# ---- block 1 ----
==> block_1/port_trees.png <==
Scale bar: 20 um.
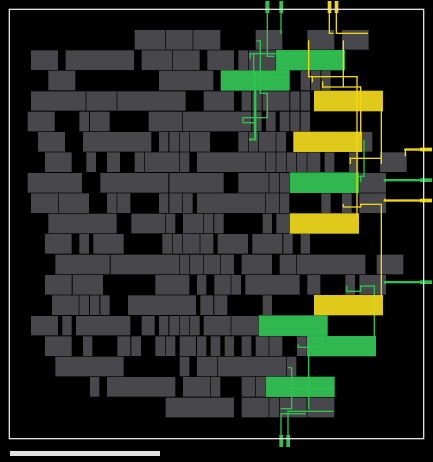

`src/rtl/csa_multi_adder_pipe.sv`:
```
// Multi-operand adder: carry-save 3:2 reduction in S1, carry-propagate add with wrap/saturate in S2.
// Latency: 2 cycles from input accept to out_valid; one beat per cycle when not stalled.
// Backpressure: out_ready low holds the output stage; in_ready drops once both stages are occupied.
module csa_multi_adder_pipe #(
    parameter int WIDTH  = 4,
    parameter int NUM_IN = 3,
    parameter int FULL_W = WIDTH + $clog2(NUM_IN)
) (
    input  logic                    clk,
    input  logic                    rst,
    input  logic                    in_valid,
    output logic                    in_ready,
    input  logic [NUM_IN*WIDTH-1:0] in_data,
    input  logic                    in_signed,
    input  logic                    in_sat,
    output logic                    out_valid,
    input  logic                    out_ready,
    output logic [WIDTH-1:0]        out_sum,
    output logic [FULL_W-1:0]       out_full,
    output logic                    out_ovf
);
    localparam int EXT_W = FULL_W - WIDTH;

    logic [FULL_W-1:0] ext_op [NUM_IN];
    logic [FULL_W-1:0] csa_sum;
    logic [FULL_W-1:0] csa_carry;
    logic [FULL_W-1:0] prev_sum;

    logic              s1_valid;
    logic [FULL_W-1:0] s1_sum;
    logic [FULL_W-1:0] s1_carry;
    logic              s1_signed;
    logic              s1_sat;

    logic              s1_load;
    logic              s2_load;
    logic              accept;

    logic [FULL_W-1:0] full;
    logic              ovf_nxt;
    logic [WIDTH-1:0]  sum_nxt;

    assign s2_load  = !out_valid || out_ready;
    assign s1_load  = !s1_valid || s2_load;
    assign in_ready = s1_load;
    assign accept   = in_valid && in_ready;

    always_comb begin
        for (int k = 0; k < NUM_IN; k++) begin
            ext_op[k] = {{EXT_W{in_signed & in_data[k*WIDTH+WIDTH-1]}}, in_data[k*WIDTH +: WIDTH]};
        end
    end

    // Each 3:2 compressor folds one more operand into the redundant (sum, carry) pair;
    // with two operands the pair is just the operands themselves.
    always_comb begin
        csa_sum   = ext_op[0];
        csa_carry = ext_op[1];
        prev_sum  = '0;
        for (int k = 2; k < NUM_IN; k++) begin
            prev_sum  = csa_sum;
            csa_sum   = prev_sum ^ csa_carry ^ ext_op[k];
            csa_carry = ((prev_sum & csa_carry) | (prev_sum & ext_op[k]) | (csa_carry & ext_op[k])) << 1;
        end
    end

    always_ff @(posedge clk or posedge rst) begin
        if (rst) begin
            s1_valid  <= 1'b0;
            s1_sum    <= '0;
            s1_carry  <= '0;
            s1_signed <= 1'b0;
            s1_sat    <= 1'b0;
        end else if (s1_load) begin
            s1_valid <= in_valid;
            if (in_valid) begin
                s1_sum    <= csa_sum;
                s1_carry  <= csa_carry;
                s1_signed <= in_signed;
                s1_sat    <= in_sat;
            end
        end
    end

    assign full = s1_sum + s1_carry;

    // Signed results fit only when every bit from the WIDTH-1 sign position upward agrees.
    always_comb begin
        if (s1_signed) begin
            ovf_nxt = !((&full[FULL_W-1:WIDTH-1]) || !(|full[FULL_W-1:WIDTH-1]));
        end else begin
            ovf_nxt = |full[FULL_W-1:WIDTH];
        end
        sum_nxt = full[WIDTH-1:0];
        if (ovf_nxt && s1_sat) begin
            if (!s1_signed) begin
                sum_nxt = '1;
            end else if (full[FULL_W-1]) begin
                sum_nxt = {1'b1, {(WIDTH-1){1'b0}}};
            end else begin
                sum_nxt = {1'b0, {(WIDTH-1){1'b1}}};
            end
        end
    end

    always_ff @(posedge clk or posedge rst) begin
        if (rst) begin
            out_valid <= 1'b0;
            out_sum   <= '0;
            out_full  <= '0;
            out_ovf   <= 1'b0;
        end else if (s2_load) begin
            out_valid <= s1_valid;
            if (s1_valid) begin
                out_sum  <= sum_nxt;
                out_full <= full;
                out_ovf  <= ovf_nxt;
            end
        end
    end

endmodule
```
`config.mk`:
```
export PLATFORM = sky130hd
export DESIGN_NAME = csa_multi_adder_pipe
export DESIGN_NICKNAME = d
export VERILOG_FILES = /design/src/rtl/csa_multi_adder_pipe.sv
export SDC_FILE = /design/constraint.sdc
export NUM_CORES = 1
export LEC_CHECK = 0
export ABC_AREA = 1
export CAP_MARGIN = 25
export CORE_AREA = 2 2 53 55
export CTS_BUF_LIST = sky130_fd_sc_hd__clkbuf_4
export DETAILED_ROUTE_END_ITERATION = 12
export DIE_AREA = 0 0 55 57
export PLACE_DENSITY = 0.84
export SLEW_MARGIN = 40
export SYNTH_ARGS = -nofsm -noshare
export SYNTH_HDL_FRONTEND = slang
export SYNTH_SLANG_ARGS = --single-unit
```
`constraint.sdc`:
```
create_clock -name clk -period 2.9 [get_ports clk]
set_input_delay 0.725 -clock clk [delete_from_list [all_inputs] [get_ports clk]]
set_output_delay 0.725 -clock clk [all_outputs]
set_load 0.01 [all_outputs]
```
# ---- block 2 ----
File: config.mk
export PLATFORM = sky130hd
export DESIGN_NAME = spi_display_rx
export DESIGN_NICKNAME = d
export VERILOG_FILES = /design/src/rtl/spi_display_rx.sv
export SDC_FILE = /design/constraint.sdc
export NUM_CORES = 1
export LEC_CHECK = 0
export CAP_MARGIN = 20
export CORE_MARGIN = 2
export CORE_UTILIZATION = 40
export DETAILED_ROUTE_END_ITERATION = 8
export GPL_TIMING_DRIVEN = 0
export RECOVER_POWER = 50
export SLEW_MARGIN = 30
export SYNTH_ARGS = -nofsm -noshare
export SYNTH_HDL_FRONTEND = slang
export SYNTH_SLANG_ARGS = --single-unit
export TNS_END_PERCENT = 20
File: constraint.sdc
create_clock -name i_clk -period 17.5 [get_ports i_clk]
set_clock_uncertainty 0.05 [all_clocks]
set_input_delay 4.375 -clock i_clk [delete_from_list [all_inputs] [get_ports i_clk]]
set_output_delay 4.375 -clock i_clk [all_outputs]
set_load 0.01 [all_outputs]
File: src/rtl/spi_display_rx.sv
// Panel-side SPI receiver: decodes SET_COLUMN/SET_PAGE/WRITE_RAM into addressed RGB565 pixel writes.
// Latency: 4 i_clk cycles from the raw SCLK rise of bit 0 (the 8th bit) to o_cmd_valid/o_pix_we.
// Backpressure: none; the frame-buffer port must accept every strobe. Optional stats: SPI_DISPLAY_RX_STATS_EN.
`timescale 1ns/1ps
module spi_display_rx #(
   parameter int WIDTH  = 240,
   parameter int HEIGHT = 320
) (
   input  logic        i_clk,
   input  logic        i_rst,
   input  logic        i_sclk,
   input  logic        i_mosi,
   input  logic        i_dc,
   input  logic        i_cs,
   output logic        o_cmd_valid,
   output logic [7:0]  o_cmd,
   output logic        o_pix_we,
   output logic [15:0] o_pix_x,
   output logic [15:0] o_pix_y,
   output logic [15:0] o_pix_data,
   output logic [31:0] o_pix_count,
   output logic [15:0] o_err_count
);

   localparam logic [15:0] LP_W = 16'(WIDTH);
   localparam logic [15:0] LP_H = 16'(HEIGHT);

   typedef enum logic [2:0] {M_IDLE, M_COL, M_PAGE, M_RAM, M_IGNORE} mode_t;

   // serial front end
   logic [1:0]  r_sclk_sync, r_mosi_sync, r_dc_sync, r_cs_sync;
   logic        r_sclk_prev;
   logic [2:0]  r_bit_cnt;
   logic [6:0]  r_shift;
   logic        r_dc_lat;
   logic        r_byte_vld;
   logic [7:0]  r_byte;
   logic        r_byte_dc;
   logic        r_abort;
   logic        w_sclk_rise;

   // decoder state
   mode_t       r_mode, w_mode_next;
   logic [2:0]  r_idx;
   logic [15:0] r_start;
   logic [7:0]  r_end_hi;
   logic [15:0] r_xs, r_xe, r_ys, r_ye;
   logic [15:0] r_x, r_y;
   logic        r_phase;
   logic [7:0]  r_pix_hi;

   logic        w_is_cmd, w_is_data, w_pix_done, w_pix_wr;
   logic [15:0] w_end, w_end_clamped, w_x_adv, w_y_adv;

   assign w_sclk_rise = r_sclk_sync[1] & ~r_sclk_prev & ~r_cs_sync[1];

   // Two-flop synchronizers plus previous-SCLK register for rise detection
   always_ff @(posedge i_clk or posedge i_rst) begin
      if (i_rst) begin
         r_sclk_sync <= 2'b00;
         r_mosi_sync <= 2'b00;
         r_dc_sync   <= 2'b00;
         r_cs_sync   <= 2'b11;
         r_sclk_prev <= 1'b0;
      end else begin
         r_sclk_sync <= {r_sclk_sync[0], i_sclk};
         r_mosi_sync <= {r_mosi_sync[0], i_mosi};
         r_dc_sync   <= {r_dc_sync[0], i_dc};
         r_cs_sync   <= {r_cs_sync[0], i_cs};
         r_sclk_prev <= r_sclk_sync[1];
      end
   end

   // Byte assembly: shift MSB first, flag a byte on the 8th rise, flag an abort when CS ends a partial byte
   always_ff @(posedge i_clk or posedge i_rst) begin
      if (i_rst) begin
         r_bit_cnt  <= 3'd0;
         r_shift    <= 7'd0;
         r_dc_lat   <= 1'b0;
         r_byte_vld <= 1'b0;
         r_byte     <= 8'd0;
         r_byte_dc  <= 1'b0;
         r_abort    <= 1'b0;
      end else begin
         r_byte_vld <= 1'b0;
         r_abort    <= 1'b0;
         if (r_cs_sync[1]) begin
            if (r_bit_cnt != 3'd0) r_abort <= 1'b1;
            r_bit_cnt <= 3'd0;
         end else if (w_sclk_rise) begin
            // D/C belongs to the byte whose MSB is being sampled
            if (r_bit_cnt == 3'd0) r_dc_lat <= r_dc_sync[1];
            r_shift   <= {r_shift[5:0], r_mosi_sync[1]};
            r_bit_cnt <= r_bit_cnt + 3'd1;
            if (r_bit_cnt == 3'd7) begin
               r_byte_vld <= 1'b1;
               r_byte     <= {r_shift, r_mosi_sync[1]};
               r_byte_dc  <= r_dc_lat;
            end
         end
      end
   end

   assign w_is_cmd      = r_byte_vld & ~r_byte_dc;
   assign w_is_data     = r_byte_vld &  r_byte_dc;
   assign w_end         = {r_end_hi, r_byte};
   assign w_end_clamped = (w_end < r_start) ? r_start : w_end;
   assign w_pix_done    = w_is_data && (r_mode == M_RAM) && r_phase;
   assign w_pix_wr      = w_pix_done && (r_x < LP_W) && (r_y < LP_H);
   assign w_x_adv       = (r_x == r_xe) ? r_xs : r_x + 16'd1;
   assign w_y_adv       = (r_x != r_xe) ? r_y : ((r_y == r_ye) ? r_ys : r_y + 16'd1);

   // Mode register
   always_ff @(posedge i_clk or posedge i_rst) begin
      if (i_rst) r_mode <= M_IDLE;
      else       r_mode <= w_mode_next;
   end

   // Next mode: only command bytes change the mode
   always_comb begin
      w_mode_next = r_mode;
      if (w_is_cmd) begin
         case (r_byte)
            8'h2A:   w_mode_next = M_COL;
            8'h2B:   w_mode_next = M_PAGE;
            8'h2C:   w_mode_next = M_RAM;
            default: w_mode_next = M_IGNORE;
         endcase
      end
   end

   // Command/parameter/pixel datapath and registered strobes
   always_ff @(posedge i_clk or posedge i_rst) begin
      if (i_rst) begin
         o_cmd_valid <= 1'b0;
         o_cmd       <= 8'd0;
         o_pix_we    <= 1'b0;
         o_pix_x     <= 16'd0;
         o_pix_y     <= 16'd0;
         o_pix_data  <= 16'd0;
         r_idx       <= 3'd0;
         r_start     <= 16'd0;
         r_end_hi    <= 8'd0;
         r_xs        <= 16'd0;
         r_xe        <= LP_W - 16'd1;
         r_ys        <= 16'd0;
         r_ye        <= LP_H - 16'd1;
         r_x         <= 16'd0;
         r_y         <= 16'd0;
         r_phase     <= 1'b0;
         r_pix_hi    <= 8'd0;
      end else begin
         o_cmd_valid <= 1'b0;
         o_pix_we    <= 1'b0;
         if (w_is_cmd) begin
            o_cmd       <= r_byte;
            o_cmd_valid <= 1'b1;
            r_phase     <= 1'b0;   // a half-received pixel is dropped
            r_idx       <= 3'd0;
            if (r_byte == 8'h2C) begin
               r_x <= r_xs;
               r_y <= r_ys;
            end
         end else if (w_is_data) begin
            case (r_mode)
               M_COL, M_PAGE: begin
                  case (r_idx)
                     3'd0: r_start[15:8] <= r_byte;
                     3'd1: r_start[7:0]  <= r_byte;
                     3'd2: r_end_hi      <= r_byte;
                     3'd3: begin
                        // window changes only once all four parameters are in
                        if (r_mode == M_COL) begin
                           r_xs <= r_start;
                           r_xe <= w_end_clamped;
                        end else begin
                           r_ys <= r_start;
                           r_ye <= w_end_clamped;
                        end
                     end
                     default: ;
                  endcase
                  if (r_idx != 3'd4) r_idx <= r_idx + 3'd1;
               end
               M_RAM: begin
                  if (!r_phase) begin
                     r_pix_hi <= r_byte;
                     r_phase  <= 1'b1;
                  end else begin
                     r_phase <= 1'b0;
                     if (w_pix_wr) begin
                        o_pix_we   <= 1'b1;
                        o_pix_x    <= r_x;
                        o_pix_y    <= r_y;
                        o_pix_data <= {r_pix_hi, r_byte};
                     end
                     // cursor moves even when the pixel is off-panel
                     r_x <= w_x_adv;
                     r_y <= w_y_adv;
                  end
               end
               default: ;
            endcase
         end
      end
   end

`ifdef SPI_DISPLAY_RX_STATS_EN
   logic [31:0] r_pix_count;
   logic [15:0] r_err_count;

   // Statistics: wrapping pixel count, saturating abort count
   always_ff @(posedge i_clk or posedge i_rst) begin
      if (i_rst) begin
         r_pix_count <= 32'd0;
         r_err_count <= 16'd0;
      end else begin
         if (w_pix_wr) r_pix_count <= r_pix_count + 32'd1;
         if (r_abort && (r_err_count != 16'hFFFF)) r_err_count <= r_err_count + 16'd1;
      end
   end

   assign o_pix_count = r_pix_count;
   assign o_err_count = r_err_count;
`else
   logic w_unused_stats;
   assign w_unused_stats = r_abort;
   assign o_pix_count    = 32'd0;
   assign o_err_count    = 16'd0;
`endif

endmodule
# ---- block 3 ----
==> src/rtl/fetch_unit_pkg.sv <==
// -----------------------------------------------------------------------------
// fetch_unit_pkg
// Shared definitions for the instruction fetch unit: word width, reset PC
// default, the NOP word, FSM state encoding, the buffer entry layout and a
// small PC alignment helper.
// -----------------------------------------------------------------------------
package fetch_unit_pkg;

  localparam int WORD_W  = 32;
  localparam int ENTRY_W = 2 * WORD_W;

  localparam logic [WORD_W-1:0] RESET_PC_DEFAULT = 32'h0040_0000;
  localparam logic [WORD_W-1:0] NOP              = 32'h0000_0000;
  localparam logic [WORD_W-1:0] PC_STEP          = 32'd4;

  typedef enum logic {
    ST_RUN  = 1'b0,
    ST_MISS = 1'b1
  } fetch_state_e;

  // One buffered fetch: address in the upper word, instruction in the lower.
  typedef struct packed {
    logic [WORD_W-1:0] pc;
    logic [WORD_W-1:0] instr;
  } fetch_entry_t;

  // Redirect targets are forced onto a word boundary.
  function automatic logic [WORD_W-1:0] align_word(input logic [WORD_W-1:0] a);
    return a & ~32'h0000_0003;
  endfunction

endpackage

==> src/rtl/fetch_unit_if.sv <==
// -----------------------------------------------------------------------------
// fetch_unit_if
// Bundles the fetch unit's icache, redirect, decode and status signals.
//   master : the fetch unit (drives icache_addr, instr, instr_pc, valid,
//            miss_cycles; receives icache_data/hit, branch, stall)
//   slave  : the environment (icache + downstream pipeline)
// -----------------------------------------------------------------------------
interface fetch_unit_if;
  import fetch_unit_pkg::*;

  logic [WORD_W-1:0] icache_addr;
  logic [WORD_W-1:0] icache_data;
  logic              icache_hit;
  logic              branch_taken;
  logic [WORD_W-1:0] branch_target;
  logic              stall;
  logic [WORD_W-1:0] instr;
  logic [WORD_W-1:0] instr_pc;
  logic              valid;
  logic [WORD_W-1:0] miss_cycles;

  modport master (
    output icache_addr,
    input  icache_data,
    input  icache_hit,
    input  branch_taken,
    input  branch_target,
    input  stall,
    output instr,
    output instr_pc,
    output valid,
    output miss_cycles
  );

  modport slave (
    input  icache_addr,
    output icache_data,
    output icache_hit,
    output branch_taken,
    output branch_target,
    output stall,
    input  instr,
    input  instr_pc,
    input  valid,
    input  miss_cycles
  );

endinterface

==> src/rtl/fetch_buffer.sv <==
// -----------------------------------------------------------------------------
// fetch_buffer
// Small circular FIFO holding fetched {pc, instr} entries.
//   clk, reset  : clock, synchronous active-low reset
//   push        : write wr_data (accepted when not full, or full with a pop)
//   pop         : retire the head entry (ignored when empty)
//   flush       : drop every entry
//   wr_data     : entry to write
//   rd_data     : head entry, all zeros when empty
//   full, empty : occupancy status
// -----------------------------------------------------------------------------
module fetch_buffer
  import fetch_unit_pkg::*;
#(
  parameter int DEPTH = 2
) (
  input  logic               clk,
  input  logic               reset,
  input  logic               push,
  input  logic               pop,
  input  logic               flush,
  input  logic [ENTRY_W-1:0] wr_data,
  output logic [ENTRY_W-1:0] rd_data,
  output logic               full,
  output logic               empty
);

  localparam int PW = (DEPTH > 1) ? $clog2(DEPTH) : 1;
  localparam int CW = $clog2(DEPTH + 1);
  localparam logic [PW-1:0] PTR_LAST = PW'(DEPTH - 1);
  localparam logic [CW-1:0] CNT_FULL = CW'(DEPTH);

  logic [ENTRY_W-1:0] mem_q [DEPTH];
  logic [ENTRY_W-1:0] mem_d [DEPTH];
  logic [PW-1:0]      rd_ptr_q, rd_ptr_d;
  logic [PW-1:0]      wr_ptr_q, wr_ptr_d;
  logic [CW-1:0]      count_q, count_d;
  logic               do_push;
  logic               do_pop;

  function automatic logic [PW-1:0] ptr_next(input logic [PW-1:0] p);
    return (p == PTR_LAST) ? '0 : p + PW'(1);
  endfunction

  assign empty   = (count_q == '0);
  assign full    = (count_q == CNT_FULL);
  assign do_pop  = pop && !empty;
  // A full buffer can still take a write when the head leaves the same cycle.
  assign do_push = push && (!full || do_pop);
  assign rd_data = empty ? '0 : mem_q[rd_ptr_q];

  always_comb begin
    mem_d    = mem_q;
    rd_ptr_d = rd_ptr_q;
    wr_ptr_d = wr_ptr_q;
    count_d  = count_q;
    if (flush) begin
      rd_ptr_d = '0;
      wr_ptr_d = '0;
      count_d  = '0;
    end else begin
      if (do_push) begin
        mem_d[wr_ptr_q] = wr_data;
        wr_ptr_d        = ptr_next(wr_ptr_q);
      end
      if (do_pop) begin
        rd_ptr_d = ptr_next(rd_ptr_q);
      end
      count_d = count_q + CW'(do_push) - CW'(do_pop);
    end
  end

  // Payload storage carries no reset; occupancy alone decides what is live.
  always_ff @(posedge clk) begin
    mem_q <= mem_d;
  end

  always_ff @(posedge clk) begin
    if (!reset) begin
      rd_ptr_q <= '0;
      wr_ptr_q <= '0;
      count_q  <= '0;
    end else begin
      rd_ptr_q <= rd_ptr_d;
      wr_ptr_q <= wr_ptr_d;
      count_q  <= count_d;
    end
  end

endmodule

==> src/rtl/fetch_unit.sv <==
// -----------------------------------------------------------------------------
// fetch_unit
// Instruction fetch front end: holds the PC, fetches one word per cycle from
// the icache into a small buffer, counts missed fetch attempts and handles
// branch redirects.
//   clk   : clock, all state changes on the rising edge
//   reset : synchronous, active-low
//   bus   : fetch_unit_if.master -- icache_addr/data/hit, branch_taken/target,
//           stall, instr, instr_pc, valid, miss_cycles
// -----------------------------------------------------------------------------
module fetch_unit
  import fetch_unit_pkg::*;
#(
  parameter logic [WORD_W-1:0] RESET_PC  = RESET_PC_DEFAULT,
  parameter int                BUF_DEPTH = 2
) (
  input  logic         clk,
  input  logic         reset,
  fetch_unit_if.master bus
);

  logic [WORD_W-1:0] pc_q, pc_d;
  logic [WORD_W-1:0] miss_q, miss_d;
  fetch_state_e      state_q, state_d;

  logic         running;
  logic         attempt;
  logic         buf_push;
  logic         buf_pop;
  logic         buf_full;
  logic         buf_empty;
  fetch_entry_t wr_entry;
  fetch_entry_t rd_entry;

  assign running  = reset;
  // A branch flushes instead of popping, and suppresses the fetch attempt.
  assign buf_pop  = running && !buf_empty && !bus.stall && !bus.branch_taken;
  assign attempt  = running && !bus.branch_taken && (!buf_full || buf_pop);
  assign buf_push = attempt && bus.icache_hit;
  assign wr_entry = '{pc: pc_q, instr: bus.icache_data};

  fetch_buffer #(
    .DEPTH (BUF_DEPTH)
  ) u_buf (
    .clk     (clk),
    .reset   (reset),
    .push    (buf_push),
    .pop     (buf_pop),
    .flush   (bus.branch_taken),
    .wr_data (wr_entry),
    .rd_data (rd_entry),
    .full    (buf_full),
    .empty   (buf_empty)
  );

  always_comb begin
    pc_d    = pc_q;
    state_d = state_q;
    miss_d  = miss_q;
    if (bus.branch_taken) begin
      pc_d    = align_word(bus.branch_target);
      state_d = ST_RUN;
    end else if (attempt) begin
      if (bus.icache_hit) begin
        pc_d    = pc_q + PC_STEP;
        state_d = ST_RUN;
      end else begin
        state_d = ST_MISS;
        if (miss_q != '1) begin
          miss_d = miss_q + WORD_W'(1);
        end
      end
    end
  end

  always_ff @(posedge clk) begin
    if (!reset) begin
      pc_q    <= RESET_PC;
      state_q <= ST_RUN;
      miss_q  <= '0;
    end else begin
      pc_q    <= pc_d;
      state_q <= state_d;
      miss_q  <= miss_d;
    end
  end

  // Outputs are forced to their reset values while reset is held so they are
  // defined even before the first reset edge has been seen.
  assign bus.icache_addr = running ? pc_q : RESET_PC;
  assign bus.valid       = running && !buf_empty;
  assign bus.instr       = bus.valid ? rd_entry.instr : NOP;
  assign bus.instr_pc    = bus.valid ? rd_entry.pc    : NOP;
  assign bus.miss_cycles = miss_q;

endmodule

==> src/flat_wrapper.sv <==
// flat-port wrapper written by rule: the top's interface ports become plain ports
module fetch_unit_flat import fetch_unit_pkg::*;
#(
  parameter logic [WORD_W-1:0] RESET_PC  = RESET_PC_DEFAULT,
  parameter int                BUF_DEPTH = 2
)
  (clk, reset, bus_icache_addr, bus_icache_data, bus_icache_hit, bus_branch_taken, bus_branch_target, bus_stall, bus_instr, bus_instr_pc, bus_valid, bus_miss_cycles);
  fetch_unit_if bus_i ();
  input  logic clk;
  input  logic reset;
  output wire logic [$bits(bus_i.icache_addr)-1:0] bus_icache_addr;
  input wire logic [$bits(bus_i.icache_data)-1:0] bus_icache_data;
  input wire logic [$bits(bus_i.icache_hit)-1:0] bus_icache_hit;
  input wire logic [$bits(bus_i.branch_taken)-1:0] bus_branch_taken;
  input wire logic [$bits(bus_i.branch_target)-1:0] bus_branch_target;
  input wire logic [$bits(bus_i.stall)-1:0] bus_stall;
  output wire logic [$bits(bus_i.instr)-1:0] bus_instr;
  output wire logic [$bits(bus_i.instr_pc)-1:0] bus_instr_pc;
  output wire logic [$bits(bus_i.valid)-1:0] bus_valid;
  output wire logic [$bits(bus_i.miss_cycles)-1:0] bus_miss_cycles;
  assign bus_icache_addr = bus_i.icache_addr;
  assign bus_i.icache_data = bus_icache_data;
  assign bus_i.icache_hit = bus_icache_hit;
  assign bus_i.branch_taken = bus_branch_taken;
  assign bus_i.branch_target = bus_branch_target;
  assign bus_i.stall = bus_stall;
  assign bus_instr = bus_i.instr;
  assign bus_instr_pc = bus_i.instr_pc;
  assign bus_valid = bus_i.valid;
  assign bus_miss_cycles = bus_i.miss_cycles;
  fetch_unit #(.RESET_PC(RESET_PC), .BUF_DEPTH(BUF_DEPTH)) u_core (.clk(clk), .reset(reset), .bus(bus_i));
endmodule
==> config.mk <==
export PLATFORM = sky130hd
export DESIGN_NAME = fetch_unit_flat
export DESIGN_NICKNAME = d
export VERILOG_FILES = /design/src/rtl/fetch_unit_pkg.sv /design/src/rtl/fetch_unit_if.sv /design/src/rtl/fetch_buffer.sv /design/src/rtl/fetch_unit.sv /design/src/flat_wrapper.sv
export SDC_FILE = /design/constraint.sdc
export NUM_CORES = 1
export LEC_CHECK = 0
export CAP_MARGIN = 5
export CORE_UTILIZATION = 40
export CTS_CLUSTER_SIZE = 24
export DETAILED_ROUTE_END_ITERATION = 12
export GPL_ROUTABILITY_DRIVEN = 0
export PLACE_DENSITY_LB_ADDON = 0.2
export SYNTH_ARGS = -nofsm -noshare
export SYNTH_HDL_FRONTEND = slang
export SYNTH_SLANG_ARGS = --single-unit
==> constraint.sdc <==
create_clock -name clk -period 4.9 [get_ports clk]
set_input_delay 0.735 -clock clk [delete_from_list [all_inputs] [get_ports clk]]
set_output_delay 0.735 -clock clk [all_outputs]
set_load 0.005 [all_outputs]

==> screenshots <==
Cells coloured by class.
(a)
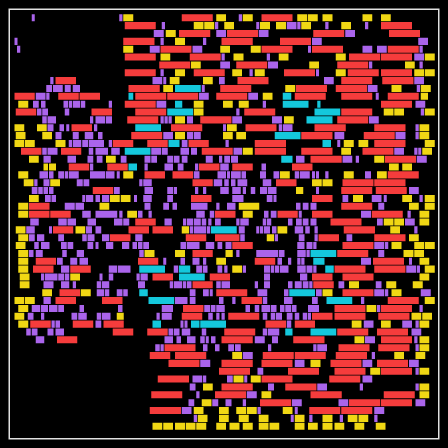
(b)
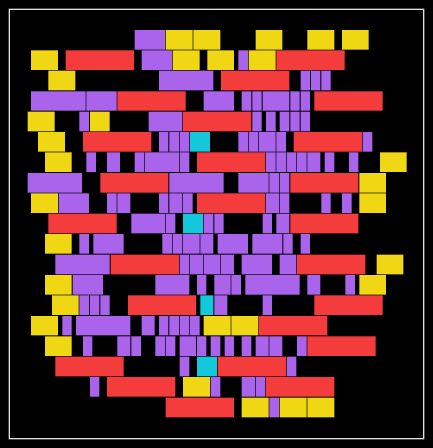
(c)
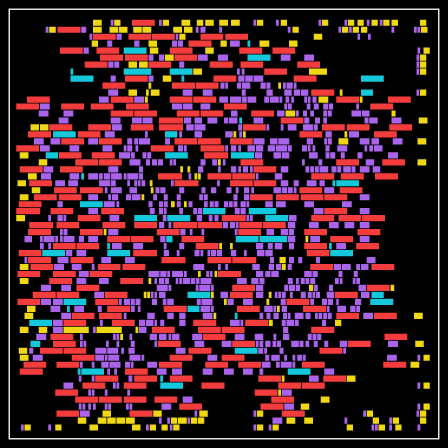
(a) -> block 3
(c) -> block 2
(b) -> block 1
The one with the fewest sequential cells is (b).

Key to (a):
colour	class	cells	share of their area
purple	remaining logic cells	516	30%
cyan	clock drivers and dummy loads	32	5.1%
yellow	remaining buffers and delay cells	199	18%
red	registers	190	46%

==> block_1/congestion_map.png <==
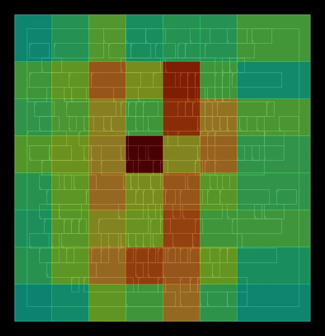
Most Used Layer, Global Route: met2
global routing usage on met2: 0.361

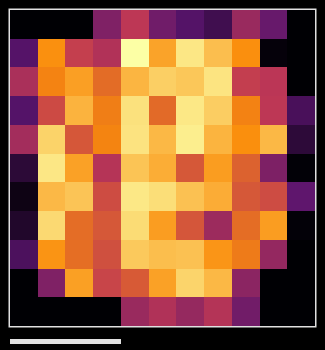
(block_1/util_map.png)
Scale bar: 20 um. The die is cut into 11 by 11 equal tiles; black is low, pale yellow is high, 0 to 100% covered.
nearly empty tiles	16%
densest ninth of the die	centre
mean over tiles	54%
fullest tile	100%
tiles over 75% full	38%
Core Box Area: 2620 um2
share of the core filled by cells before placement: 0.522
Core Util, Final: 0.659

## Picture notes: block_1/port_trees.png
colour	port	direction	end cells	buffers	wire
yellow	out_sum	output	4	4	97.8 um
green	out_full	output	6	6	127 um
Top-Level Pins: 31
number of I/O port buffers: 30

==> notes.md, block 1 <==
Results of an implementation run.

The run finished with clean final reports. The final count of negative-setup-slack endpoints is 0. The detailed router placed 1082 vias in this run. The chip area line of the yosys report is 1370 um2. The total number of cells along the worst setup path is 4. The top cell type in the final layout, fill and taps aside, is nand2_1. The worst relative slew slack is 0.586.

The CTS buffer count is 3. The worst hold path passes through 2 cells. In this run the critical path is formed by clkdlybuf4s50_1, inv_1, nand3_1, clkdlybuf4s50_1. The path class of the tightest hold or removal check is reg2reg. The footprint of the flip-flops and latches is 626 um2. The netlist area before placement is 1370 um2. Entering global routing, the biggest net connects 26 pins. The antenna diode count is 0. The tightest hold path in the finished design has a slack of 0.505 ns.

In the final layout, the clock buffer count is 3. Ranked by total cell area, the synthesized netlist is headed by dfrtp_1 (46%), nand2_1 (13%), fa_1 (8.8%), mux2_2 (5.8%), inv_1 (5.2%). In this run the post-CTS setup repair buffer count came out at 0. The sum of negative setup slack is 0 ns. The flop count is 25. The x dimension of the die is 55 um. The instance area at placement is 1700 um2.

The final-layout fill cell count is 228. At the pin with the least slew margin, the transition time is 0.619 ns. The clock latency at the later pin of the worst-skew pair is 0.32 ns. The cell count listed in synth_stat.txt is 147.

The number of flops mapped to enable cells by yosys is 0. In the final run the clock tree shows a worst skew of 0.00830 ns. Per the detailed-route log, wirelength across all metal layers totals 2530 um. OpenROAD emitted warnings numbering 26. The setup slack on the worst flop-to-flop path is 0.86 ns. According to the timing report, the data required time at the worst endpoint equals 2.17 ns. The number of nets handed over by synthesis was 175. The global-route congestion overflow total is 0. The number of hold violations in the final report is 0. The cell taking the most area after synthesis is dfrtp_1. Per the OpenROAD floorplan log, the area of the die is 3140 um2.
## block 1: power by group
group	leakage, nW	internal, mW	switching [mW]
sequential	0.293	0.457	0.0669
clock	0.0177	0.0517	0.103
combinational	0.571	0.326	0.353
total	0.882	0.835	0.524
## block 1: flip-flops by register name (all words and copies together), names as in the netlist
signal / count
s1_sum: 5
s1_valid: 1
out_valid: 1
out_full: 6
out_sum: 4
s1_sat: 1
s1_signed: 1
out_ovf: 1
s1_carry: 5
## block 1: tightest hold or removal path: stages, from the launching register on
cell and delay [ns]:
dfrtp_1 0.37, nand2_1 0.05, o21ai_0 0.06
## block 1: metal layers
metal,part of all wire,global-route usage,up-vias
met2,0.56,0.361,22
met5,0,0,-
met1,0.39,0.228,529
li1,-,-,524
met3,0.033,0.0236,7
met4,0.022,0.0732,0
## block 1: through the flow
step	setup WS (ns)	cells	total power [mW]
3_5_place_dp	0.300	207	1.21
6_report	0.298	211	1.36
2_1_floorplan	1.09	147	0.951
3_3_place_gp	0.309	207	1.18
5_1_grt	0.232	211	1.48
4_1_cts	0.295	211	1.38
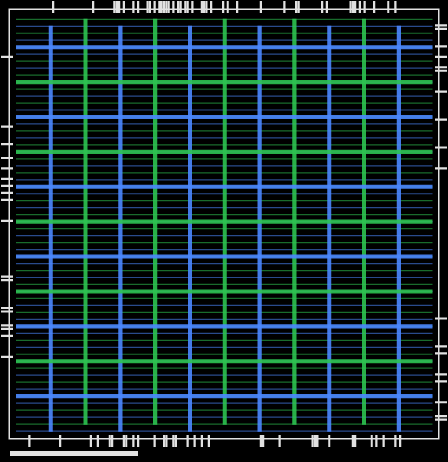
(block_2/floorplan.png)
Scale bar: 50 um. Pins as bars on the die edge.
colour	net
green	VDD
blue	VSS
met4 straps	11
met5 straps	11
rows	59
met1 rails	60
signal pins	112
die span in y: 167 um
die span in x: 167 um

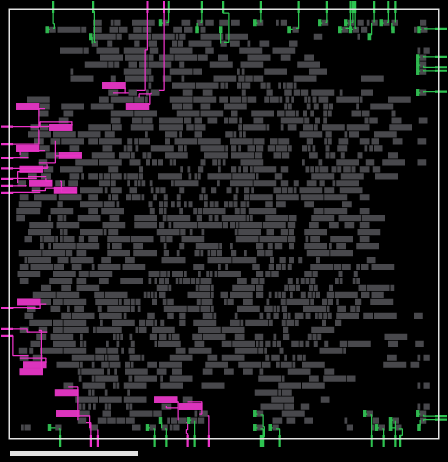
(block_2/port_trees.png)
Scale bar: 50 um.
colour	port	direction	end cells	buffers	wire
green	o_pix_count	output	32	32	235 um
magenta	o_pix_data	output	16	16	436 um
Top-Level Pins: 112
number of I/O port buffers: 63

==> notes.md, block 2 <==
Results of an implementation run.

The count of tool warnings is 30. Of the total synthesized cell area, the portion taken by full adders, half adders and majority gates is 0.0295. The CTS log lists the clock sinks for this run as 223. The synthesis run shows the most used standard cells to be dfrtp_1 (207), mux2_1 (95), nand2_1 (61). The worst hold path terminates at r_dc_sync[1].

The flow ran to the end, but the final reports show violations. TritonCTS built the clock tree. In the CTS report, the clock slew at the register clock pins of the worst setup and hold paths is listed as 0.06 ns. The final-layout fill cell count is 2425. The checks that failed: capacitance limit, slew limit. The worst register-to-register path depth is 7. The number of pins with negative max-slew slack in the final report is 75. Grouping stages by cell kind, the critical path spends the most delay in buffers and inverters. The mean post-synth cell area is 11.3 um2.

The area share of and-or/or-and cells after synthesis is 0.0913. The total of max-cap violations is 1. The endpoint identified for the worst register-to-register timing path is o_pix_y[2]. Walking the critical path from launch to capture passes 2 cell instances. The number of vias after detailed routing is 7451.

The inverter tally of the final layout excluding the clock network is 33. The sum of negative setup slack is 0 ns. The plain and repair buffers instantiated in the layout total 163. The routed layout reports a DRC error count of 0.
-- block 2: metrics by stage --
step | hold slack (ns) | worst slack [ns] | area, um2 | power (mW) | cells
detailed placement | 0.288 | 11.74 | 11900 | 0.574 | 1384
global placement | 0.281 | 3.94 | 11800 | 0.572 | 1382
floorplan | 0.281 | 7.00 | 10800 | 0.565 | 984
CTS | 0.301 | 11.59 | 12800 | 1.12 | 1432
global route | 0.304 | 9.91 | 12700 | 1.15 | 1432
finish | 0.298 | 10.56 | 12700 | 1.11 | 1433
-- block 2: report_power, final --
| part | internal, mW | leakage (nW) | total (mW) | switching, mW |
|---|---|---|---|---|
| sequential | 0.525 | 3.03 | 0.530 | 0.00565 |
| clock | 0.329 | 0.416 | 0.543 | 0.214 |
| combinational | 0.0151 | 2.72 | 0.0340 | 0.0189 |
-- block 2: layer usage --
metal / global-route usage / part of all wire
met1: 0.269 / 0.45
met2: 0.307 / 0.47
met4: 0.0543 / 0.033
met3: 0.0276 / 0.049
met5: 0 / 0
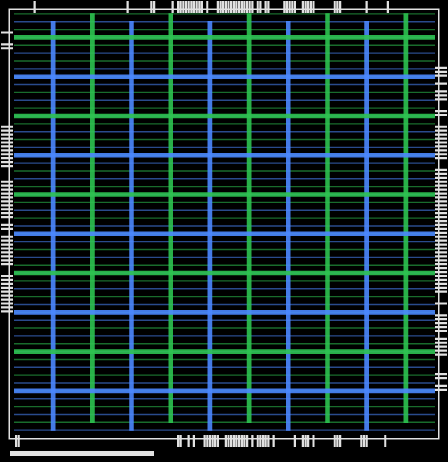
(block_3/floorplan.png)
Scale bar: 50 um. Pins as bars on the die edge.
colour	net
green	VDD
blue	VSS
signal pins	198
met5 straps	10
rows	53
die span in y: 148 um
Core Box Area: 21000 um2

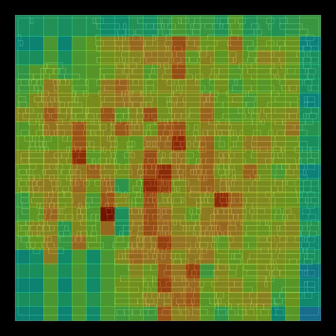
(block_3/congestion_map.png)
Core Util, Final: 0.535
WL/cell: 17.2 um

==> notes.md, block 3 <==
Results of an implementation run.

Per STA, the startpoint of the critical path is reset. The flow ran to the end, and the final reports show no timing, DRC or antenna violations. STA shows the worst reg2reg path with a cell count of 6. Detailed placement finished with a half-perimeter wire length of 13700 um. The largest fanout on the critical path is 40. Per the finish-stage timing summary, setup violations number 0. The footprint of the flip-flops and latches is 5050 um2. The largest net degree at the start of global routing is 63. The post-synthesis share of cell area spent on full adders, half adders and majority gates is 0.00585.

After floorplanning, the core was divided into 53 placement rows. The wire length reported by the detailed router is 20900 um. According to the CTS report, the clock sink count is 190.

The netlist area before placement is 8550 um2. Once layout is done, the placed cells without fillers occupy 11200 um2. The stage logs contain a warning count of 28. For this run, the top clock speed supported by timing is 289 MHz.
==> block 3: critical path, delay by kind of cell <==
family / cells / cell delay, ns
buffers and inverters: 4 / 1.68
and+or+nand+nor: 1 / 0.28
==> block 3: layout make-up <==
cell class / count / area share
tap: 275 / 0.0306
timing repair buffer: 199 / 0.176
sequential: 190 / 0.449
inverter: 13 / 0.00434
multi-input combinational: 503 / 0.291
clock inverter: 14 / 0.0112
clock buffer: 18 / 0.0382
==> block 3: metal layers <==
metal / share of wire / vias up / routed length, um / GRT usage
met5: 0.00062 / - / 13 / 0
met4: 0.0084 / 2 / 175 / 0.0495
met3: 0.068 / 15 / 1420 / 0.0534
met2: 0.47 / 180 / 9860 / 0.308
met1: 0.45 / 3080 / 9390 / 0.254
li1: - / 3157 / - / -
==> block 3: cells by family (layout without fill, tap and decap cells) <==
family          count (synthesis)  after routing
compound gates                127            127
xor+xnor                       11             11
fa+ha+maj                       4              4
buf+inv                        62            244
flops                         190            190
mux                            71             71
other cells                     1              4
simple gates                  286            286
==> block 3: where the power goes <==
group	internal, mW	leakage (nW)	switching [mW]
logic	0.108	1.63	0.0925
registers	1.74	1.66	0.0342
clock network	0.672	0.270	0.635

# ---- block 4 ----
==> block_4/congestion_map.png <==
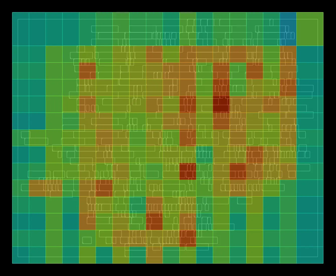

==> src/rtl/uart_rx_frontend.sv <==
// UART receive front end: 2-flop synchroniser, 8N1 deserialiser (8E1 when RX_PARITY_EN is defined),
// first-word-fall-through byte FIFO with valid/ready output and sticky error flags.
module uart_rx_frontend #(
    parameter int CLK_FREQ     = 50000000,
    parameter int BIT_RATE     = 115200,
    parameter int PAYLOAD_BITS = 8,
    parameter int FIFO_DEPTH   = 8
) (
    input  logic                          clk,
    input  logic                          reset_n,
    input  logic                          rx,
    output logic [PAYLOAD_BITS-1:0]       rx_data,
    output logic                          rx_valid,
    input  logic                          rx_ready,
    output logic [$clog2(FIFO_DEPTH):0]   fifo_count,
    output logic                          frame_error,
    output logic                          overrun,
    output logic                          parity_error,
    input  logic                          clear_errors
);

    localparam int CPB = CLK_FREQ / BIT_RATE;
    localparam int TW  = $clog2(CPB);
    localparam int AW  = $clog2(FIFO_DEPTH);
    localparam int BW  = (PAYLOAD_BITS > 1) ? $clog2(PAYLOAD_BITS) : 1;

    localparam logic [TW-1:0] HALF_M1  = TW'(CPB / 2 - 1);
    localparam logic [TW-1:0] FULL_M1  = TW'(CPB - 1);
    localparam logic [BW-1:0] LAST_BIT = BW'(PAYLOAD_BITS - 1);
    localparam logic [AW:0]   DEPTH_C  = (AW + 1)'(FIFO_DEPTH);

    typedef enum logic [2:0] {
        ST_IDLE,
        ST_START,
        ST_DATA,
        ST_PARITY,
        ST_STOP,
        ST_WAIT_IDLE
    } state_t;

    // ------------------------------------------------------------------
    // Input synchroniser and re-arm qualifier
    // ------------------------------------------------------------------
    logic       rx_meta_reg;
    logic       rx_s_reg;
    logic [1:0] fill_reg;
    logic       armed_reg;

    // armed_reg only rises once rx_s carries real line data and that data is high,
    // so a line already low when reset releases is not mistaken for a start bit.
    always_ff @(posedge clk or negedge reset_n) begin
        if (!reset_n) begin
            rx_meta_reg <= 1'b1;
            rx_s_reg    <= 1'b1;
            fill_reg    <= 2'b00;
            armed_reg   <= 1'b0;
        end else begin
            rx_meta_reg <= rx;
            rx_s_reg    <= rx_meta_reg;
            fill_reg    <= {fill_reg[0], 1'b1};
            armed_reg   <= armed_reg | (fill_reg[1] & rx_s_reg);
        end
    end

    // ------------------------------------------------------------------
    // Receive FSM
    // ------------------------------------------------------------------
    state_t                  state_reg, state_next;
    logic [TW-1:0]           tick_reg, tick_next;
    logic [BW-1:0]           bit_reg, bit_next;
    logic [PAYLOAD_BITS-1:0] shift_reg, shift_next;
    logic                    push;
    logic                    pop;
    logic                    set_ferr;
    logic                    set_ovr;
    logic                    set_perr;
    logic                    parity_ok;
    logic                    par_bad_next;
    logic                    ferr_reg;
    logic                    ovr_reg;

`ifdef RX_PARITY_EN
    logic par_bad_reg;
    logic perr_reg;
    assign parity_ok    = ~par_bad_reg;
    assign parity_error = perr_reg;
`else
    assign parity_ok    = 1'b1;
    assign parity_error = 1'b0;
`endif

    always_ff @(posedge clk or negedge reset_n) begin
        if (!reset_n) begin
            state_reg <= ST_IDLE;
            tick_reg  <= '0;
            bit_reg   <= '0;
            shift_reg <= '0;
        end else begin
            state_reg <= state_next;
            tick_reg  <= tick_next;
            bit_reg   <= bit_next;
            shift_reg <= shift_next;
        end
    end

    always_comb begin
        state_next   = state_reg;
        tick_next    = tick_reg;
        bit_next     = bit_reg;
        shift_next   = shift_reg;
        push         = 1'b0;
        set_ferr     = 1'b0;
        set_ovr      = 1'b0;
        set_perr     = 1'b0;
        par_bad_next = 1'b0;
`ifdef RX_PARITY_EN
        par_bad_next = par_bad_reg;
`endif
        case (state_reg)
            ST_IDLE: begin
                tick_next    = '0;
                bit_next     = '0;
                par_bad_next = 1'b0;
                if (armed_reg && !rx_s_reg) begin
                    state_next = ST_START;
                end
            end
            ST_START: begin
                if (tick_reg == HALF_M1) begin
                    tick_next  = '0;
                    state_next = rx_s_reg ? ST_IDLE : ST_DATA;
                end else begin
                    tick_next = tick_reg + TW'(1);
                end
            end
            ST_DATA: begin
                if (tick_reg == FULL_M1) begin
                    tick_next  = '0;
                    shift_next = {rx_s_reg, shift_reg[PAYLOAD_BITS-1:1]};
                    if (bit_reg == LAST_BIT) begin
                        bit_next = '0;
`ifdef RX_PARITY_EN
                        state_next = ST_PARITY;
`else
                        state_next = ST_STOP;
`endif
                    end else begin
                        bit_next = bit_reg + BW'(1);
                    end
                end else begin
                    tick_next = tick_reg + TW'(1);
                end
            end
`ifdef RX_PARITY_EN
            ST_PARITY: begin
                if (tick_reg == FULL_M1) begin
                    tick_next  = '0;
                    state_next = ST_STOP;
                    // Even parity: payload bits plus parity bit must XOR to zero.
                    if (rx_s_reg != ^shift_reg) begin
                        par_bad_next = 1'b1;
                        set_perr     = 1'b1;
                    end
                end else begin
                    tick_next = tick_reg + TW'(1);
                end
            end
`endif
            ST_STOP: begin
                if (tick_reg == FULL_M1) begin
                    tick_next = '0;
                    if (rx_s_reg) begin
                        state_next = ST_IDLE;
                        if (parity_ok) begin
                            if ((fifo_count < DEPTH_C) || pop) begin
                                push = 1'b1;
                            end else begin
                                set_ovr = 1'b1;
                            end
                        end
                    end else begin
                        set_ferr   = 1'b1;
                        state_next = ST_WAIT_IDLE;
                    end
                end else begin
                    tick_next = tick_reg + TW'(1);
                end
            end
            ST_WAIT_IDLE: begin
                if (rx_s_reg) begin
                    state_next = ST_IDLE;
                end
            end
            default: begin
                state_next = ST_IDLE;
            end
        endcase
    end

    // ------------------------------------------------------------------
    // Sticky error flags: a set in the same cycle as clear_errors wins
    // ------------------------------------------------------------------
    always_ff @(posedge clk or negedge reset_n) begin
        if (!reset_n) begin
            ferr_reg <= 1'b0;
            ovr_reg  <= 1'b0;
        end else begin
            ferr_reg <= set_ferr | (ferr_reg & ~clear_errors);
            ovr_reg  <= set_ovr  | (ovr_reg  & ~clear_errors);
        end
    end

`ifdef RX_PARITY_EN
    always_ff @(posedge clk or negedge reset_n) begin
        if (!reset_n) begin
            par_bad_reg <= 1'b0;
            perr_reg    <= 1'b0;
        end else begin
            par_bad_reg <= par_bad_next;
            perr_reg    <= set_perr | (perr_reg & ~clear_errors);
        end
    end
`else
    logic unused_parity;
    assign unused_parity = set_perr | par_bad_next;
`endif

    assign frame_error = ferr_reg;
    assign overrun     = ovr_reg;

    // ------------------------------------------------------------------
    // First-word-fall-through FIFO
    // ------------------------------------------------------------------
    logic [AW:0]             wr_ptr_reg;
    logic [AW:0]             rd_ptr_reg;
    logic [PAYLOAD_BITS-1:0] mem [FIFO_DEPTH];

    assign fifo_count = wr_ptr_reg - rd_ptr_reg;
    assign rx_valid   = (fifo_count != '0);
    assign pop        = rx_valid & rx_ready;
    // Gate the head so the port reads zero while empty (storage itself is not reset).
    assign rx_data    = rx_valid ? mem[rd_ptr_reg[AW-1:0]] : '0;

    always_ff @(posedge clk or negedge reset_n) begin
        if (!reset_n) begin
            wr_ptr_reg <= '0;
            rd_ptr_reg <= '0;
        end else begin
            if (push) begin
                wr_ptr_reg <= wr_ptr_reg + (AW + 1)'(1);
            end
            if (pop) begin
                rd_ptr_reg <= rd_ptr_reg + (AW + 1)'(1);
            end
        end
    end

    always_ff @(posedge clk) begin
        if (push) begin
            mem[wr_ptr_reg[AW-1:0]] <= shift_reg;
        end
    end

endmodule

==> config.mk <==
export PLATFORM = sky130hd
export DESIGN_NAME = uart_rx_frontend
export DESIGN_NICKNAME = d
export VERILOG_FILES = /design/src/rtl/uart_rx_frontend.sv
export SDC_FILE = /design/constraint.sdc
export NUM_CORES = 1
export LEC_CHECK = 0
export ABC_AREA = 1
export CORE_ASPECT_RATIO = 0.8
export CORE_MARGIN = 2
export CORE_UTILIZATION = 39
export DETAILED_ROUTE_END_ITERATION = 6
export DONT_BUFFER_PORTS = 1
export SLEW_MARGIN = 20
export SYNTH_ARGS = -nofsm -noshare
export SYNTH_HDL_FRONTEND = slang
export SYNTH_SLANG_ARGS = --single-unit
==> constraint.sdc <==
create_clock -name clk -period 3.1 [get_ports clk]
set_clock_uncertainty 0.2 [all_clocks]
set_input_delay 0.465 -clock clk [delete_from_list [all_inputs] [get_ports clk]]
set_output_delay 0.465 -clock clk [all_outputs]
set_load 0.02 [all_outputs]
# ---- block 5 ----
$ cat config.mk
export PLATFORM = sky130hd
export DESIGN_NAME = alu_multicycle
export DESIGN_NICKNAME = d
export VERILOG_FILES = /design/src/rtl/alu_pkg.sv /design/src/rtl/alu_slice.sv /design/src/rtl/alu_multicycle.sv
export SDC_FILE = /design/constraint.sdc
export NUM_CORES = 1
export LEC_CHECK = 0
export CORE_ASPECT_RATIO = 0.5
export CORE_MARGIN = 2
export CORE_UTILIZATION = 25
export DETAILED_ROUTE_END_ITERATION = 7
export GPL_ROUTABILITY_DRIVEN = 1
export PLACE_DENSITY = 0.42
export SLEW_MARGIN = 20
export SYNTH_ARGS = -nofsm -noshare
export SYNTH_HDL_FRONTEND = slang
export SYNTH_SLANG_ARGS = --single-unit
$ cat constraint.sdc
create_clock -name clk -period 6.4 [get_ports clk]
set_clock_uncertainty 0.05 [all_clocks]
set_input_delay 0.96 -clock clk [delete_from_list [all_inputs] [get_ports clk]]
set_output_delay 0.96 -clock clk [all_outputs]
set_load 0.02 [all_outputs]
$ cat src/rtl/alu_pkg.sv
`default_nettype none
// +----------------------------------------------------------------------+
// | Module   : alu_pkg                                                   |
// | Purpose  : Shared opcode and FSM state types for the multicycle ALU, |
// |            plus the helper that selects an operation's first carry.  |
// | Revision : 1.0  initial release                                      |
// +----------------------------------------------------------------------+
package alu_pkg;

   typedef enum logic [2:0] {
      OP_AND   = 3'b000,
      OP_OR    = 3'b001,
      OP_XOR   = 3'b010,
      OP_NOR   = 3'b011,
      OP_ADD   = 3'b100,
      OP_SUB   = 3'b101,
      OP_SLL1  = 3'b110,
      OP_PASSB = 3'b111
   } opsel_e;

   typedef enum logic [1:0] {
      IDLE = 2'd0,
      BUSY = 2'd1,
      DONE = 2'd2
   } state_e;

   // SUB is computed as A + ~B + ~Cin, so its first carry is the inverted
   // borrow-in. Every other op (including SLL1) starts from Cin itself.
   function automatic logic init_carry(input opsel_e op, input logic cin);
      return (op == OP_SUB) ? ~cin : cin;
   endfunction

endpackage
`default_nettype wire

$ cat src/rtl/alu_slice.sv
`default_nettype none
// +----------------------------------------------------------------------+
// | Module   : alu_slice                                                 |
// | Purpose  : Combinational W-bit ALU slice. The caller supplies the    |
// |            carry chained from the previous slice.                    |
// | Ports    : i_a, i_b    W-bit operand chunks                          |
// |            i_cin       incoming carry / shift-in bit                 |
// |            i_opsel     opcode                                        |
// |            o_result    W-bit result chunk                            |
// |            o_cout      carry out of the slice (A MSB for SLL1)       |
// |            o_cmsb      carry into the slice MSB (overflow detection) |
// | Revision : 1.0  initial release                                      |
// +----------------------------------------------------------------------+
module alu_slice #(
   parameter int W = 32
) (
   input  logic [W-1:0] i_a,
   input  logic [W-1:0] i_b,
   input  logic         i_cin,
   input  logic [2:0]   i_opsel,
   output logic [W-1:0] o_result,
   output logic         o_cout,
   output logic         o_cmsb
);
   import alu_pkg::*;

   logic [W-1:0] w_b_eff;
   logic [W:0]   w_sum;

   always_comb begin
      w_b_eff  = (i_opsel == OP_SUB) ? ~i_b : i_b;
      w_sum    = {1'b0, i_a} + {1'b0, w_b_eff} + {{W{1'b0}}, i_cin};
      o_result = '0;
      o_cout   = 1'b0;
      o_cmsb   = 1'b0;
      case (i_opsel)
         OP_AND:   o_result = i_a & i_b;
         OP_OR:    o_result = i_a | i_b;
         OP_XOR:   o_result = i_a ^ i_b;
         OP_NOR:   o_result = ~(i_a | i_b);
         OP_ADD, OP_SUB: begin
            o_result = w_sum[W-1:0];
            o_cout   = w_sum[W];
            // Sum bit = a ^ b ^ carry-in, so the MSB carry-in falls out
            // without a second adder. Also valid when W == 1.
            o_cmsb   = i_a[W-1] ^ w_b_eff[W-1] ^ w_sum[W-1];
         end
         OP_SLL1: begin
            o_result = (i_a << 1) | W'(i_cin);
            o_cout   = i_a[W-1];
         end
         OP_PASSB: o_result = i_b;
         default:  o_result = '0;
      endcase
   end

endmodule
`default_nettype wire

$ cat src/rtl/alu_multicycle.sv
`default_nettype none
// +----------------------------------------------------------------------+
// | Module   : alu_multicycle                                            |
// | Purpose  : WIDTH-bit ALU processed SLICE bits per clock. The carry   |
// |            between slices is held in a register. Operations enter    |
// |            and results leave through valid/ready handshakes.         |
// | Ports    : clk, rst                 clock, sync active-high reset    |
// |            i_in_valid / o_in_ready  operation handshake              |
// |            i_a, i_b, i_cin, i_opsel operands, carry-in, opcode       |
// |            o_out_valid/i_out_ready  result handshake                 |
// |            o_result, o_cout, o_zero, o_ovf  result and flags         |
// | Revision : 1.0  initial release                                      |
// +----------------------------------------------------------------------+
module alu_multicycle #(
   parameter int WIDTH = 128,
   parameter int SLICE = 32
) (
   input  logic             clk,
   input  logic             rst,
   input  logic             i_in_valid,
   output logic             o_in_ready,
   input  logic [WIDTH-1:0] i_a,
   input  logic [WIDTH-1:0] i_b,
   input  logic             i_cin,
   input  logic [2:0]       i_opsel,
   output logic             o_out_valid,
   input  logic             i_out_ready,
   output logic [WIDTH-1:0] o_result,
   output logic             o_cout,
   output logic             o_zero,
   output logic             o_ovf
);
   import alu_pkg::*;

   localparam int NSLICE = WIDTH / SLICE;
   localparam int CNT_W  = (NSLICE > 1) ? $clog2(NSLICE) : 1;
   localparam logic [CNT_W-1:0] c_last_cnt = CNT_W'(NSLICE - 1);

   state_e           r_state;
   logic             r_in_ready;
   logic             r_out_valid;
   logic [WIDTH-1:0] r_a;
   logic [WIDTH-1:0] r_b;
   opsel_e           r_op;
   logic             r_carry;
   logic [CNT_W-1:0] r_cnt;
   logic [WIDTH-1:0] r_result;
   logic             r_cout;
   logic             r_zero;
   logic             r_ovf;

   logic [SLICE-1:0] w_a_chunk;
   logic [SLICE-1:0] w_b_chunk;
   logic [SLICE-1:0] w_slice_res;
   logic             w_slice_cout;
   logic             w_slice_cmsb;
   logic [WIDTH-1:0] w_result_next;

   // Operand chunk selection by slice counter.
   always_comb begin
      w_a_chunk = '0;
      w_b_chunk = '0;
      for (int k = 0; k < NSLICE; k++) begin
         if (r_cnt == CNT_W'(k)) begin
            w_a_chunk = r_a[k*SLICE +: SLICE];
            w_b_chunk = r_b[k*SLICE +: SLICE];
         end
      end
   end

   alu_slice #(
      .W(SLICE)
   ) u_slice (
      .i_a      (w_a_chunk),
      .i_b      (w_b_chunk),
      .i_cin    (r_carry),
      .i_opsel  (r_op),
      .o_result (w_slice_res),
      .o_cout   (w_slice_cout),
      .o_cmsb   (w_slice_cmsb)
   );

   // Result register with the current chunk merged in. Kept separate from
   // the operand mux so there is no apparent loop through the slice.
   always_comb begin
      w_result_next = r_result;
      for (int k = 0; k < NSLICE; k++) begin
         if (r_cnt == CNT_W'(k)) begin
            w_result_next[k*SLICE +: SLICE] = w_slice_res;
         end
      end
   end

   always_ff @(posedge clk) begin
      if (rst) begin
         r_state     <= IDLE;
         r_in_ready  <= 1'b1;
         r_out_valid <= 1'b0;
         r_a         <= '0;
         r_b         <= '0;
         r_op        <= OP_AND;
         r_carry     <= 1'b0;
         r_cnt       <= '0;
         r_result    <= '0;
         r_cout      <= 1'b0;
         r_zero      <= 1'b0;
         r_ovf       <= 1'b0;
      end else begin
         case (r_state)
            IDLE: begin
               // r_in_ready is 1 throughout IDLE, so i_in_valid alone
               // completes the handshake.
               if (i_in_valid) begin
                  r_a        <= i_a;
                  r_b        <= i_b;
                  r_op       <= opsel_e'(i_opsel);
                  r_carry    <= init_carry(opsel_e'(i_opsel), i_cin);
                  r_cnt      <= '0;
                  r_in_ready <= 1'b0;
                  r_state    <= BUSY;
               end
            end
            BUSY: begin
               r_result <= w_result_next;
               r_carry  <= w_slice_cout;
               // Exit on an explicit count match. Wrap-around would alias
               // when NSLICE is not a power of two.
               if (r_cnt == c_last_cnt) begin
                  r_cout      <= w_slice_cout;
                  r_ovf       <= ((r_op == OP_ADD) || (r_op == OP_SUB))
                                 && (w_slice_cmsb ^ w_slice_cout);
                  r_zero      <= (w_result_next == '0);
                  r_out_valid <= 1'b1;
                  r_state     <= DONE;
               end else begin
                  r_cnt <= r_cnt + 1'b1;
               end
            end
            DONE: begin
               if (i_out_ready) begin
                  r_out_valid <= 1'b0;
                  r_in_ready  <= 1'b1;
                  r_state     <= IDLE;
               end
            end
            default: begin
               r_state     <= IDLE;
               r_in_ready  <= 1'b1;
               r_out_valid <= 1'b0;
            end
         endcase
      end
   end

   assign o_in_ready  = r_in_ready;
   assign o_out_valid = r_out_valid;
   assign o_result    = r_result;
   assign o_cout      = r_cout;
   assign o_zero      = r_zero;
   assign o_ovf       = r_ovf;

endmodule
`default_nettype wire


==> gallery <==
Local utilization.
image #1
Scale bar: 100 um. The die is cut into 21 by 11 equal tiles; black is low, pale yellow is high, 0 to 100% covered.
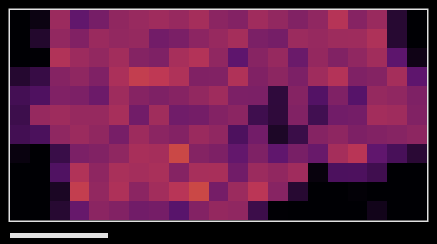
image #2
Scale bar: 50 um. The die is cut into 13 by 10 equal tiles; black is low, pale yellow is high, 0 to 100% covered.
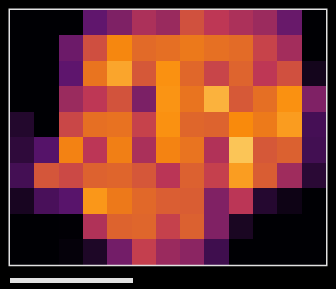
image #2 -> block 4
image #1 -> block 5
Of these, largest die: image #1
Of these, highest utilization: image #2

Key to image #1:
mean over tiles	30%
nearly empty tiles	12%
fullest tile	55%
emptiest ninth of the die	south-east

==> block_5/congestion_map.png <==
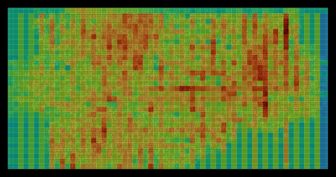
met3 track utilization from global routing: 0.0287
global routing usage on met2: 0.328
Most Used Layer, Global Route: met2
Core Util, Final: 0.326
WL/cell: 22.8 um

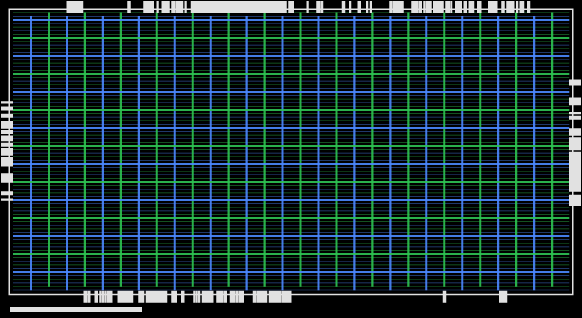
(block_5/floorplan.png)
Scale bar: 100 um. Pins as bars on the die edge.
colour	net
green	VDD
blue	VSS
met5 straps	15
signal pins	397
met4 straps	30
die span in y: 214 um
Core Box Area: 88000 um2
Peak VDD IR: 0.177 mV

==> notes.md, block 5 <==
Results of an implementation run.

The largest fanout on the critical path is 27. The library cells used most frequently in the layout, excluding fill and tap cells, are nand2_1 (704), a21oi_1 (396), clkdlybuf4s50_1 (395), dfxtp_1 (395), nor2_1 (198). Measured against the total synthesized area, the mux share comes to 0.0102. The cell family contributing the most delay on the critical path is AND-OR/OR-AND gates.

For the worst flop-to-flop path, the logic depth is 21. The sum of negative setup slack is 0 ns. The number of iterations in the first detailed-routing pass is 6. The CTS buffer count is 42. The HPWL after detailed placement is 75100 um. The layout contains a multi-input combinational cell count of 2193. There are 397 flip-flops and latches. The antenna diode count is 0. For this block, the routed nets add up to 101000 um of wire.

The number of distinct library cells after synthesis is 96. The worst setup path is captured at a flop. The number of register bits inferred by synthesis is 397. All stages included, the depth of the critical timing path comes to 21. In this run the critical path is formed by inv_1, ha_4, inv_2, a31oi_1, nor3_1, xor2_1, fa_1, inv_1, fa_1, a21o_1, a221oi_2, o211a_1, o221ai_1, or3_1, a31oi_2, buf_4, nand4_1, or3_1, o21a_1, a2111o_1, o21ai_1.

The footprint of the flip-flops and latches is 7950 um2. Hold analysis shows the worst path with a depth of 2. The fraction of standard cell area that is sequential is 0.277. The run finished with clean final reports.

After detailed routing, the number of remaining DRC violations is 0. The final layout contains 3598 nets. The initial antenna violation count is 2.
block 5: through the flow:
step	cells	power, mW
final	4447	7.03
after global routing	4447	7.36
after CTS	4446	7.10
after detailed placement	4373	4.52
after global placement	4373	4.52
after floorplan	2941	3.72
block 5: power by group:
group / internal, mW / leakage [nW] / switching [mW]
registers: 2.60 / 3.25 / 0.0912
logic: 0.673 / 6.51 / 1.12
clock network: 1.43 / 0.682 / 1.11
block 5: flip-flops by register name (all words and copies together), names as in the netlist:
| name | cells |
|---|---|
| o_result | 128 |
| r_a | 128 |
| r_b | 128 |
| r_op | 3 |
| r_cnt | 2 |
| r_state | 2 |
| o_cout | 1 |
| o_in_ready | 1 |
| o_out_valid | 1 |
| o_ovf | 1 |
| o_zero | 1 |
| r_carry | 1 |
block 5: per-layer routing:
layer / routed length (um) / track usage / part of all wire / vias up
met4: 1350 / 0.0343 / 0.013 / 0
li1: - / - / - / 10815
met3: 4650 / 0.0287 / 0.046 / 79
met1: 50900 / 0.323 / 0.50 / 10823
met5: 0 / 0 / 0 / -
met2: 44300 / 0.328 / 0.44 / 529
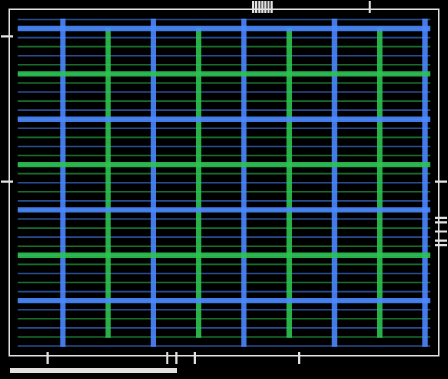
(block_4/floorplan.png)
Scale bar: 50 um. Pins as bars on the die edge.
colour	net
blue	VSS
green	VDD
met1 rails	37
signal pins	21
Peak VDD IR: 0.347 mV
die span in x: 128 um
Core Box Area: 12100 um2
die span in y: 103 um

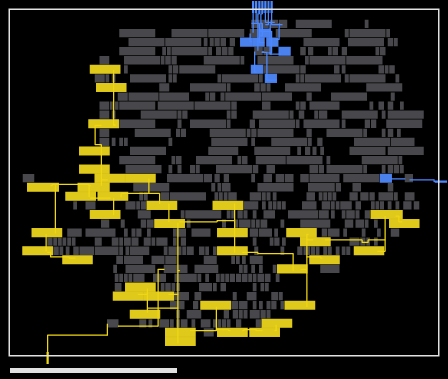
(block_4/port_trees.png)
Scale bar: 50 um.
colour	port	direction	end cells	buffers	wire
yellow	reset_n	input	38	2	386 um
blue	rx_data	output	8	8	125 um
number of I/O port buffers: 0
Top-Level Pins: 21

About block_4/congestion_map.png:
global routing usage on met2: 0.242
WL/cell: 15.1 um
Core Util, Final: 0.461
All-Layer GR Usage: 0.161
global routing usage on met1: 0.238

==> notes.md, block 4 <==
Results of an implementation run.

The run finished with clean final reports. The clock edge transition at the registers on the reported setup and hold paths is 0.07 ns. The reg-to-reg endpoint is mem[3][2]. The launching element type of the critical path is a flop. The netlist area before placement is 4820 um2.

The share of total power dissipated in sequential elements is 0.353. For the final routed database, the setup TNS stands at 0 ns. Among all stages on the critical path, the maximum delay recorded is 0.40 ns. In this run, the synthesized area fraction spent on AND-OR/OR-AND gates is recorded as 0.0506. Leaving out fill and tap cells, the most frequent cell in the layout is nand2_1. The power density over cell area is 809 nW/um2. The top cell type by instance count after synthesis is nand2_1.

Per the synth log, the flip-flop and latch total comes to 102. The critical path's slowest stage uses the library cell dfrtp_1. The commonest register cell after synthesis is edfxtp_1. The repair_antennas step left the layout with diodes totalling 0. The post-synth count of flops with an enable pin is 64.

Per the placement report, the placed cell count is 636. In this run the tools logged warnings totalling 28. The wire length reported by the detailed router is 9940 um. The wire length of the first global-routing pass is 16300 um. The minimum period implied by the final worst setup slack is 3.04 ns.

The path class of the tightest hold or removal check is in2reg. For this run, the register share of the synthesized area comes to 0.596. The worst hold slack after final layout is 0.0160 ns. Using the TritonRoute via totals, the vias-per-cell ratio works out to 4.99. The number of flip-flops in the largest register is 64.
## block 4: worst register-to-register path: stages (launching register included)
cell	delay [ns]
dfrtp_1	0.36
clkinv_1	0.14
ha_4	0.33
nand3_1	0.14
nand2_1	0.12
nand2_1	0.07
nand3_2	0.20
nand3_2	0.15
nor2_1	0.13
buf_4	0.19
## block 4: final cells by class
class,count,area [um2]
Clock buffer,9,225
Fill cell,1084,6540
Clock inverter,7,57.6
Timing Repair Buffer,32,270
Multi-Input combinational cell,316,1800
Inverter,42,164
Tap cell,152,190
Sequential cell,102,2880
## block 4: metal layers
layer,share of wire,track usage
met2,0.45,0.242
met1,0.49,0.238
met3,0.052,0.0314
met5,0,0
met4,0.010,0.0507
## block 4: power by group through the flow
stage / Sequential (mW) / Clock (mW) / Combinational (mW)
finish: 1.59 / 1.07 / 1.85
global route: 1.60 / 1.16 / 2.03
CTS: 1.60 / 1.09 / 1.72
detailed placement: 1.63 / 0 / 1.70
global placement: 1.62 / 0 / 1.68
floorplan: 1.59 / 0 / 1.21

# ---- block 6 ----
==> block_6/port_trees.png <==
Scale bar: 10 um.
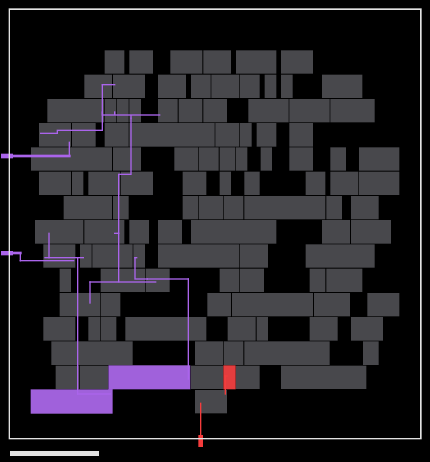

==> src/rtl/traffic_phase_timer.sv <==
// traffic_phase_timer: phase sequencer for the intersection light controller.
// Counts clk1 seconds per phase, drives the green-end (_45s) and yellow-end (_15s)
// strobes that the light FSM samples, truncates green on an opposing pedestrian
// request, supports a maintenance hold and exposes the seconds left in the phase.
//
// Handshake: there is no valid/ready pair here; _45s/_15s are single-cycle
// level strobes decoded from registers (and hold), and both this block and the
// light FSM act on them at the same clk1 edge. ped_ack is a one-cycle pulse.
module traffic_phase_timer #(
    parameter int GREEN_S     = 45,
    parameter int YELLOW_S    = 15,
    parameter int MIN_GREEN_S = 10,
    parameter int CNT_W       = 6
) (
    input  logic             clk1,
    input  logic             clr,
    input  logic             ped_ns,
    input  logic             ped_ew,
    input  logic             hold,
    output logic             _45s,
    output logic             _15s,
    output logic [1:0]       phase,
    output logic [CNT_W-1:0] remain,
    output logic [1:0]       ped_ack
);

    typedef enum logic [1:0] {
        NS_GREEN  = 2'd0,
        NS_YELLOW = 2'd1,
        EW_GREEN  = 2'd2,
        EW_YELLOW = 2'd3
    } phase_t;

    // Counter reload values and the count at or below which a pending
    // opposing request may end green (elapsed >= MIN_GREEN_S-1).
    localparam logic [CNT_W-1:0] GRN_LD   = CNT_W'(GREEN_S - 1);
    localparam logic [CNT_W-1:0] YEL_LD   = CNT_W'(YELLOW_S - 1);
    localparam logic [CNT_W-1:0] TRUNC_AT = CNT_W'(GREEN_S - MIN_GREEN_S);

    phase_t           state, state_nx;
    logic [CNT_W-1:0] cnt, cnt_nx;
    logic             pend_ns, pend_ns_nx;
    logic             pend_ew, pend_ew_nx;
    logic [1:0]       ack_nx;
    logic             term_g, term_y, pend_opp;
    logic             adv, enter_ns, enter_ew;

    // State register: phase, countdown, pending requests and ack pulse.
    always_ff @(posedge clk1 or posedge clr) begin
        if (clr) begin
            state   <= NS_GREEN;
            cnt     <= GRN_LD;
            pend_ns <= 1'b0;
            pend_ew <= 1'b0;
            ped_ack <= 2'b00;
        end else begin
            state   <= state_nx;
            cnt     <= cnt_nx;
            pend_ns <= pend_ns_nx;
            pend_ew <= pend_ew_nx;
            ped_ack <= ack_nx;
        end
    end

    // Next-state: advance on a strobe, count down otherwise unless held,
    // latch requests for the direction not in (or leaving) green.
    always_comb begin
        adv        = term_g | term_y;
        state_nx   = state;
        cnt_nx     = cnt;
        enter_ns   = 1'b0;
        enter_ew   = 1'b0;
        pend_ns_nx = pend_ns;
        pend_ew_nx = pend_ew;
        ack_nx     = 2'b00;
        if (adv) begin
            state_nx = phase_t'(state + 2'd1);
            cnt_nx   = state_nx[0] ? YEL_LD : GRN_LD;
            enter_ns = (state == EW_YELLOW);
            enter_ew = (state == NS_YELLOW);
        end else if (!hold) begin
            cnt_nx = cnt - CNT_W'(1);
        end
        // A request arriving on the edge that starts its own green is already served.
        if (enter_ns) begin
            pend_ns_nx = 1'b0;
            ack_nx[0]  = pend_ns;
        end else if (ped_ns && state_nx != NS_GREEN) begin
            pend_ns_nx = 1'b1;
        end
        if (enter_ew) begin
            pend_ew_nx = 1'b0;
            ack_nx[1]  = pend_ew;
        end else if (ped_ew && state_nx != EW_GREEN) begin
            pend_ew_nx = 1'b1;
        end
    end

    // Outputs: strobes decoded from registers and hold only, plus display.
    always_comb begin
        pend_opp = (state == NS_GREEN) ? pend_ew : pend_ns;
        term_g   = !state[0] && !hold &&
                   ((cnt == '0) || (pend_opp && (cnt <= TRUNC_AT)));
        term_y   = state[0] && !hold && (cnt == '0);
        _45s     = term_g;
        _15s     = term_y;
        phase    = state;
        remain   = cnt + CNT_W'(1);
    end

endmodule

==> config.mk <==
export PLATFORM = sky130hd
export DESIGN_NAME = traffic_phase_timer
export DESIGN_NICKNAME = d
export VERILOG_FILES = /design/src/rtl/traffic_phase_timer.sv
export SDC_FILE = /design/constraint.sdc
export NUM_CORES = 1
export LEC_CHECK = 0
export CORE_AREA = 2 2 44 46
export DETAILED_ROUTE_END_ITERATION = 12
export DIE_AREA = 0 0 46 48
export PLACE_DENSITY = 0.73
export RECOVER_POWER = 100
export SYNTH_ARGS = -nofsm -noshare
export SYNTH_HDL_FRONTEND = slang
export SYNTH_SLANG_ARGS = --single-unit
==> constraint.sdc <==
create_clock -name clk1 -period 2.75 [get_ports clk1]
set_clock_uncertainty 0.15 [all_clocks]
set_input_delay 0.825 -clock clk1 [delete_from_list [all_inputs] [get_ports clk1]]
set_output_delay 0.825 -clock clk1 [all_outputs]
set_load 0.005 [all_outputs]
# ---- block 7 ----
## config.mk

```make
export PLATFORM = sky130hd
export DESIGN_NAME = cifra_bcd_sched
export DESIGN_NICKNAME = d
export VERILOG_FILES = /design/src/rtl/cifra_bcd_sched.sv
export SDC_FILE = /design/constraint.sdc
export NUM_CORES = 1
export LEC_CHECK = 0
export CORE_UTILIZATION = 25
export CTS_CLUSTER_SIZE = 28
export DETAILED_ROUTE_END_ITERATION = 8
export GPL_ROUTABILITY_DRIVEN = 1
export PLACE_DENSITY_LB_ADDON = 0.25
export SYNTH_ARGS = -nofsm -noshare
export SYNTH_HDL_FRONTEND = slang
export SYNTH_SLANG_ARGS = --single-unit
```

## constraint.sdc

```tcl
create_clock -name clk -period 3.7 [get_ports clk]
set_clock_uncertainty 0.2 [all_clocks]
set_input_delay 1.11 -clock clk [delete_from_list [all_inputs] [get_ports clk]]
set_output_delay 1.11 -clock clk [all_outputs]
set_load 0.02 [all_outputs]
```

## src/rtl/cifra_bcd_sched.sv

```systemverilog
// Converts a selector row value to five glyph codes (sign + 4 digits) with serial
// double-dabble, then serves those codes per pixel for the numeric field of that row.
module cifra_bcd_sched #(
    parameter logic [10:0] X0      = 11'd16,
    parameter int          CW_LOG2 = 3,
    parameter int          ROW_H   = 16
) (
    input  logic               clk,
    input  logic               reset_n,
    input  logic [12:0]        cifra,
    input  logic               znak,
    input  logic [10:0]        YO,
    input  logic [10:0]        X,
    input  logic [10:0]        Y,
    output logic [3:0]         glyph,
    output logic               glyph_en,
    output logic [CW_LOG2-1:0] glyph_col,
    output logic [4:0]         glyph_row,
    output logic               ready,
    output logic               busy
);

    localparam logic [10:0] FIELD_W   = 11'(5 << CW_LOG2);
    localparam logic [10:0] ROW_H_W   = 11'(ROW_H);
    localparam logic [3:0]  GLYPH_BLK = 4'd15;
    localparam logic [3:0]  GLYPH_MIN = 4'd10;

    typedef enum logic [1:0] {S_IDLE, S_SHIFT, S_FMT} state_t;

    state_t      state, state_nxt;
    logic [10:0] yo_q;
    logic [10:0] yo_pend;
    logic [10:0] yo_disp;
    logic [12:0] sh;
    logic [15:0] bcd;
    logic        sgn;
    logic [3:0]  cnt;
    logic        disp_valid;
    logic [3:0]  disp_buf [5];
    logic [3:0]  fmt_buf  [5];
    logic        start;
    logic        do_shift;
    logic        do_write;
    logic [15:0] bcd_adj;
    logic [28:0] shifted;

    assign start = (YO != yo_q);

    always_ff @(posedge clk or negedge reset_n) begin
        if (!reset_n) begin
            state <= S_IDLE;
        end else begin
            state <= state_nxt;
        end
    end

    // A new row value always restarts the conversion, whatever state we are in.
    always_comb begin
        state_nxt = state;
        case (state)
            S_IDLE:  if (start) state_nxt = S_SHIFT;
            S_SHIFT: begin
                if (start)
                    state_nxt = S_SHIFT;
                else if (cnt == 4'd12)
                    state_nxt = S_FMT;
            end
            S_FMT:   state_nxt = start ? S_SHIFT : S_IDLE;
            default: state_nxt = S_IDLE;
        endcase
    end

    always_comb begin
        busy     = (state != S_IDLE);
        do_shift = (state == S_SHIFT) && !start;
        do_write = (state == S_FMT) && !start;
    end

    always_comb begin
        bcd_adj = bcd;
        for (int i = 0; i < 4; i++) begin
            if (bcd[4*i +: 4] >= 4'd5)
                bcd_adj[4*i +: 4] = bcd[4*i +: 4] + 4'd3;
        end
        shifted = {bcd_adj, sh} << 1;
    end

    always_ff @(posedge clk or negedge reset_n) begin
        if (!reset_n) begin
            yo_q    <= '0;
            yo_pend <= '0;
            sh      <= '0;
            bcd     <= '0;
            sgn     <= 1'b0;
            cnt     <= '0;
        end else begin
            yo_q <= YO;
            if (start) begin
                sh      <= cifra;
                bcd     <= '0;
                sgn     <= znak;
                yo_pend <= YO;
                cnt     <= '0;
            end else if (do_shift) begin
                bcd <= shifted[28:13];
                sh  <= shifted[12:0];
                cnt <= cnt + 4'd1;
            end
        end
    end

    // Blank leading zeros from the thousands down; the units digit always shows.
    always_comb begin
        fmt_buf[0] = (sgn && (bcd != 16'd0)) ? GLYPH_MIN : GLYPH_BLK;
        fmt_buf[1] = (bcd[15:12] == 4'd0) ? GLYPH_BLK : bcd[15:12];
        fmt_buf[2] = (bcd[15:8] == 8'd0) ? GLYPH_BLK : bcd[11:8];
        fmt_buf[3] = (bcd[15:4] == 12'd0) ? GLYPH_BLK : bcd[7:4];
        fmt_buf[4] = bcd[3:0];
    end

    always_ff @(posedge clk or negedge reset_n) begin
        if (!reset_n) begin
            ready      <= 1'b0;
            disp_valid <= 1'b0;
            yo_disp    <= '0;
            for (int i = 0; i < 5; i++)
                disp_buf[i] <= GLYPH_BLK;
        end else begin
            ready <= do_write;
            if (do_write) begin
                disp_valid <= 1'b1;
                yo_disp    <= yo_pend;
                for (int i = 0; i < 5; i++)
                    disp_buf[i] <= fmt_buf[i];
            end
        end
    end

    logic [10:0] dx, dy;
    logic        active;
    logic [2:0]  char_idx;
    logic [3:0]  cell_glyph;

    always_comb begin
        dx       = X - X0;
        dy       = Y - yo_disp;
        active   = disp_valid && (X >= X0) && (dx < FIELD_W) &&
                   (Y >= yo_disp) && (dy < ROW_H_W);
        char_idx = dx[CW_LOG2+2:CW_LOG2];
        case (char_idx)
            3'd0:    cell_glyph = disp_buf[0];
            3'd1:    cell_glyph = disp_buf[1];
            3'd2:    cell_glyph = disp_buf[2];
            3'd3:    cell_glyph = disp_buf[3];
            3'd4:    cell_glyph = disp_buf[4];
            default: cell_glyph = GLYPH_BLK;
        endcase
    end

    always_ff @(posedge clk or negedge reset_n) begin
        if (!reset_n) begin
            glyph     <= GLYPH_BLK;
            glyph_en  <= 1'b0;
            glyph_col <= '0;
            glyph_row <= '0;
        end else if (active) begin
            glyph     <= cell_glyph;
            glyph_en  <= 1'b1;
            glyph_col <= dx[CW_LOG2-1:0];
            glyph_row <= dy[4:0];
        end else begin
            glyph     <= GLYPH_BLK;
            glyph_en  <= 1'b0;
            glyph_col <= '0;
            glyph_row <= '0;
        end
    end

endmodule

```

# ---- block 8 ----
## config.mk

```make
export PLATFORM = sky130hd
export DESIGN_NAME = hazard_stall_unit
export DESIGN_NICKNAME = d
export VERILOG_FILES = /design/src/rtl/hazard_stall_unit.sv
export SDC_FILE = /design/constraint.sdc
export NUM_CORES = 1
export LEC_CHECK = 0
export ABC_AREA = 0
export CORE_ASPECT_RATIO = 1.4
export CORE_MARGIN = 2
export CORE_UTILIZATION = 52
export CTS_CLUSTER_SIZE = 14
export DETAILED_ROUTE_END_ITERATION = 7
export PLACE_DENSITY = 0.87
export REMOVE_ABC_BUFFERS = 1
export SETUP_SLACK_MARGIN = 0.1
export SYNTH_ARGS = -nofsm -noshare
export SYNTH_HDL_FRONTEND = slang
export SYNTH_SLANG_ARGS = --single-unit
```

## constraint.sdc

```tcl
create_clock -name clk -period 8.1 [get_ports clk]
set_input_delay 2.025 -clock clk [delete_from_list [all_inputs] [get_ports clk]]
set_output_delay 2.025 -clock clk [all_outputs]
set_load 0.1 [all_outputs]
```

## src/rtl/hazard_stall_unit.sv

```systemverilog
// rtl/hazard_stall_unit.sv - load-use interlock, memory-wait freeze and branch flush control
module hazard_stall_unit #(
    parameter int REGADDR_WIDTH = 5,
    parameter int CNT_WIDTH     = 32,
    parameter int MEM_TIMEOUT   = 255
) (
    input  logic                     clk,
    input  logic                     rst_n,
    input  logic [REGADDR_WIDTH-1:0] id_rs_addr,
    input  logic [REGADDR_WIDTH-1:0] id_rt_addr,
    input  logic                     id_uses_rs,
    input  logic                     id_uses_rt,
    input  logic                     id_branch_taken,
    input  logic                     id2ex_is_load,
    input  logic [REGADDR_WIDTH-1:0] id2ex_wb_reg_addr,
    input  logic                     ex2mem_is_load,
    input  logic [REGADDR_WIDTH-1:0] ex2mem_wb_reg_addr,
    input  logic                     mem_req,
    input  logic                     mem_ack,
    input  logic                     err_clr,
    output logic                     pc_stall,
    output logic                     if2id_stall,
    output logic                     if2id_flush,
    output logic                     id2ex_stall,
    output logic                     id2ex_bubble,
    output logic                     ex2mem_stall,
    output logic                     mem2wb_bubble,
    output logic [CNT_WIDTH-1:0]     stall_cycles,
    output logic                     mem_err
);

    // Wait counter only has to reach MEM_TIMEOUT-1.
    localparam int WAIT_W = (MEM_TIMEOUT > 1) ? $clog2(MEM_TIMEOUT) : 1;
    localparam logic [WAIT_W-1:0] WAIT_LAST = WAIT_W'(MEM_TIMEOUT - 1);

    typedef enum logic {
        IDLE     = 1'b0,
        MEM_WAIT = 1'b1
    } state_t;

    state_t                state_q, state_d;
    logic [WAIT_W-1:0]     wait_cnt_q, wait_cnt_d;
    logic                  mem_err_q, mem_err_d;
    logic [CNT_WIDTH-1:0]  stall_cycles_q, stall_cycles_d;

    logic match_ex;
    logic match_mem;
    logic lu;
    logic mw;
    logic timeout;

    // Load-use detection against loads sitting in EX and in MEM; r0 never hazards.
    always_comb begin
        match_ex  = id2ex_is_load && (id2ex_wb_reg_addr != '0) &&
                    ((id_uses_rs && (id_rs_addr == id2ex_wb_reg_addr)) ||
                     (id_uses_rt && (id_rt_addr == id2ex_wb_reg_addr)));
        match_mem = ex2mem_is_load && (ex2mem_wb_reg_addr != '0) &&
                    ((id_uses_rs && (id_rs_addr == ex2mem_wb_reg_addr)) ||
                     (id_uses_rt && (id_rt_addr == ex2mem_wb_reg_addr)));
        lu        = match_ex || match_mem;
        mw        = ((state_q == MEM_WAIT) || mem_req) && !mem_ack;
    end

    // State register, wait counter, sticky error and stall counter.
    always_ff @(posedge clk or negedge rst_n) begin
        if (!rst_n) begin
            state_q        <= IDLE;
            wait_cnt_q     <= '0;
            mem_err_q      <= 1'b0;
            stall_cycles_q <= '0;
        end else begin
            state_q        <= state_d;
            wait_cnt_q     <= wait_cnt_d;
            mem_err_q      <= mem_err_d;
            stall_cycles_q <= stall_cycles_d;
        end
    end

    // Next state: ack always releases, even on the timeout cycle, so ack beats timeout.
    always_comb begin
        state_d    = state_q;
        wait_cnt_d = wait_cnt_q;
        timeout    = 1'b0;
        case (state_q)
            IDLE: begin
                if (mem_req && !mem_ack) begin
                    state_d    = MEM_WAIT;
                    wait_cnt_d = '0;
                end
            end
            MEM_WAIT: begin
                if (mem_ack) begin
                    state_d = IDLE;
                end else if (wait_cnt_q == WAIT_LAST) begin
                    state_d = IDLE;
                    timeout = 1'b1;
                end else begin
                    wait_cnt_d = wait_cnt_q + WAIT_W'(1);
                end
            end
            default: state_d = IDLE;
        endcase
        mem_err_d      = timeout || (mem_err_q && !err_clr);
        stall_cycles_d = (pc_stall && (stall_cycles_q != '1)) ?
                         stall_cycles_q + CNT_WIDTH'(1) : stall_cycles_q;
    end

    // Outputs by priority: memory freeze, then load-use, then branch flush; all low in reset.
    always_comb begin
        pc_stall      = 1'b0;
        if2id_stall   = 1'b0;
        if2id_flush   = 1'b0;
        id2ex_stall   = 1'b0;
        id2ex_bubble  = 1'b0;
        ex2mem_stall  = 1'b0;
        mem2wb_bubble = 1'b0;
        if (rst_n) begin
            if (mw) begin
                pc_stall      = 1'b1;
                if2id_stall   = 1'b1;
                id2ex_stall   = 1'b1;
                ex2mem_stall  = 1'b1;
                mem2wb_bubble = 1'b1;
            end else if (lu) begin
                pc_stall      = 1'b1;
                if2id_stall   = 1'b1;
                id2ex_bubble  = 1'b1;
            end else if (id_branch_taken) begin
                if2id_flush   = 1'b1;
            end
        end
    end

    assign stall_cycles = stall_cycles_q;
    assign mem_err      = mem_err_q;

endmodule
```

# ---- block 9 ----
<file path="config.mk">
export PLATFORM = sky130hd
export DESIGN_NAME = uart_rx_cfg
export DESIGN_NICKNAME = d
export VERILOG_FILES = /design/src/rtl/uart_pkg.sv /design/src/rtl/uart_baud_tick.sv /design/src/rtl/uart_rx_cfg.sv
export SDC_FILE = /design/constraint.sdc
export NUM_CORES = 1
export LEC_CHECK = 0
export CORE_ASPECT_RATIO = 0.9
export CORE_UTILIZATION = 35
export CTS_CLUSTER_DIAMETER = 40
export DETAILED_ROUTE_END_ITERATION = 7
export GPL_TIMING_DRIVEN = 0
export PLACE_DENSITY = 0.62
export SYNTH_ARGS = -nofsm -noshare
export SYNTH_HDL_FRONTEND = slang
export SYNTH_SLANG_ARGS = --single-unit
export TNS_END_PERCENT = 50
</file>
<file path="constraint.sdc">
create_clock -name clk -period 8.4 [get_ports clk]
set_input_delay 1.68 -clock clk [delete_from_list [all_inputs] [get_ports clk]]
set_output_delay 1.68 -clock clk [all_outputs]
set_load 0.02 [all_outputs]
</file>
<file path="src/rtl/uart_pkg.sv">
// Shared definitions for the configurable UART receive path:
// FSM state encoding, parity-mode codes and the shortest legal data length.
package uart_pkg;

  typedef enum logic [2:0] {
    ST_IDLE   = 3'd0,
    ST_START  = 3'd1,
    ST_DATA   = 3'd2,
    ST_PARITY = 3'd3,
    ST_STOP   = 3'd4
  } rx_state_e;

  localparam logic [1:0] PAR_NONE = 2'b00;
  localparam logic [1:0] PAR_EVEN = 2'b01;
  localparam logic [1:0] PAR_ODD  = 2'b10;

  // Data lengths below this value are treated as a configuration error.
  localparam int MIN_DATA_BITS = 5;

  // Mode 2'b11 is an alias for "no parity".
  function automatic logic parity_enabled(input logic [1:0] mode);
    return (mode == PAR_EVEN) || (mode == PAR_ODD);
  endfunction

endpackage

</file>
<file path="src/rtl/uart_baud_tick.sv">
// Free-running baud tick generator: counts 0..i_tick_cmp-1 and emits a
// one-cycle tick at the terminal count. A divisor of 0 or 1 ticks every cycle.
module uart_baud_tick #(
  parameter int NB_COUNTER = 32
) (
  input  logic                  clk,
  input  logic                  i_rst_n,
  input  logic [NB_COUNTER-1:0] i_tick_cmp,
  output logic                  o_tick
);

  logic [NB_COUNTER-1:0] cnt_q;
  logic [NB_COUNTER-1:0] cnt_d;
  logic                  terminal;

  // Terminal-count detect; ">=" keeps the counter sane if the divisor is
  // lowered below the current count at runtime.
  always_comb begin
    terminal = 1'b0;
    cnt_d    = cnt_q;
    if (i_tick_cmp <= NB_COUNTER'(1)) begin
      terminal = 1'b1;
    end else if (cnt_q >= (i_tick_cmp - NB_COUNTER'(1))) begin
      terminal = 1'b1;
    end
    if (terminal) begin
      cnt_d = '0;
    end else begin
      cnt_d = cnt_q + NB_COUNTER'(1);
    end
  end

  // Counter register.
  always_ff @(posedge clk or negedge i_rst_n) begin
    if (!i_rst_n) begin
      cnt_q <= '0;
    end else begin
      cnt_q <= cnt_d;
    end
  end

  assign o_tick = terminal;

endmodule

</file>
<file path="src/rtl/uart_rx_cfg.sv">
// Runtime-configurable UART receiver: input synchronizer, 5..NB_DATA data
// bits, none/even/odd parity, one or two stop bits, with parity, framing
// and break reporting. Frame settings are captured at the start edge.
module uart_rx_cfg
  import uart_pkg::*;
#(
  parameter int NB_DATA    = 8,
  parameter int NB_COUNTER = 32,
  parameter int NB_SYNC    = 2,
  parameter int OVERSAMPLE = 16,
  parameter int NB_DBITS   = $clog2(NB_DATA + 1)
) (
  input  logic                  clk,
  input  logic                  i_rst_n,
  input  logic                  i_rx,
  input  logic                  i_en,
  input  logic [NB_COUNTER-1:0] i_tick_cmp,
  input  logic [NB_DBITS-1:0]   i_data_bits,
  input  logic [1:0]            i_parity_mode,
  input  logic                  i_two_stop,
  output logic [NB_DATA-1:0]    o_rdata,
  output logic                  o_rx_done,
  output logic                  o_parity_err,
  output logic                  o_frame_err,
  output logic                  o_break,
  output logic                  o_busy
);

  localparam int NB_SCNT = (OVERSAMPLE > 1) ? $clog2(OVERSAMPLE) : 1;
  localparam logic [NB_SCNT-1:0] S_MID  = NB_SCNT'(OVERSAMPLE / 2 - 1);
  localparam logic [NB_SCNT-1:0] S_LAST = NB_SCNT'(OVERSAMPLE - 1);

  // ---------------------------------------------------------------------
  // Input synchronizer, preset to the idle (high) line level.
  // ---------------------------------------------------------------------
  logic [NB_SYNC-1:0] sync_q;
  logic               rx_s;

  // Shift the raw pin through NB_SYNC flops.
  always_ff @(posedge clk or negedge i_rst_n) begin
    if (!i_rst_n) begin
      sync_q <= '1;
    end else begin
      sync_q <= {sync_q[NB_SYNC-2:0], i_rx};
    end
  end

  assign rx_s = sync_q[NB_SYNC-1];

  // ---------------------------------------------------------------------
  // Baud tick
  // ---------------------------------------------------------------------
  logic tick;

  uart_baud_tick #(
    .NB_COUNTER (NB_COUNTER)
  ) u_baud_tick (
    .clk        (clk),
    .i_rst_n    (i_rst_n),
    .i_tick_cmp (i_tick_cmp),
    .o_tick     (tick)
  );

  // ---------------------------------------------------------------------
  // Receive state
  // ---------------------------------------------------------------------
  rx_state_e            state_q,      state_d;
  logic [NB_SCNT-1:0]   s_cnt_q,      s_cnt_d;
  logic [NB_DBITS-1:0]  n_cnt_q,      n_cnt_d;
  logic [NB_DATA-1:0]   shift_q,      shift_d;
  logic [NB_DBITS-1:0]  len_q,        len_d;
  logic [1:0]           par_mode_q,   par_mode_d;
  logic                 two_stop_q,   two_stop_d;
  logic                 stop_idx_q,   stop_idx_d;
  logic                 par_bit_q,    par_bit_d;
  logic                 ferr_acc_q,   ferr_acc_d;
  logic                 stop1_bad_q,  stop1_bad_d;
  logic                 armed_q,      armed_d;
  logic                 done_q,       done_d;
  logic [NB_DATA-1:0]   rdata_q,      rdata_d;
  logic                 perr_q,       perr_d;
  logic                 ferr_q,       ferr_d;
  logic                 brk_q,        brk_d;

  // Clamped data length as it would be latched at a start edge.
  logic [NB_DBITS-1:0]  len_cfg;
  // Stop-bit evaluation helpers for the current sample.
  logic                 ferr_now;
  logic                 stop1_bad_now;
  logic                 data_par;

  // Out-of-range lengths fall back to the full word width.
  always_comb begin
    len_cfg = i_data_bits;
    if ((i_data_bits < NB_DBITS'(MIN_DATA_BITS)) ||
        (i_data_bits > NB_DBITS'(NB_DATA))) begin
      len_cfg = NB_DBITS'(NB_DATA);
    end
  end

  // Next-state and datapath logic for the receive FSM.
  always_comb begin
    state_d       = state_q;
    s_cnt_d       = s_cnt_q;
    n_cnt_d       = n_cnt_q;
    shift_d       = shift_q;
    len_d         = len_q;
    par_mode_d    = par_mode_q;
    two_stop_d    = two_stop_q;
    stop_idx_d    = stop_idx_q;
    par_bit_d     = par_bit_q;
    ferr_acc_d    = ferr_acc_q;
    stop1_bad_d   = stop1_bad_q;
    armed_d       = armed_q;
    done_d        = 1'b0;
    rdata_d       = rdata_q;
    perr_d        = perr_q;
    ferr_d        = ferr_q;
    brk_d         = brk_q;
    ferr_now      = ferr_acc_q | ~rx_s;
    stop1_bad_now = stop_idx_q ? stop1_bad_q : ~rx_s;
    // Unused MSBs of the shift register stay 0, so a full reduction works
    // for every configured length.
    data_par      = ^shift_q;

    unique case (state_q)
      ST_IDLE: begin
        // A high line after a bad frame allows the next start edge.
        if (rx_s) begin
          armed_d = 1'b1;
        end
        if (armed_q && i_en && !rx_s) begin
          state_d     = ST_START;
          s_cnt_d     = '0;
          len_d       = len_cfg;
          par_mode_d  = i_parity_mode;
          two_stop_d  = i_two_stop;
          shift_d     = '0;
          stop_idx_d  = 1'b0;
          par_bit_d   = 1'b0;
          ferr_acc_d  = 1'b0;
          stop1_bad_d = 1'b0;
        end
      end

      ST_START: begin
        if (tick) begin
          if (s_cnt_q == S_MID) begin
            s_cnt_d = '0;
            n_cnt_d = '0;
            // A start bit that is high again at mid-bit was only a glitch.
            state_d = rx_s ? ST_IDLE : ST_DATA;
          end else begin
            s_cnt_d = s_cnt_q + NB_SCNT'(1);
          end
        end
      end

      ST_DATA: begin
        if (tick) begin
          if (s_cnt_q == S_LAST) begin
            s_cnt_d = '0;
            for (int i = 0; i < NB_DATA; i++) begin
              if (n_cnt_q == NB_DBITS'(i)) begin
                shift_d[i] = rx_s;
              end
            end
            if (n_cnt_q == (len_q - NB_DBITS'(1))) begin
              stop_idx_d = 1'b0;
              state_d    = parity_enabled(par_mode_q) ? ST_PARITY : ST_STOP;
            end else begin
              n_cnt_d = n_cnt_q + NB_DBITS'(1);
            end
          end else begin
            s_cnt_d = s_cnt_q + NB_SCNT'(1);
          end
        end
      end

      ST_PARITY: begin
        if (tick) begin
          if (s_cnt_q == S_LAST) begin
            s_cnt_d    = '0;
            par_bit_d  = rx_s;
            stop_idx_d = 1'b0;
            state_d    = ST_STOP;
          end else begin
            s_cnt_d = s_cnt_q + NB_SCNT'(1);
          end
        end
      end

      ST_STOP: begin
        if (tick) begin
          if (s_cnt_q == S_LAST) begin
            s_cnt_d = '0;
            if (two_stop_q && !stop_idx_q) begin
              // First of two stop bits: remember it and always take the second.
              stop_idx_d  = 1'b1;
              ferr_acc_d  = ferr_now;
              stop1_bad_d = stop1_bad_now;
            end else begin
              state_d = ST_IDLE;
              done_d  = 1'b1;
              rdata_d = shift_q;
              ferr_d  = ferr_now;
              perr_d  = 1'b0;
              if (par_mode_q == PAR_EVEN) begin
                perr_d = data_par ^ par_bit_q;
              end else if (par_mode_q == PAR_ODD) begin
                perr_d = ~(data_par ^ par_bit_q);
              end
              brk_d = (shift_q == '0) &&
                      (!parity_enabled(par_mode_q) || !par_bit_q) &&
                      stop1_bad_now;
              // A held-low line must not produce back-to-back frames.
              if (ferr_now) begin
                armed_d = 1'b0;
              end
            end
          end else begin
            s_cnt_d = s_cnt_q + NB_SCNT'(1);
          end
        end
      end

      default: begin
        state_d = ST_IDLE;
      end
    endcase
  end

  // State and result registers.
  always_ff @(posedge clk or negedge i_rst_n) begin
    if (!i_rst_n) begin
      state_q     <= ST_IDLE;
      s_cnt_q     <= '0;
      n_cnt_q     <= '0;
      shift_q     <= '0;
      len_q       <= NB_DBITS'(NB_DATA);
      par_mode_q  <= PAR_NONE;
      two_stop_q  <= 1'b0;
      stop_idx_q  <= 1'b0;
      par_bit_q   <= 1'b0;
      ferr_acc_q  <= 1'b0;
      stop1_bad_q <= 1'b0;
      armed_q     <= 1'b1;
      done_q      <= 1'b0;
      rdata_q     <= '0;
      perr_q      <= 1'b0;
      ferr_q      <= 1'b0;
      brk_q       <= 1'b0;
    end else begin
      state_q     <= state_d;
      s_cnt_q     <= s_cnt_d;
      n_cnt_q     <= n_cnt_d;
      shift_q     <= shift_d;
      len_q       <= len_d;
      par_mode_q  <= par_mode_d;
      two_stop_q  <= two_stop_d;
      stop_idx_q  <= stop_idx_d;
      par_bit_q   <= par_bit_d;
      ferr_acc_q  <= ferr_acc_d;
      stop1_bad_q <= stop1_bad_d;
      armed_q     <= armed_d;
      done_q      <= done_d;
      rdata_q     <= rdata_d;
      perr_q      <= perr_d;
      ferr_q      <= ferr_d;
      brk_q       <= brk_d;
    end
  end

  assign o_rdata      = rdata_q;
  assign o_rx_done    = done_q;
  assign o_parity_err = perr_q;
  assign o_frame_err  = ferr_q;
  assign o_break      = brk_q;
  assign o_busy       = (state_q != ST_IDLE);

endmodule

</file>
==> block_6/floorplan.png <==
Scale bar: 10 um. Pins as bars on the die edge.
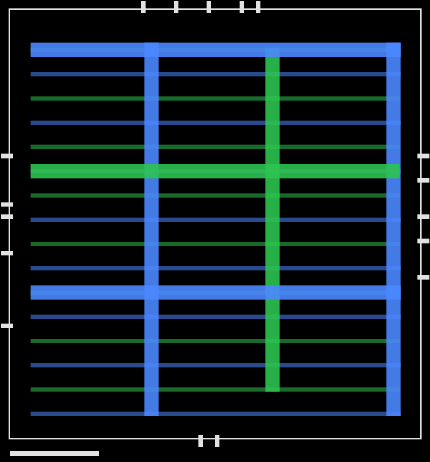
colour	net
blue	VSS
green	VDD
met4 straps	3
rows	15
signal pins	17
die span in y: 48 um
die span in x: 46 um
Peak VDD IR: 0.633 mV
Core Box Area: 1690 um2

About block_6/port_trees.png:
colour	port	direction	end cells	buffers	wire
purple	phase	output	2	3	112 um
red	clr	input	1	1	5.80 um
number of I/O port buffers: 16
Top-Level Pins: 17

==> notes.md, block 6 <==
Results of an implementation run.

Per the run summary, max-cap violations total 0. For flop-to-flop paths, the worst setup slack is 0.57 ns. The async set-reset flop share out of synthesis is 1.00. The reg-to-reg endpoint is pend_ns. The tightest hold path in the finished design has a slack of 0.416 ns. In the final routed layout, each cell accounts on average for 14.3 um. The number of nets in the layout is 123.

Note that the worst hold path type here is reg2reg. The floorplan has 15 rows. Per the layout report, the design carries 143 filler cells. At the later pin of the worst-skew pair, clock insertion delay measures 0.27 ns. The buffers inserted during post-CTS setup optimization is 3.

The final weighted congestion recorded by global placement is 0.757. For this run, the register share of the synthesized area comes to 0.383. The mean post-synth cell area is 10.0 um2.

The timing endpoint of the critical path is _45s. The via count of the first global-routing pass is 678. Summed over all failing endpoints, the final setup total negative slack is 0 ns. The startpoint identified for the worst hold timing path is cnt[5].

The count of buffer and inverter cells on the critical path is 3. The part of the power in the clock network is 0.096. The global routing usage on met2 is 0.347. Once routing completed, OpenROAD measured the worst setup slack at 0.0283 ns. The CTS buffer count is 3. The sort of element at the end of the critical path is an output port. Summed over the clock group, the power is 0.114 mW. The count of non-filler cells in the finished layout is 127. The cell at the root of the clock tree is clkbuf_4. The routed design uses 974 um of met2 wire. The run finished with clean final reports.

The total power is 1.20 mW. Detailed routing placed a total of 72 um of wire on met3. The worst setup path category is in2out.

The ratio of routed vias to standard cells is 5.50. The number of hold violations in the final report is 0. The synthesized netlist was found by Yosys to have 79 cells. The netlist area before placement is 793 um2.
## block 6: cells by family (layout without fill, tap and decap cells)
kind of cell             Yosys count  count (layout)  synth area share
XOR/XNOR                           7               7            0.0773
flip-flops                        12              12             0.383
multiplexers                       2               2            0.0315
buffers and inverters             11              42            0.0678
AND/OR/NAND/NOR                   27              27             0.194
adder cells (fa/ha/maj)            7               7             0.110
AND-OR/OR-AND                     13              13             0.136
## block 6: cell usage in the layout, fill, tap and decap left out, types with 2 or more instances in the layout
cell / n
buf_4: 11
clkdlybuf4s50_1: 9
inv_1: 8
dfrtp_1: 8
ha_1: 7
xnor2_1: 6
nor2_1: 5
and3_1: 5
nand3_1: 3
clkbuf_4: 3
dfstp_2: 3
dlymetal6s2s_1: 3
nor3_1: 2
a21o_1: 2
nand2_1: 2
a21oi_1: 2
nand2b_1: 2
nor2b_1: 2
dlygate4sd2_1: 2
buf_6: 2
## block 6: layout make-up
class	instances	area share
multi-input cells	56	0.414
well taps	17	0.0190
clock buffers	4	0.0234
repair buffers	30	0.245
flip-flops and latches	12	0.272
inverters	8	0.0268
## block 6: registers in the layout (all words and copies together) (netlist names)
signal   count
phase        2
pend_ew      1
pend_ns      1
cnt          6
ped_ack      2
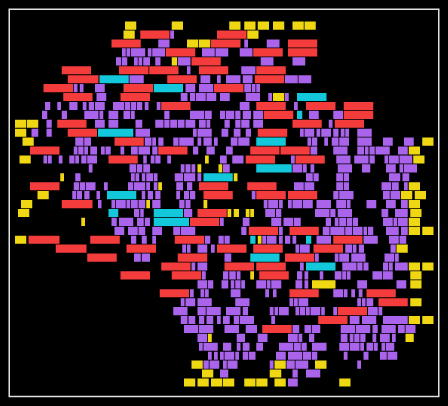
(block_9/class_map.png)
colour	class	cells	share of their area
cyan	clock drivers and dummy loads	16	5.5%
yellow	remaining buffers and delay cells	73	10%
purple	remaining logic cells	483	52%
red	registers	77	32%
Core Box Area: 14300 um2
number of rows created at floorplan: 41

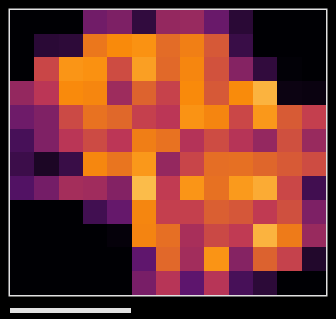
(block_9/util_map.png)
Scale bar: 50 um. The die is cut into 13 by 12 equal tiles; black is low, pale yellow is high, 0 to 100% covered.
mean over tiles	40%
emptiest ninth of the die	south-west
fullest tile	85%
tiles over 75% full	9.0%
share of the core filled by cells before placement: 0.365
Core Util, Final: 0.445

==> notes.md, block 9 <==
Results of an implementation run.

The worst voltage drop across the vdd grid is 0.118 mV. The worst-margin pin slew is 0.683 ns. Measured along the y axis, the die boundary spans 118 um. The script computed a power per unit cell area of 216 nW/um2. Wires add up to 12200 um. The proportion of cell area occupied by multi-input gates is 0.491. The number of hold violations in the final report is 0. The source of the worst register-to-register timing path is u_baud_tick.cnt_q[29]. TritonCTS built the clock tree. Summing all flip-flop and latch instances after layout gives 1930 um2. After synthesis, the largest family of logic cells by area is simple AND/OR/NAND/NOR gates. For reference, the post-synthesis area per instance comes to 9.02 um2. The post-route cell area is 6350 um2. Once the clock tree was built, the setup fixing pass inserted 0 buffers.

The post-detailed-route count of antenna-violating nets is 0. The total placed cells including tap cells is 826. The clock latency at the later pin of the worst-skew pair is 0.34 ns. Once layout is complete, the cells apart from fillers number 842.

Setup total negative slack on the finished layout was measured at 0 ns. The total clock sinks is 77. The flow ran to the end, and the final reports show no timing, DRC or antenna violations. The cell at the root of the clock tree is clkbuf_16. The I/O pin count is 56. The script logs the mean routed wire length per placed instance as 14.5 um. Per Yosys stat, the portion of area used by sequential elements is 0.371. After detailed routing, the number of vias per cell comes to 5.19. The worst relative slew slack is 0.540. The hold path startpoint is sync_q[0]. The worst register-to-register path has a depth of 10.

Before any placement, the netlist area is recorded as 5200 um2. Per STA, the highest per-stage delay on the worst path measures 0.60 ns. In the setup report, the worst path falls into the class in2reg. The global-route congestion overflow total is 0. The post-CTS resize count is 0. The report shows a maximum critical-path fanout of 10. STA reports the tightest min-delay check as being of type reg2reg.
[block 9: sequential cells by signal (all words and copies together), names as in the netlist, 2 cells and up]
register and cells:
u_baud_tick.cnt_q 32, o_rdata 8, shift_q 8, len_q 4
n_cnt_q 4, s_cnt_q 4, state_q 3, par_mode_q 2
sync_q 2
[block 9: routing by layer]
layer	share of wire	global-route usage
met5	0	0
met4	0.0081	0.0302
met3	0.047	0.0400
met2	0.47	0.277
met1	0.47	0.228
[block 9: power by group]
part           switching [mW]  internal [mW]  leakage, nW
Clock                   0.154          0.289        0.169
Sequential             0.0667          0.436         1.02
Combinational           0.249          0.176         1.54
Total                   0.470          0.901         2.73
[block 9: critical path: cells and delay by family]
family | cells | cell delay, ns
buf+inv | 3 | 0.94
compound gates | 2 | 0.49
fa+ha+maj | 1 | 0.29
xor+xnor | 1 | 0.10
simple gates | 12 | 4.01
[block 9: kinds of logic after synthesis]
| kind of cell | Yosys count |
|---|---|
| and+or+nand+nor | 245 |
| adders and majority gates | 47 |
| AOI/OAI and AO/OA | 86 |
| DFF | 77 |
| buffers and inverters | 40 |
| muxes | 13 |
| xor gates and xnor gates | 69 |
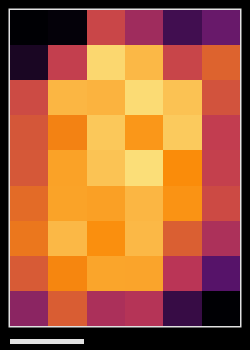
(block_8/util_map.png)
Scale bar: 20 um. The die is cut into 6 by 9 equal tiles; black is low, pale yellow is high, 0 to 100% covered.
nearly empty tiles	5.6%
tiles over 75% full	39%
fullest tile	93%
densest ninth of the die	centre
Core Util, Final: 0.726
share of the core filled by cells before placement: 0.542

==> notes.md, block 8 <==
Results of an implementation run.

The run finished with clean final reports. The chip area line of the yosys report is 2460 um2. The most used cell along the critical path is clkdlybuf4s50_1. The worst clock skew on the final layout is 0.00568 ns.

For reference, the clock transition at the flip-flops on the worst setup and hold paths is 0.08 ns. Setup repair after global routing left no endpoint under its margin. During placement, the flow inserted port buffers numbering 69. Summing over the stages, the warning tally comes to 26. Synthesis handed over a netlist of 250 instances. Per the synthesis report, the number of distinct cell types is 38. The power report attributes to the clock group a share of 0.265. The script parses the final routing iteration and logs DRC violations as 0. Per the power-grid run, VDD falls by no more than 0.387 mV. The layout report gives the multi-input gate share of total cell area as 0.399.

The total power is 0.631 mW. The finished layout holds 383 standard cells, fillers aside. The routed design shows a wire length per standard cell of 15.7 um. The count of buffer and inverter cells on the critical path is 2. There are 42 flip-flops and latches. The tree is rooted in a clkbuf_8. The global-route total usage across every layer is 0.234.

The minimum period implied by the final worst setup slack is 6.94 ns. The wire length reported by the detailed router is 6000 um.
## block 8: registers in the layout, indices dropped and copies added (netlist names)
signal,flops
stall_cycles,32
wait_cnt_q,8
state_q,1
mem_err,1
## block 8: layer usage
layer  GRT usage  up-vias  share of wire
met2       0.393       87           0.51
li1            -     1027              -
met1       0.266     1056           0.39
met4       0.106        0          0.023
met3      0.0595       15          0.086
met5           0        -              0
## block 8: cell families after synthesis
| kind of cell | count (synthesis) |
|---|---|
| muxes | 1 |
| and+or+nand+nor | 116 |
| buffers and inverters | 19 |
| AOI/OAI and AO/OA | 12 |
| xor gates and xnor gates | 57 |
| DFF | 42 |
| adders and majority gates | 3 |
## block 8: how the worst max path moves through the flow
stage                         to             startpoint  depth (start not counted)  slack, ns
floorplan           ex2mem_stall                mem_ack                          2       0.17
global placement     if2id_flush  ex2mem_wb_reg_addr[1]                          6       1.25
detailed placement   if2id_flush  ex2mem_wb_reg_addr[1]                          6       1.19
CTS                  if2id_flush  ex2mem_wb_reg_addr[1]                          6       1.18
global route         if2id_flush  ex2mem_wb_reg_addr[1]                          6       1.08
finish               if2id_flush  ex2mem_wb_reg_addr[1]                          6       1.16
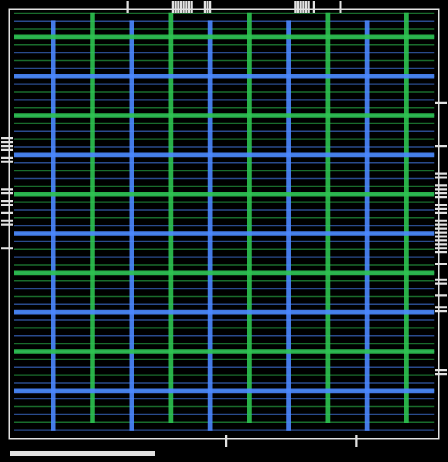
(block_7/floorplan.png)
Scale bar: 50 um. Pins as bars on the die edge.
colour	net
blue	VSS
green	VDD
met5 straps	10
rows	53
signal pins	64
Core Box Area: 21000 um2
die span in x: 148 um
die span in y: 148 um

==> notes.md, block 7 <==
Results of an implementation run.

Looking at the cell usage after synthesis, the top flip-flop cell is dfrtp_1. The initial antenna violation count is 0. The clock edge transition at the registers on the reported setup and hold paths is 0.06 ns. Ranking logic cells in the layout by count gives the top entries nand2_1 (106), dfrtp_1 (80), clkdlybuf4s50_1 (61), nor2_1 (41), inv_1 (31).

At the end of the flow the core is filled with cells to 0.326. The via count of the first global-routing pass was 4266. For this design, the CTS-stage hold fixing added 0 buffers. The I/O pin count is 64. The async set-reset flop share out of synthesis is 1.00. The netlist area before placement is 5330 um2. The flow ran to the end, and the final reports show no timing, DRC or antenna violations.

The top cell type by instance count after synthesis is nand2_1. The final layout contains 714 nets. For this run, the number of Yosys warnings is 0.

The post-CTS resize count is 4. The half-perimeter wire length after placement is 9080 um. In this run the power density over the cells is 332 nW/um2. No sink is reached through more buffers than the 2 on the longest clock path. For this run, the top clock speed supported by timing is 291 MHz. The standard-cell row count is 53. The ratio of routed vias to standard cells is 4.62. The share of cells above drive strength 1 is 0.158.

After clock tree synthesis, the setup repair step added 0 buffers. After global routing the overflow that remains totals 0. For this block, wires on met1 add up to 6100 um.

The final worst slack is 0.261 ns. Setup repair after global routing left no endpoint under its margin.
==> block 7: worst paths after layout <==
path / from / endpoint / slack [ns]
max: Y[1] / glyph_col[0] / 0.26
min: disp_valid / disp_valid / 0.27
max reg2reg: yo_disp[0] / glyph_col[0] / 0.76
min reg2reg: disp_valid / disp_valid / 0.27
max in group asynchronous: reset_n / disp_valid / 2.26
min in group asynchronous: reset_n / ready / 0.60
==> block 7: registers in the layout, indices dropped and copies added, names as in the netlist, 4 cells and up <==
register   cells
glyph          4
yo_q          11
yo_disp       11
sh            13
bcd           16
disp_buf      17
cnt            4
glyph_row      5
yo_pend       11
==> block 7: final cells by class <==
cell class              count  area (um2)  area share
multi-input cells         401        2620       0.383
flip-flops and latches    101        2550       0.374
repair buffers             96         928       0.136
well taps                 275         344      0.0503
clock buffers              13         250      0.0366
inverters                  32         120      0.0176
clock inverters             3        20.0     0.00293
==> block 7: where the power goes <==
group / internal, mW / switching (mW)
clock network: 0.476 / 0.402
registers: 1.13 / 0.0105
logic: 0.123 / 0.134
==> block 7: critical path, stage by stage <==
cell and delay, ns:
clkdlybuf4s50_1 0.44, fa_2 0.39, a211oi_4 0.26, o21ai_2 0.10, a311o_1 0.31, or3_4 0.50
a2111oi_4 0.37

==> gallery <==
Port wiring.
panel A
Scale bar: 50 um.
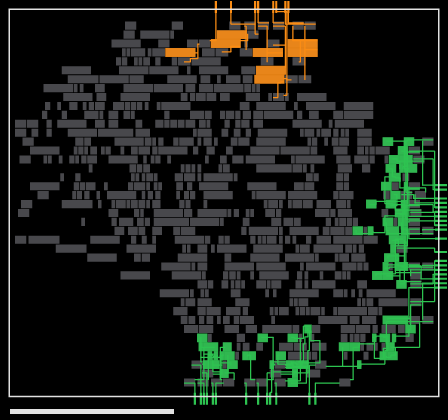
panel B
Scale bar: 20 um.
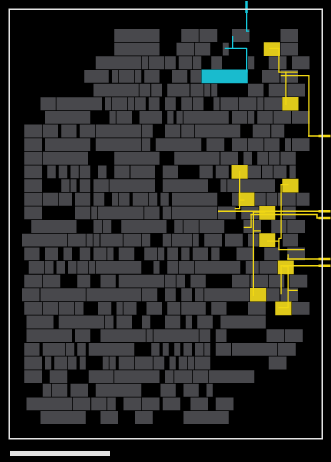
panel C
Scale bar: 50 um.
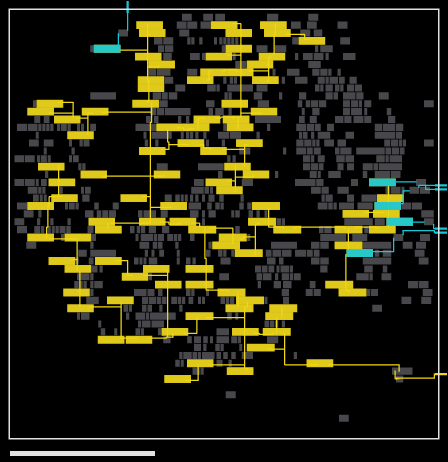
block 8 -> panel B
block 7 -> panel C
block 9 -> panel A
- fewest cells: panel B
- smallest die: panel B


# ---- block 10 ----
==> block_10/util_map.png <==
Scale bar: 20 um. The die is cut into 8 by 6 equal tiles; black is low, pale yellow is high, 0 to 100% covered.
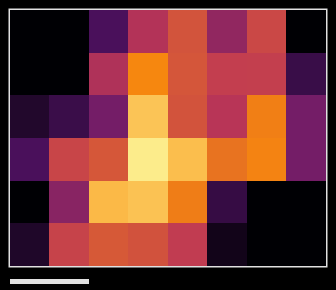
==> block_10/congestion_map.png <==
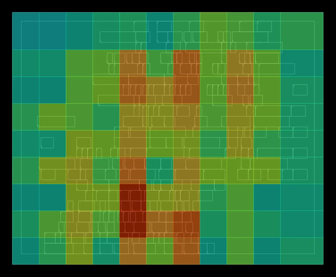
`src/rtl/ctrl_seq_pkg.sv`:
```
// Shared definitions for the ctrl_seq control sequencer: opcode values,
// FSM state encoding and RAM address-select encodings.
package ctrl_seq_pkg;

  localparam int OP_MOVA = 0;
  localparam int OP_MOVB = 1;
  localparam int OP_MOVC = 2;
  localparam int OP_MOVD = 3;
  localparam int OP_ADD  = 4;
  localparam int OP_SUB  = 5;
  localparam int OP_JMP  = 6;
  localparam int OP_JG   = 7;
  localparam int OP_IN   = 8;
  localparam int OP_OUT  = 9;
  localparam int OP_MOVI = 10;
  localparam int OP_HALT = 11;
  localparam int OP_JZ   = 12;

  // Opcodes at or above NUM_OPS are undefined and trap.
  localparam int NUM_OPS = 13;

  typedef logic [NUM_OPS-1:0] instr_vec_t;

  typedef enum logic [1:0] {
    STOP    = 2'd0,
    FETCH   = 2'd1,
    EXEC    = 2'd2,
    WAIT_IO = 2'd3
  } state_e;

  localparam logic [1:0] S_DEF  = 2'b00;
  localparam logic [1:0] S_MOVC = 2'b01;
  localparam logic [1:0] S_MOVB = 2'b10;

  function automatic logic is_io(instr_vec_t v);
    return v[OP_IN] | v[OP_OUT];
  endfunction

endpackage

```
`src/rtl/ctrl_seq_if.sv`:
```
// Bundle of all datapath-facing signals of ctrl_seq. The sequencer is the
// slave side; the datapath (or a testbench) is the master side.
interface ctrl_seq_if #(
  parameter int OP_W   = 4,
  parameter int REG_AW = 2,
  parameter int CNT_W  = 16
);
  localparam int IR_W = OP_W + 2 * REG_AW;

  logic [IR_W-1:0]   ir;
  logic              g;
  logic              z;
  logic              run;
  logic              in_valid;
  logic              out_ready;

  logic              ir_ld;
  logic              ram_re;
  logic              ram_wr;
  logic              pc_ld;
  logic              pc_inc;
  logic              reg_we;
  logic              au_en;
  logic              gf_en;
  logic              in_en;
  logic              out_en;
  logic              mux_s;
  logic [1:0]        s;
  logic [REG_AW-1:0] reg_sr;
  logic [REG_AW-1:0] reg_dr;
  logic [OP_W-1:0]   au_ac;
  logic              halted;
  logic              illegal;
  logic [CNT_W-1:0]  instr_cnt;

  modport master (
    output ir, g, z, run, in_valid, out_ready,
    input  ir_ld, ram_re, ram_wr, pc_ld, pc_inc, reg_we, au_en, gf_en,
           in_en, out_en, mux_s, s, reg_sr, reg_dr, au_ac,
           halted, illegal, instr_cnt
  );

  modport slave (
    input  ir, g, z, run, in_valid, out_ready,
    output ir_ld, ram_re, ram_wr, pc_ld, pc_inc, reg_we, au_en, gf_en,
           in_en, out_en, mux_s, s, reg_sr, reg_dr, au_ac,
           halted, illegal, instr_cnt
  );

endinterface

```
`src/rtl/ctrl_seq_dec.sv`:
```
// Combinational opcode decoder: one-hot instruction vector plus a flag for
// opcodes outside the defined instruction set.
module ctrl_seq_dec
  import ctrl_seq_pkg::*;
#(
  parameter int OP_W = 4
) (
  input  logic [OP_W-1:0] opcode_i,
  output instr_vec_t      instr_o,
  output logic            illegal_o
);

  // NOTE: every always_comb output gets a default before any conditional
  // assignment, so no path can leave it unassigned and infer a latch.
  always_comb begin
    instr_o = '0;
    for (int i = 0; i < NUM_OPS; i++) begin
      instr_o[i] = (opcode_i == OP_W'(i));
    end
  end

  assign illegal_o = ~|instr_o;

endmodule

```
`src/rtl/ctrl_seq.sv`:
```
// Multi-cycle fetch/execute control sequencer with STOP state, JZ, illegal
// opcode trap and retired-instruction counter. Define CTRL_SEQ_IO_HS_EN to
// make IN/OUT wait on in_valid/out_ready through the WAIT_IO state.
module ctrl_seq
  import ctrl_seq_pkg::*;
#(
  parameter int OP_W   = 4,
  parameter int REG_AW = 2,
  parameter int CNT_W  = 16
) (
  input logic       clk,
  input logic       rst_n,
  ctrl_seq_if.slave bus
);

  localparam int IR_W = OP_W + 2 * REG_AW;

  state_e           state_q;
  logic             halted_q;
  logic             illegal_q;
  logic [CNT_W-1:0] cnt_q;
  logic [CNT_W-1:0] cnt_d;

  logic [OP_W-1:0]  opcode;
  instr_vec_t       instr;
  logic             dec_illegal;
  logic             hs_ok;
  logic             retire;

  assign opcode = bus.ir[IR_W-1 -: OP_W];

  ctrl_seq_dec #(
    .OP_W (OP_W)
  ) u_dec (
    .opcode_i  (opcode),
    .instr_o   (instr),
    .illegal_o (dec_illegal)
  );

  // hs_ok is low only while an IN/OUT is waiting for its port.
`ifdef CTRL_SEQ_IO_HS_EN
  assign hs_ok = !(instr[OP_IN]  && !bus.in_valid) &&
                 !(instr[OP_OUT] && !bus.out_ready);
`else
  logic unused_hs;
  assign unused_hs = bus.in_valid ^ bus.out_ready;
  assign hs_ok     = 1'b1;
`endif

  // An instruction retires in the cycle it leaves EXEC/WAIT_IO toward FETCH,
  // or on HALT; illegal opcodes never retire.
  assign retire = ((state_q == EXEC) && !dec_illegal && hs_ok) ||
                  ((state_q == WAIT_IO) && hs_ok);
  assign cnt_d  = cnt_q + {{(CNT_W-1){1'b0}}, retire};

  // Datapath strobes: decoded instruction strobes fire only in the cycle the
  // instruction actually completes, so in_en/out_en double as the I/O ack.
  always_comb begin
    bus.ir_ld  = 1'b0;
    bus.ram_re = 1'b0;
    bus.ram_wr = 1'b0;
    bus.pc_ld  = 1'b0;
    bus.pc_inc = 1'b0;
    bus.reg_we = 1'b0;
    bus.au_en  = 1'b0;
    bus.gf_en  = 1'b0;
    bus.in_en  = 1'b0;
    bus.out_en = 1'b0;
    bus.mux_s  = 1'b0;
    bus.s      = S_DEF;
    case (state_q)
      FETCH: begin
        bus.ram_re = 1'b1;
        bus.ir_ld  = 1'b1;
        bus.pc_inc = 1'b1;
      end
      EXEC, WAIT_IO: begin
        if (hs_ok) begin
          bus.mux_s  = instr[OP_MOVA] | instr[OP_MOVC] | instr[OP_MOVI] |
                       instr[OP_ADD]  | instr[OP_SUB]  | instr[OP_IN];
          bus.reg_we = instr[OP_MOVA] | instr[OP_MOVC] | instr[OP_MOVD] |
                       instr[OP_MOVI] | instr[OP_ADD]  | instr[OP_SUB]  |
                       instr[OP_IN];
          bus.au_en  = instr[OP_MOVA] | instr[OP_MOVB] | instr[OP_ADD] |
                       instr[OP_SUB]  | instr[OP_OUT];
          bus.gf_en  = instr[OP_SUB];
          bus.ram_wr = instr[OP_MOVB];
          bus.ram_re = instr[OP_MOVC] | instr[OP_MOVI];
          bus.pc_inc = instr[OP_MOVI];
          bus.pc_ld  = instr[OP_JMP] | (instr[OP_JG] & bus.g) |
                       (instr[OP_JZ] & bus.z);
          bus.in_en  = instr[OP_IN];
          bus.out_en = instr[OP_OUT];
          if (instr[OP_MOVB]) begin
            bus.s = S_MOVB;
          end else if (instr[OP_MOVC]) begin
            bus.s = S_MOVC;
          end
        end
      end
      default: ;
    endcase
  end

  // NOTE: state registers use non-blocking assignments so every register
  // samples pre-edge values regardless of statement order.
  always_ff @(posedge clk or negedge rst_n) begin
    if (!rst_n) begin
      state_q   <= STOP;
      halted_q  <= 1'b1;
      illegal_q <= 1'b0;
      cnt_q     <= '0;
    end else begin
      cnt_q <= cnt_d;
      case (state_q)
        STOP: begin
          if (bus.run) begin
            state_q  <= FETCH;
            halted_q <= 1'b0;
          end
        end
        FETCH: begin
          state_q <= EXEC;
        end
        EXEC: begin
          if (dec_illegal) begin
            state_q   <= STOP;
            halted_q  <= 1'b1;
            illegal_q <= 1'b1;
          end else if (instr[OP_HALT]) begin
            state_q  <= STOP;
            halted_q <= 1'b1;
          end else if (!hs_ok && is_io(instr)) begin
            state_q <= WAIT_IO;
          end else begin
            state_q <= FETCH;
          end
        end
        WAIT_IO: begin
          if (hs_ok) begin
            state_q <= FETCH;
          end
        end
        default: begin
          state_q  <= STOP;
          halted_q <= 1'b1;
        end
      endcase
    end
  end

  assign bus.reg_sr    = bus.ir[REG_AW-1:0];
  assign bus.reg_dr    = bus.ir[2*REG_AW-1:REG_AW];
  assign bus.au_ac     = opcode;
  assign bus.halted    = halted_q;
  assign bus.illegal   = illegal_q;
  assign bus.instr_cnt = cnt_q;

endmodule

```
`src/flat_wrapper.sv`:
```
// flat-port wrapper written by rule: the top's interface ports become plain ports
module ctrl_seq_flat import ctrl_seq_pkg::*;
#(
  parameter int OP_W   = 4,
  parameter int REG_AW = 2,
  parameter int CNT_W  = 16
)
  (clk, rst_n, bus_ir, bus_g, bus_z, bus_run, bus_in_valid, bus_out_ready, bus_ir_ld, bus_ram_re, bus_ram_wr, bus_pc_ld, bus_pc_inc, bus_reg_we, bus_au_en, bus_gf_en, bus_in_en, bus_out_en, bus_mux_s, bus_s, bus_reg_sr, bus_reg_dr, bus_au_ac, bus_halted, bus_illegal, bus_instr_cnt);
  ctrl_seq_if #(.OP_W(OP_W), .REG_AW(REG_AW), .CNT_W(CNT_W)) bus_i ();
  input logic clk;
  input logic rst_n;
  input wire logic [$bits(bus_i.ir)-1:0] bus_ir;
  input wire logic [$bits(bus_i.g)-1:0] bus_g;
  input wire logic [$bits(bus_i.z)-1:0] bus_z;
  input wire logic [$bits(bus_i.run)-1:0] bus_run;
  input wire logic [$bits(bus_i.in_valid)-1:0] bus_in_valid;
  input wire logic [$bits(bus_i.out_ready)-1:0] bus_out_ready;
  output wire logic [$bits(bus_i.ir_ld)-1:0] bus_ir_ld;
  output wire logic [$bits(bus_i.ram_re)-1:0] bus_ram_re;
  output wire logic [$bits(bus_i.ram_wr)-1:0] bus_ram_wr;
  output wire logic [$bits(bus_i.pc_ld)-1:0] bus_pc_ld;
  output wire logic [$bits(bus_i.pc_inc)-1:0] bus_pc_inc;
  output wire logic [$bits(bus_i.reg_we)-1:0] bus_reg_we;
  output wire logic [$bits(bus_i.au_en)-1:0] bus_au_en;
  output wire logic [$bits(bus_i.gf_en)-1:0] bus_gf_en;
  output wire logic [$bits(bus_i.in_en)-1:0] bus_in_en;
  output wire logic [$bits(bus_i.out_en)-1:0] bus_out_en;
  output wire logic [$bits(bus_i.mux_s)-1:0] bus_mux_s;
  output wire logic [$bits(bus_i.s)-1:0] bus_s;
  output wire logic [$bits(bus_i.reg_sr)-1:0] bus_reg_sr;
  output wire logic [$bits(bus_i.reg_dr)-1:0] bus_reg_dr;
  output wire logic [$bits(bus_i.au_ac)-1:0] bus_au_ac;
  output wire logic [$bits(bus_i.halted)-1:0] bus_halted;
  output wire logic [$bits(bus_i.illegal)-1:0] bus_illegal;
  output wire logic [$bits(bus_i.instr_cnt)-1:0] bus_instr_cnt;
  assign bus_i.ir = bus_ir;
  assign bus_i.g = bus_g;
  assign bus_i.z = bus_z;
  assign bus_i.run = bus_run;
  assign bus_i.in_valid = bus_in_valid;
  assign bus_i.out_ready = bus_out_ready;
  assign bus_ir_ld = bus_i.ir_ld;
  assign bus_ram_re = bus_i.ram_re;
  assign bus_ram_wr = bus_i.ram_wr;
  assign bus_pc_ld = bus_i.pc_ld;
  assign bus_pc_inc = bus_i.pc_inc;
  assign bus_reg_we = bus_i.reg_we;
  assign bus_au_en = bus_i.au_en;
  assign bus_gf_en = bus_i.gf_en;
  assign bus_in_en = bus_i.in_en;
  assign bus_out_en = bus_i.out_en;
  assign bus_mux_s = bus_i.mux_s;
  assign bus_s = bus_i.s;
  assign bus_reg_sr = bus_i.reg_sr;
  assign bus_reg_dr = bus_i.reg_dr;
  assign bus_au_ac = bus_i.au_ac;
  assign bus_halted = bus_i.halted;
  assign bus_illegal = bus_i.illegal;
  assign bus_instr_cnt = bus_i.instr_cnt;
  ctrl_seq #(.OP_W(OP_W), .REG_AW(REG_AW), .CNT_W(CNT_W)) u_core (.clk(clk), .rst_n(rst_n), .bus(bus_i));
endmodule
```
`config.mk`:
```
export PLATFORM = sky130hd
export DESIGN_NAME = ctrl_seq_flat
export DESIGN_NICKNAME = d
export VERILOG_FILES = /design/src/rtl/ctrl_seq_pkg.sv /design/src/rtl/ctrl_seq_if.sv /design/src/rtl/ctrl_seq_dec.sv /design/src/rtl/ctrl_seq.sv /design/src/flat_wrapper.sv
export SDC_FILE = /design/constraint.sdc
export NUM_CORES = 1
export LEC_CHECK = 0
export ABC_AREA = 1
export CAP_MARGIN = 20
export CORE_ASPECT_RATIO = 0.8
export CORE_MARGIN = 2
export CORE_UTILIZATION = 27
export CTS_CLUSTER_SIZE = 24
export DETAILED_ROUTE_END_ITERATION = 12
export GPL_ROUTABILITY_DRIVEN = 0
export HOLD_SLACK_MARGIN = 0.06
export SETUP_SLACK_MARGIN = 0.3
export SYNTH_ARGS = -nofsm -noshare
export SYNTH_HDL_FRONTEND = slang
export SYNTH_SLANG_ARGS = --single-unit
```
`constraint.sdc`:
```
create_clock -name clk -period 2.34 [get_ports clk]
set_clock_uncertainty 0.2 [all_clocks]
set_input_delay 0.585 -clock clk [delete_from_list [all_inputs] [get_ports clk]]
set_output_delay 0.585 -clock clk [all_outputs]
set_load 0.005 [all_outputs]
```
==> notes.md <==
Results of an implementation run.

The run finished with clean final reports. The area growth from synthesis to layout is 69.6%. The number of iterations in the first detailed-routing pass is 5. Counting pins that exceed their max-slew limit in the final report gives 0. The cell taking the most area after synthesis is dfrtp_1.

The worst path required time is 1.55 ns. The count of tool warnings is 31. Per Yosys stat, the portion of area used by sequential elements is 0.402. The count of non-CTS buffers in the layout is 73. The final count of negative-setup-slack endpoints is 0. The largest family of logic cells by area is simple AND/OR/NAND/NOR gates. The number of hold violations in the final report is 0. The hold path startpoint is u_core.bus.halted. Of the total synthesized cell area, the portion taken by full adders, half adders and majority gates is 0.0200. Summing internal, switching and leakage power gives 1.53 mW. Per the detail_route report, vias per standard cell equal 4.25. The clock buffer count is 4. After synthesis, the most frequently instantiated cells are nand2_1 (44), nor2_1 (29), dfrtp_1 (19). The inverter tally of the final layout excluding the clock network is 18. The first global-routing pass estimated 4980 um of wire.
Notes on block_10/util_map.png above:
fullest tile	96%
emptiest ninth of the die	south-east
tiles over 75% full	10%
mean over tiles	39%
nearly empty tiles	21%
Core Box Area: 4510 um2
share of the core filled by cells before placement: 0.277

Notes on block_10/congestion_map.png above:
Core Util, Final: 0.469
met3 track utilization from global routing: 0.0265
global routing usage on met1: 0.171

## power by group
group	internal, mW	leakage, nW	total [mW]	switching [mW]
sequential	0.437	0.256	0.524	0.0866
combinational	0.400	0.757	0.744	0.344
clock	0.150	0.0288	0.259	0.110
total	0.987	1.04	1.53	0.540
## worst max path at each step
stage               startpoint                        to  slack (ns)  cells past startpoint
finish               bus_ir[4]                bus_reg_we        0.25                      8
global route         bus_ir[4]                bus_reg_we        0.21                      8
CTS                  bus_ir[4]                bus_ram_re        0.17                      8
detailed placement   bus_ir[6]                 bus_pc_ld       -0.65                      6
global placement     bus_ir[4]                bus_ram_re       -0.65                      8
floorplan            bus_ir[5]  u_core.bus.instr_cnt[10]        0.33                     11
## registers in the layout (all words and copies together) (netlist names)
signal,count
u_core.state_q,2
u_core.bus.illegal,1
u_core.bus.instr_cnt,16
u_core.bus.halted,1
## worst max-delay path: stages
cell     delay [ns]
buf_12         0.10
inv_6          0.03
nand2_4        0.09
nor2_4         0.05
buf_6          0.11
nor3_2         0.17
nor2_1         0.05
buf_2          0.12
## stage by stage
stage / utilization / std cells
detailed placement: 0.394 / 269
floorplan: - / 163
global route: 0.469 / 291
global placement: 0.394 / 269
finish: 0.469 / 291
CTS: 0.417 / 276


==> layout pictures side by side <==
Floorplan with the power grid.
Plate I
Scale bar: 20 um. Pins as bars on the die edge.
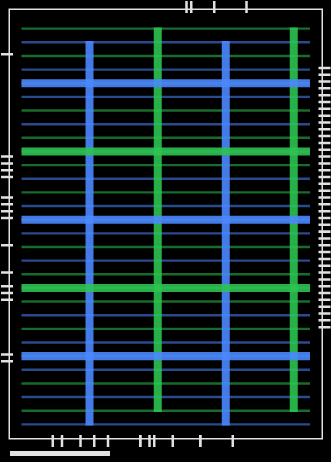
Plate II
Scale bar: 50 um. Pins as bars on the die edge.
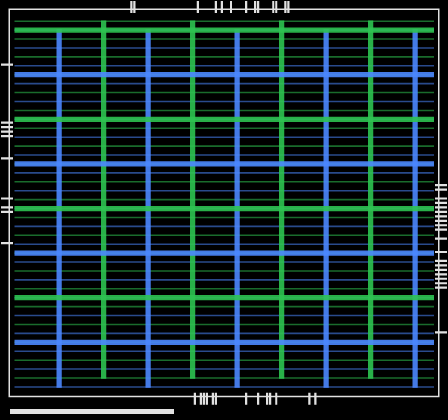
Plate III
Scale bar: 20 um. Pins as bars on the die edge.
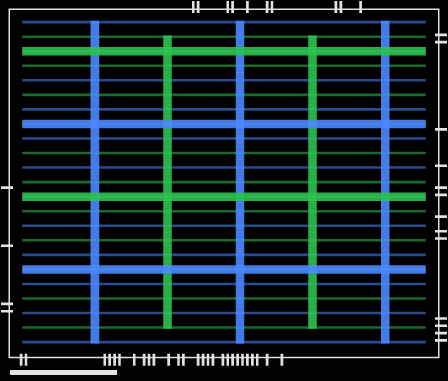
Plate IV
Scale bar: 20 um. Pins as bars on the die edge.
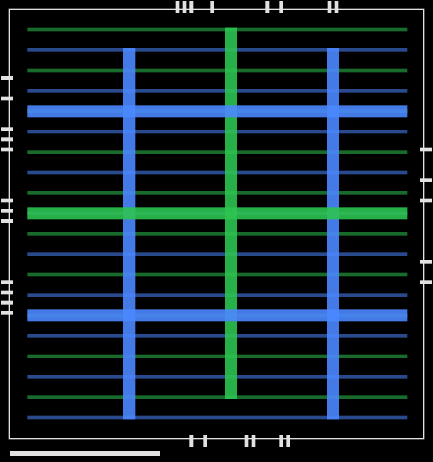
- Plate IV = block 1
- Plate II = block 9
- Plate I = block 8
- Plate III = block 10
Of these, fewest pins: Plate IV
Of these, smallest die: Plate IV

Key to Plate II:
colour	net
blue	VSS
green	VDD
met1 rails	42
rows	41
signal pins	56
met4 straps	9
met5 straps	8


## Gallery

Routing congestion map.
shot_01.png
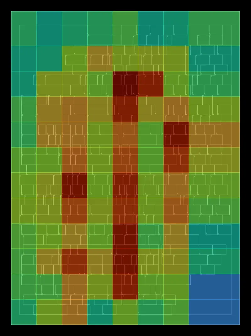
shot_02.png
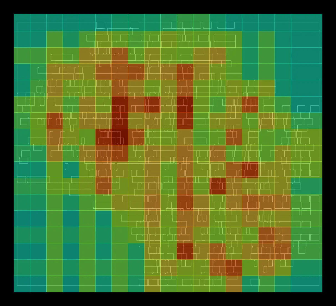
shot_03.png
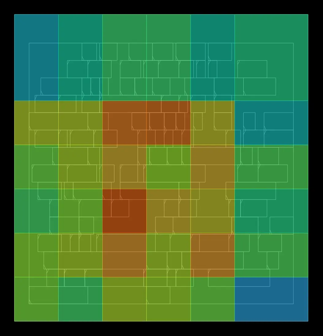
shot_04.png
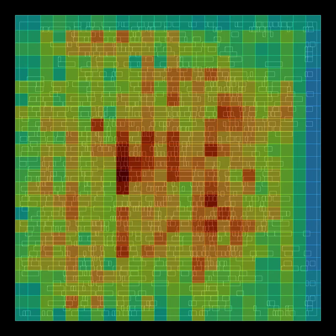
shot_05.png
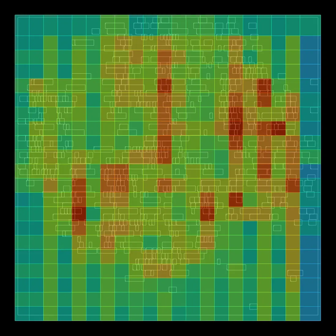
shot_03.png is block 6.
shot_02.png is block 9.
shot_01.png is block 8.
shot_04.png is block 2.
shot_05.png is block 7.
- lowest utilization: shot_05.png
- lowest track usage: shot_05.png

Power and IR drop assume default switching activity.
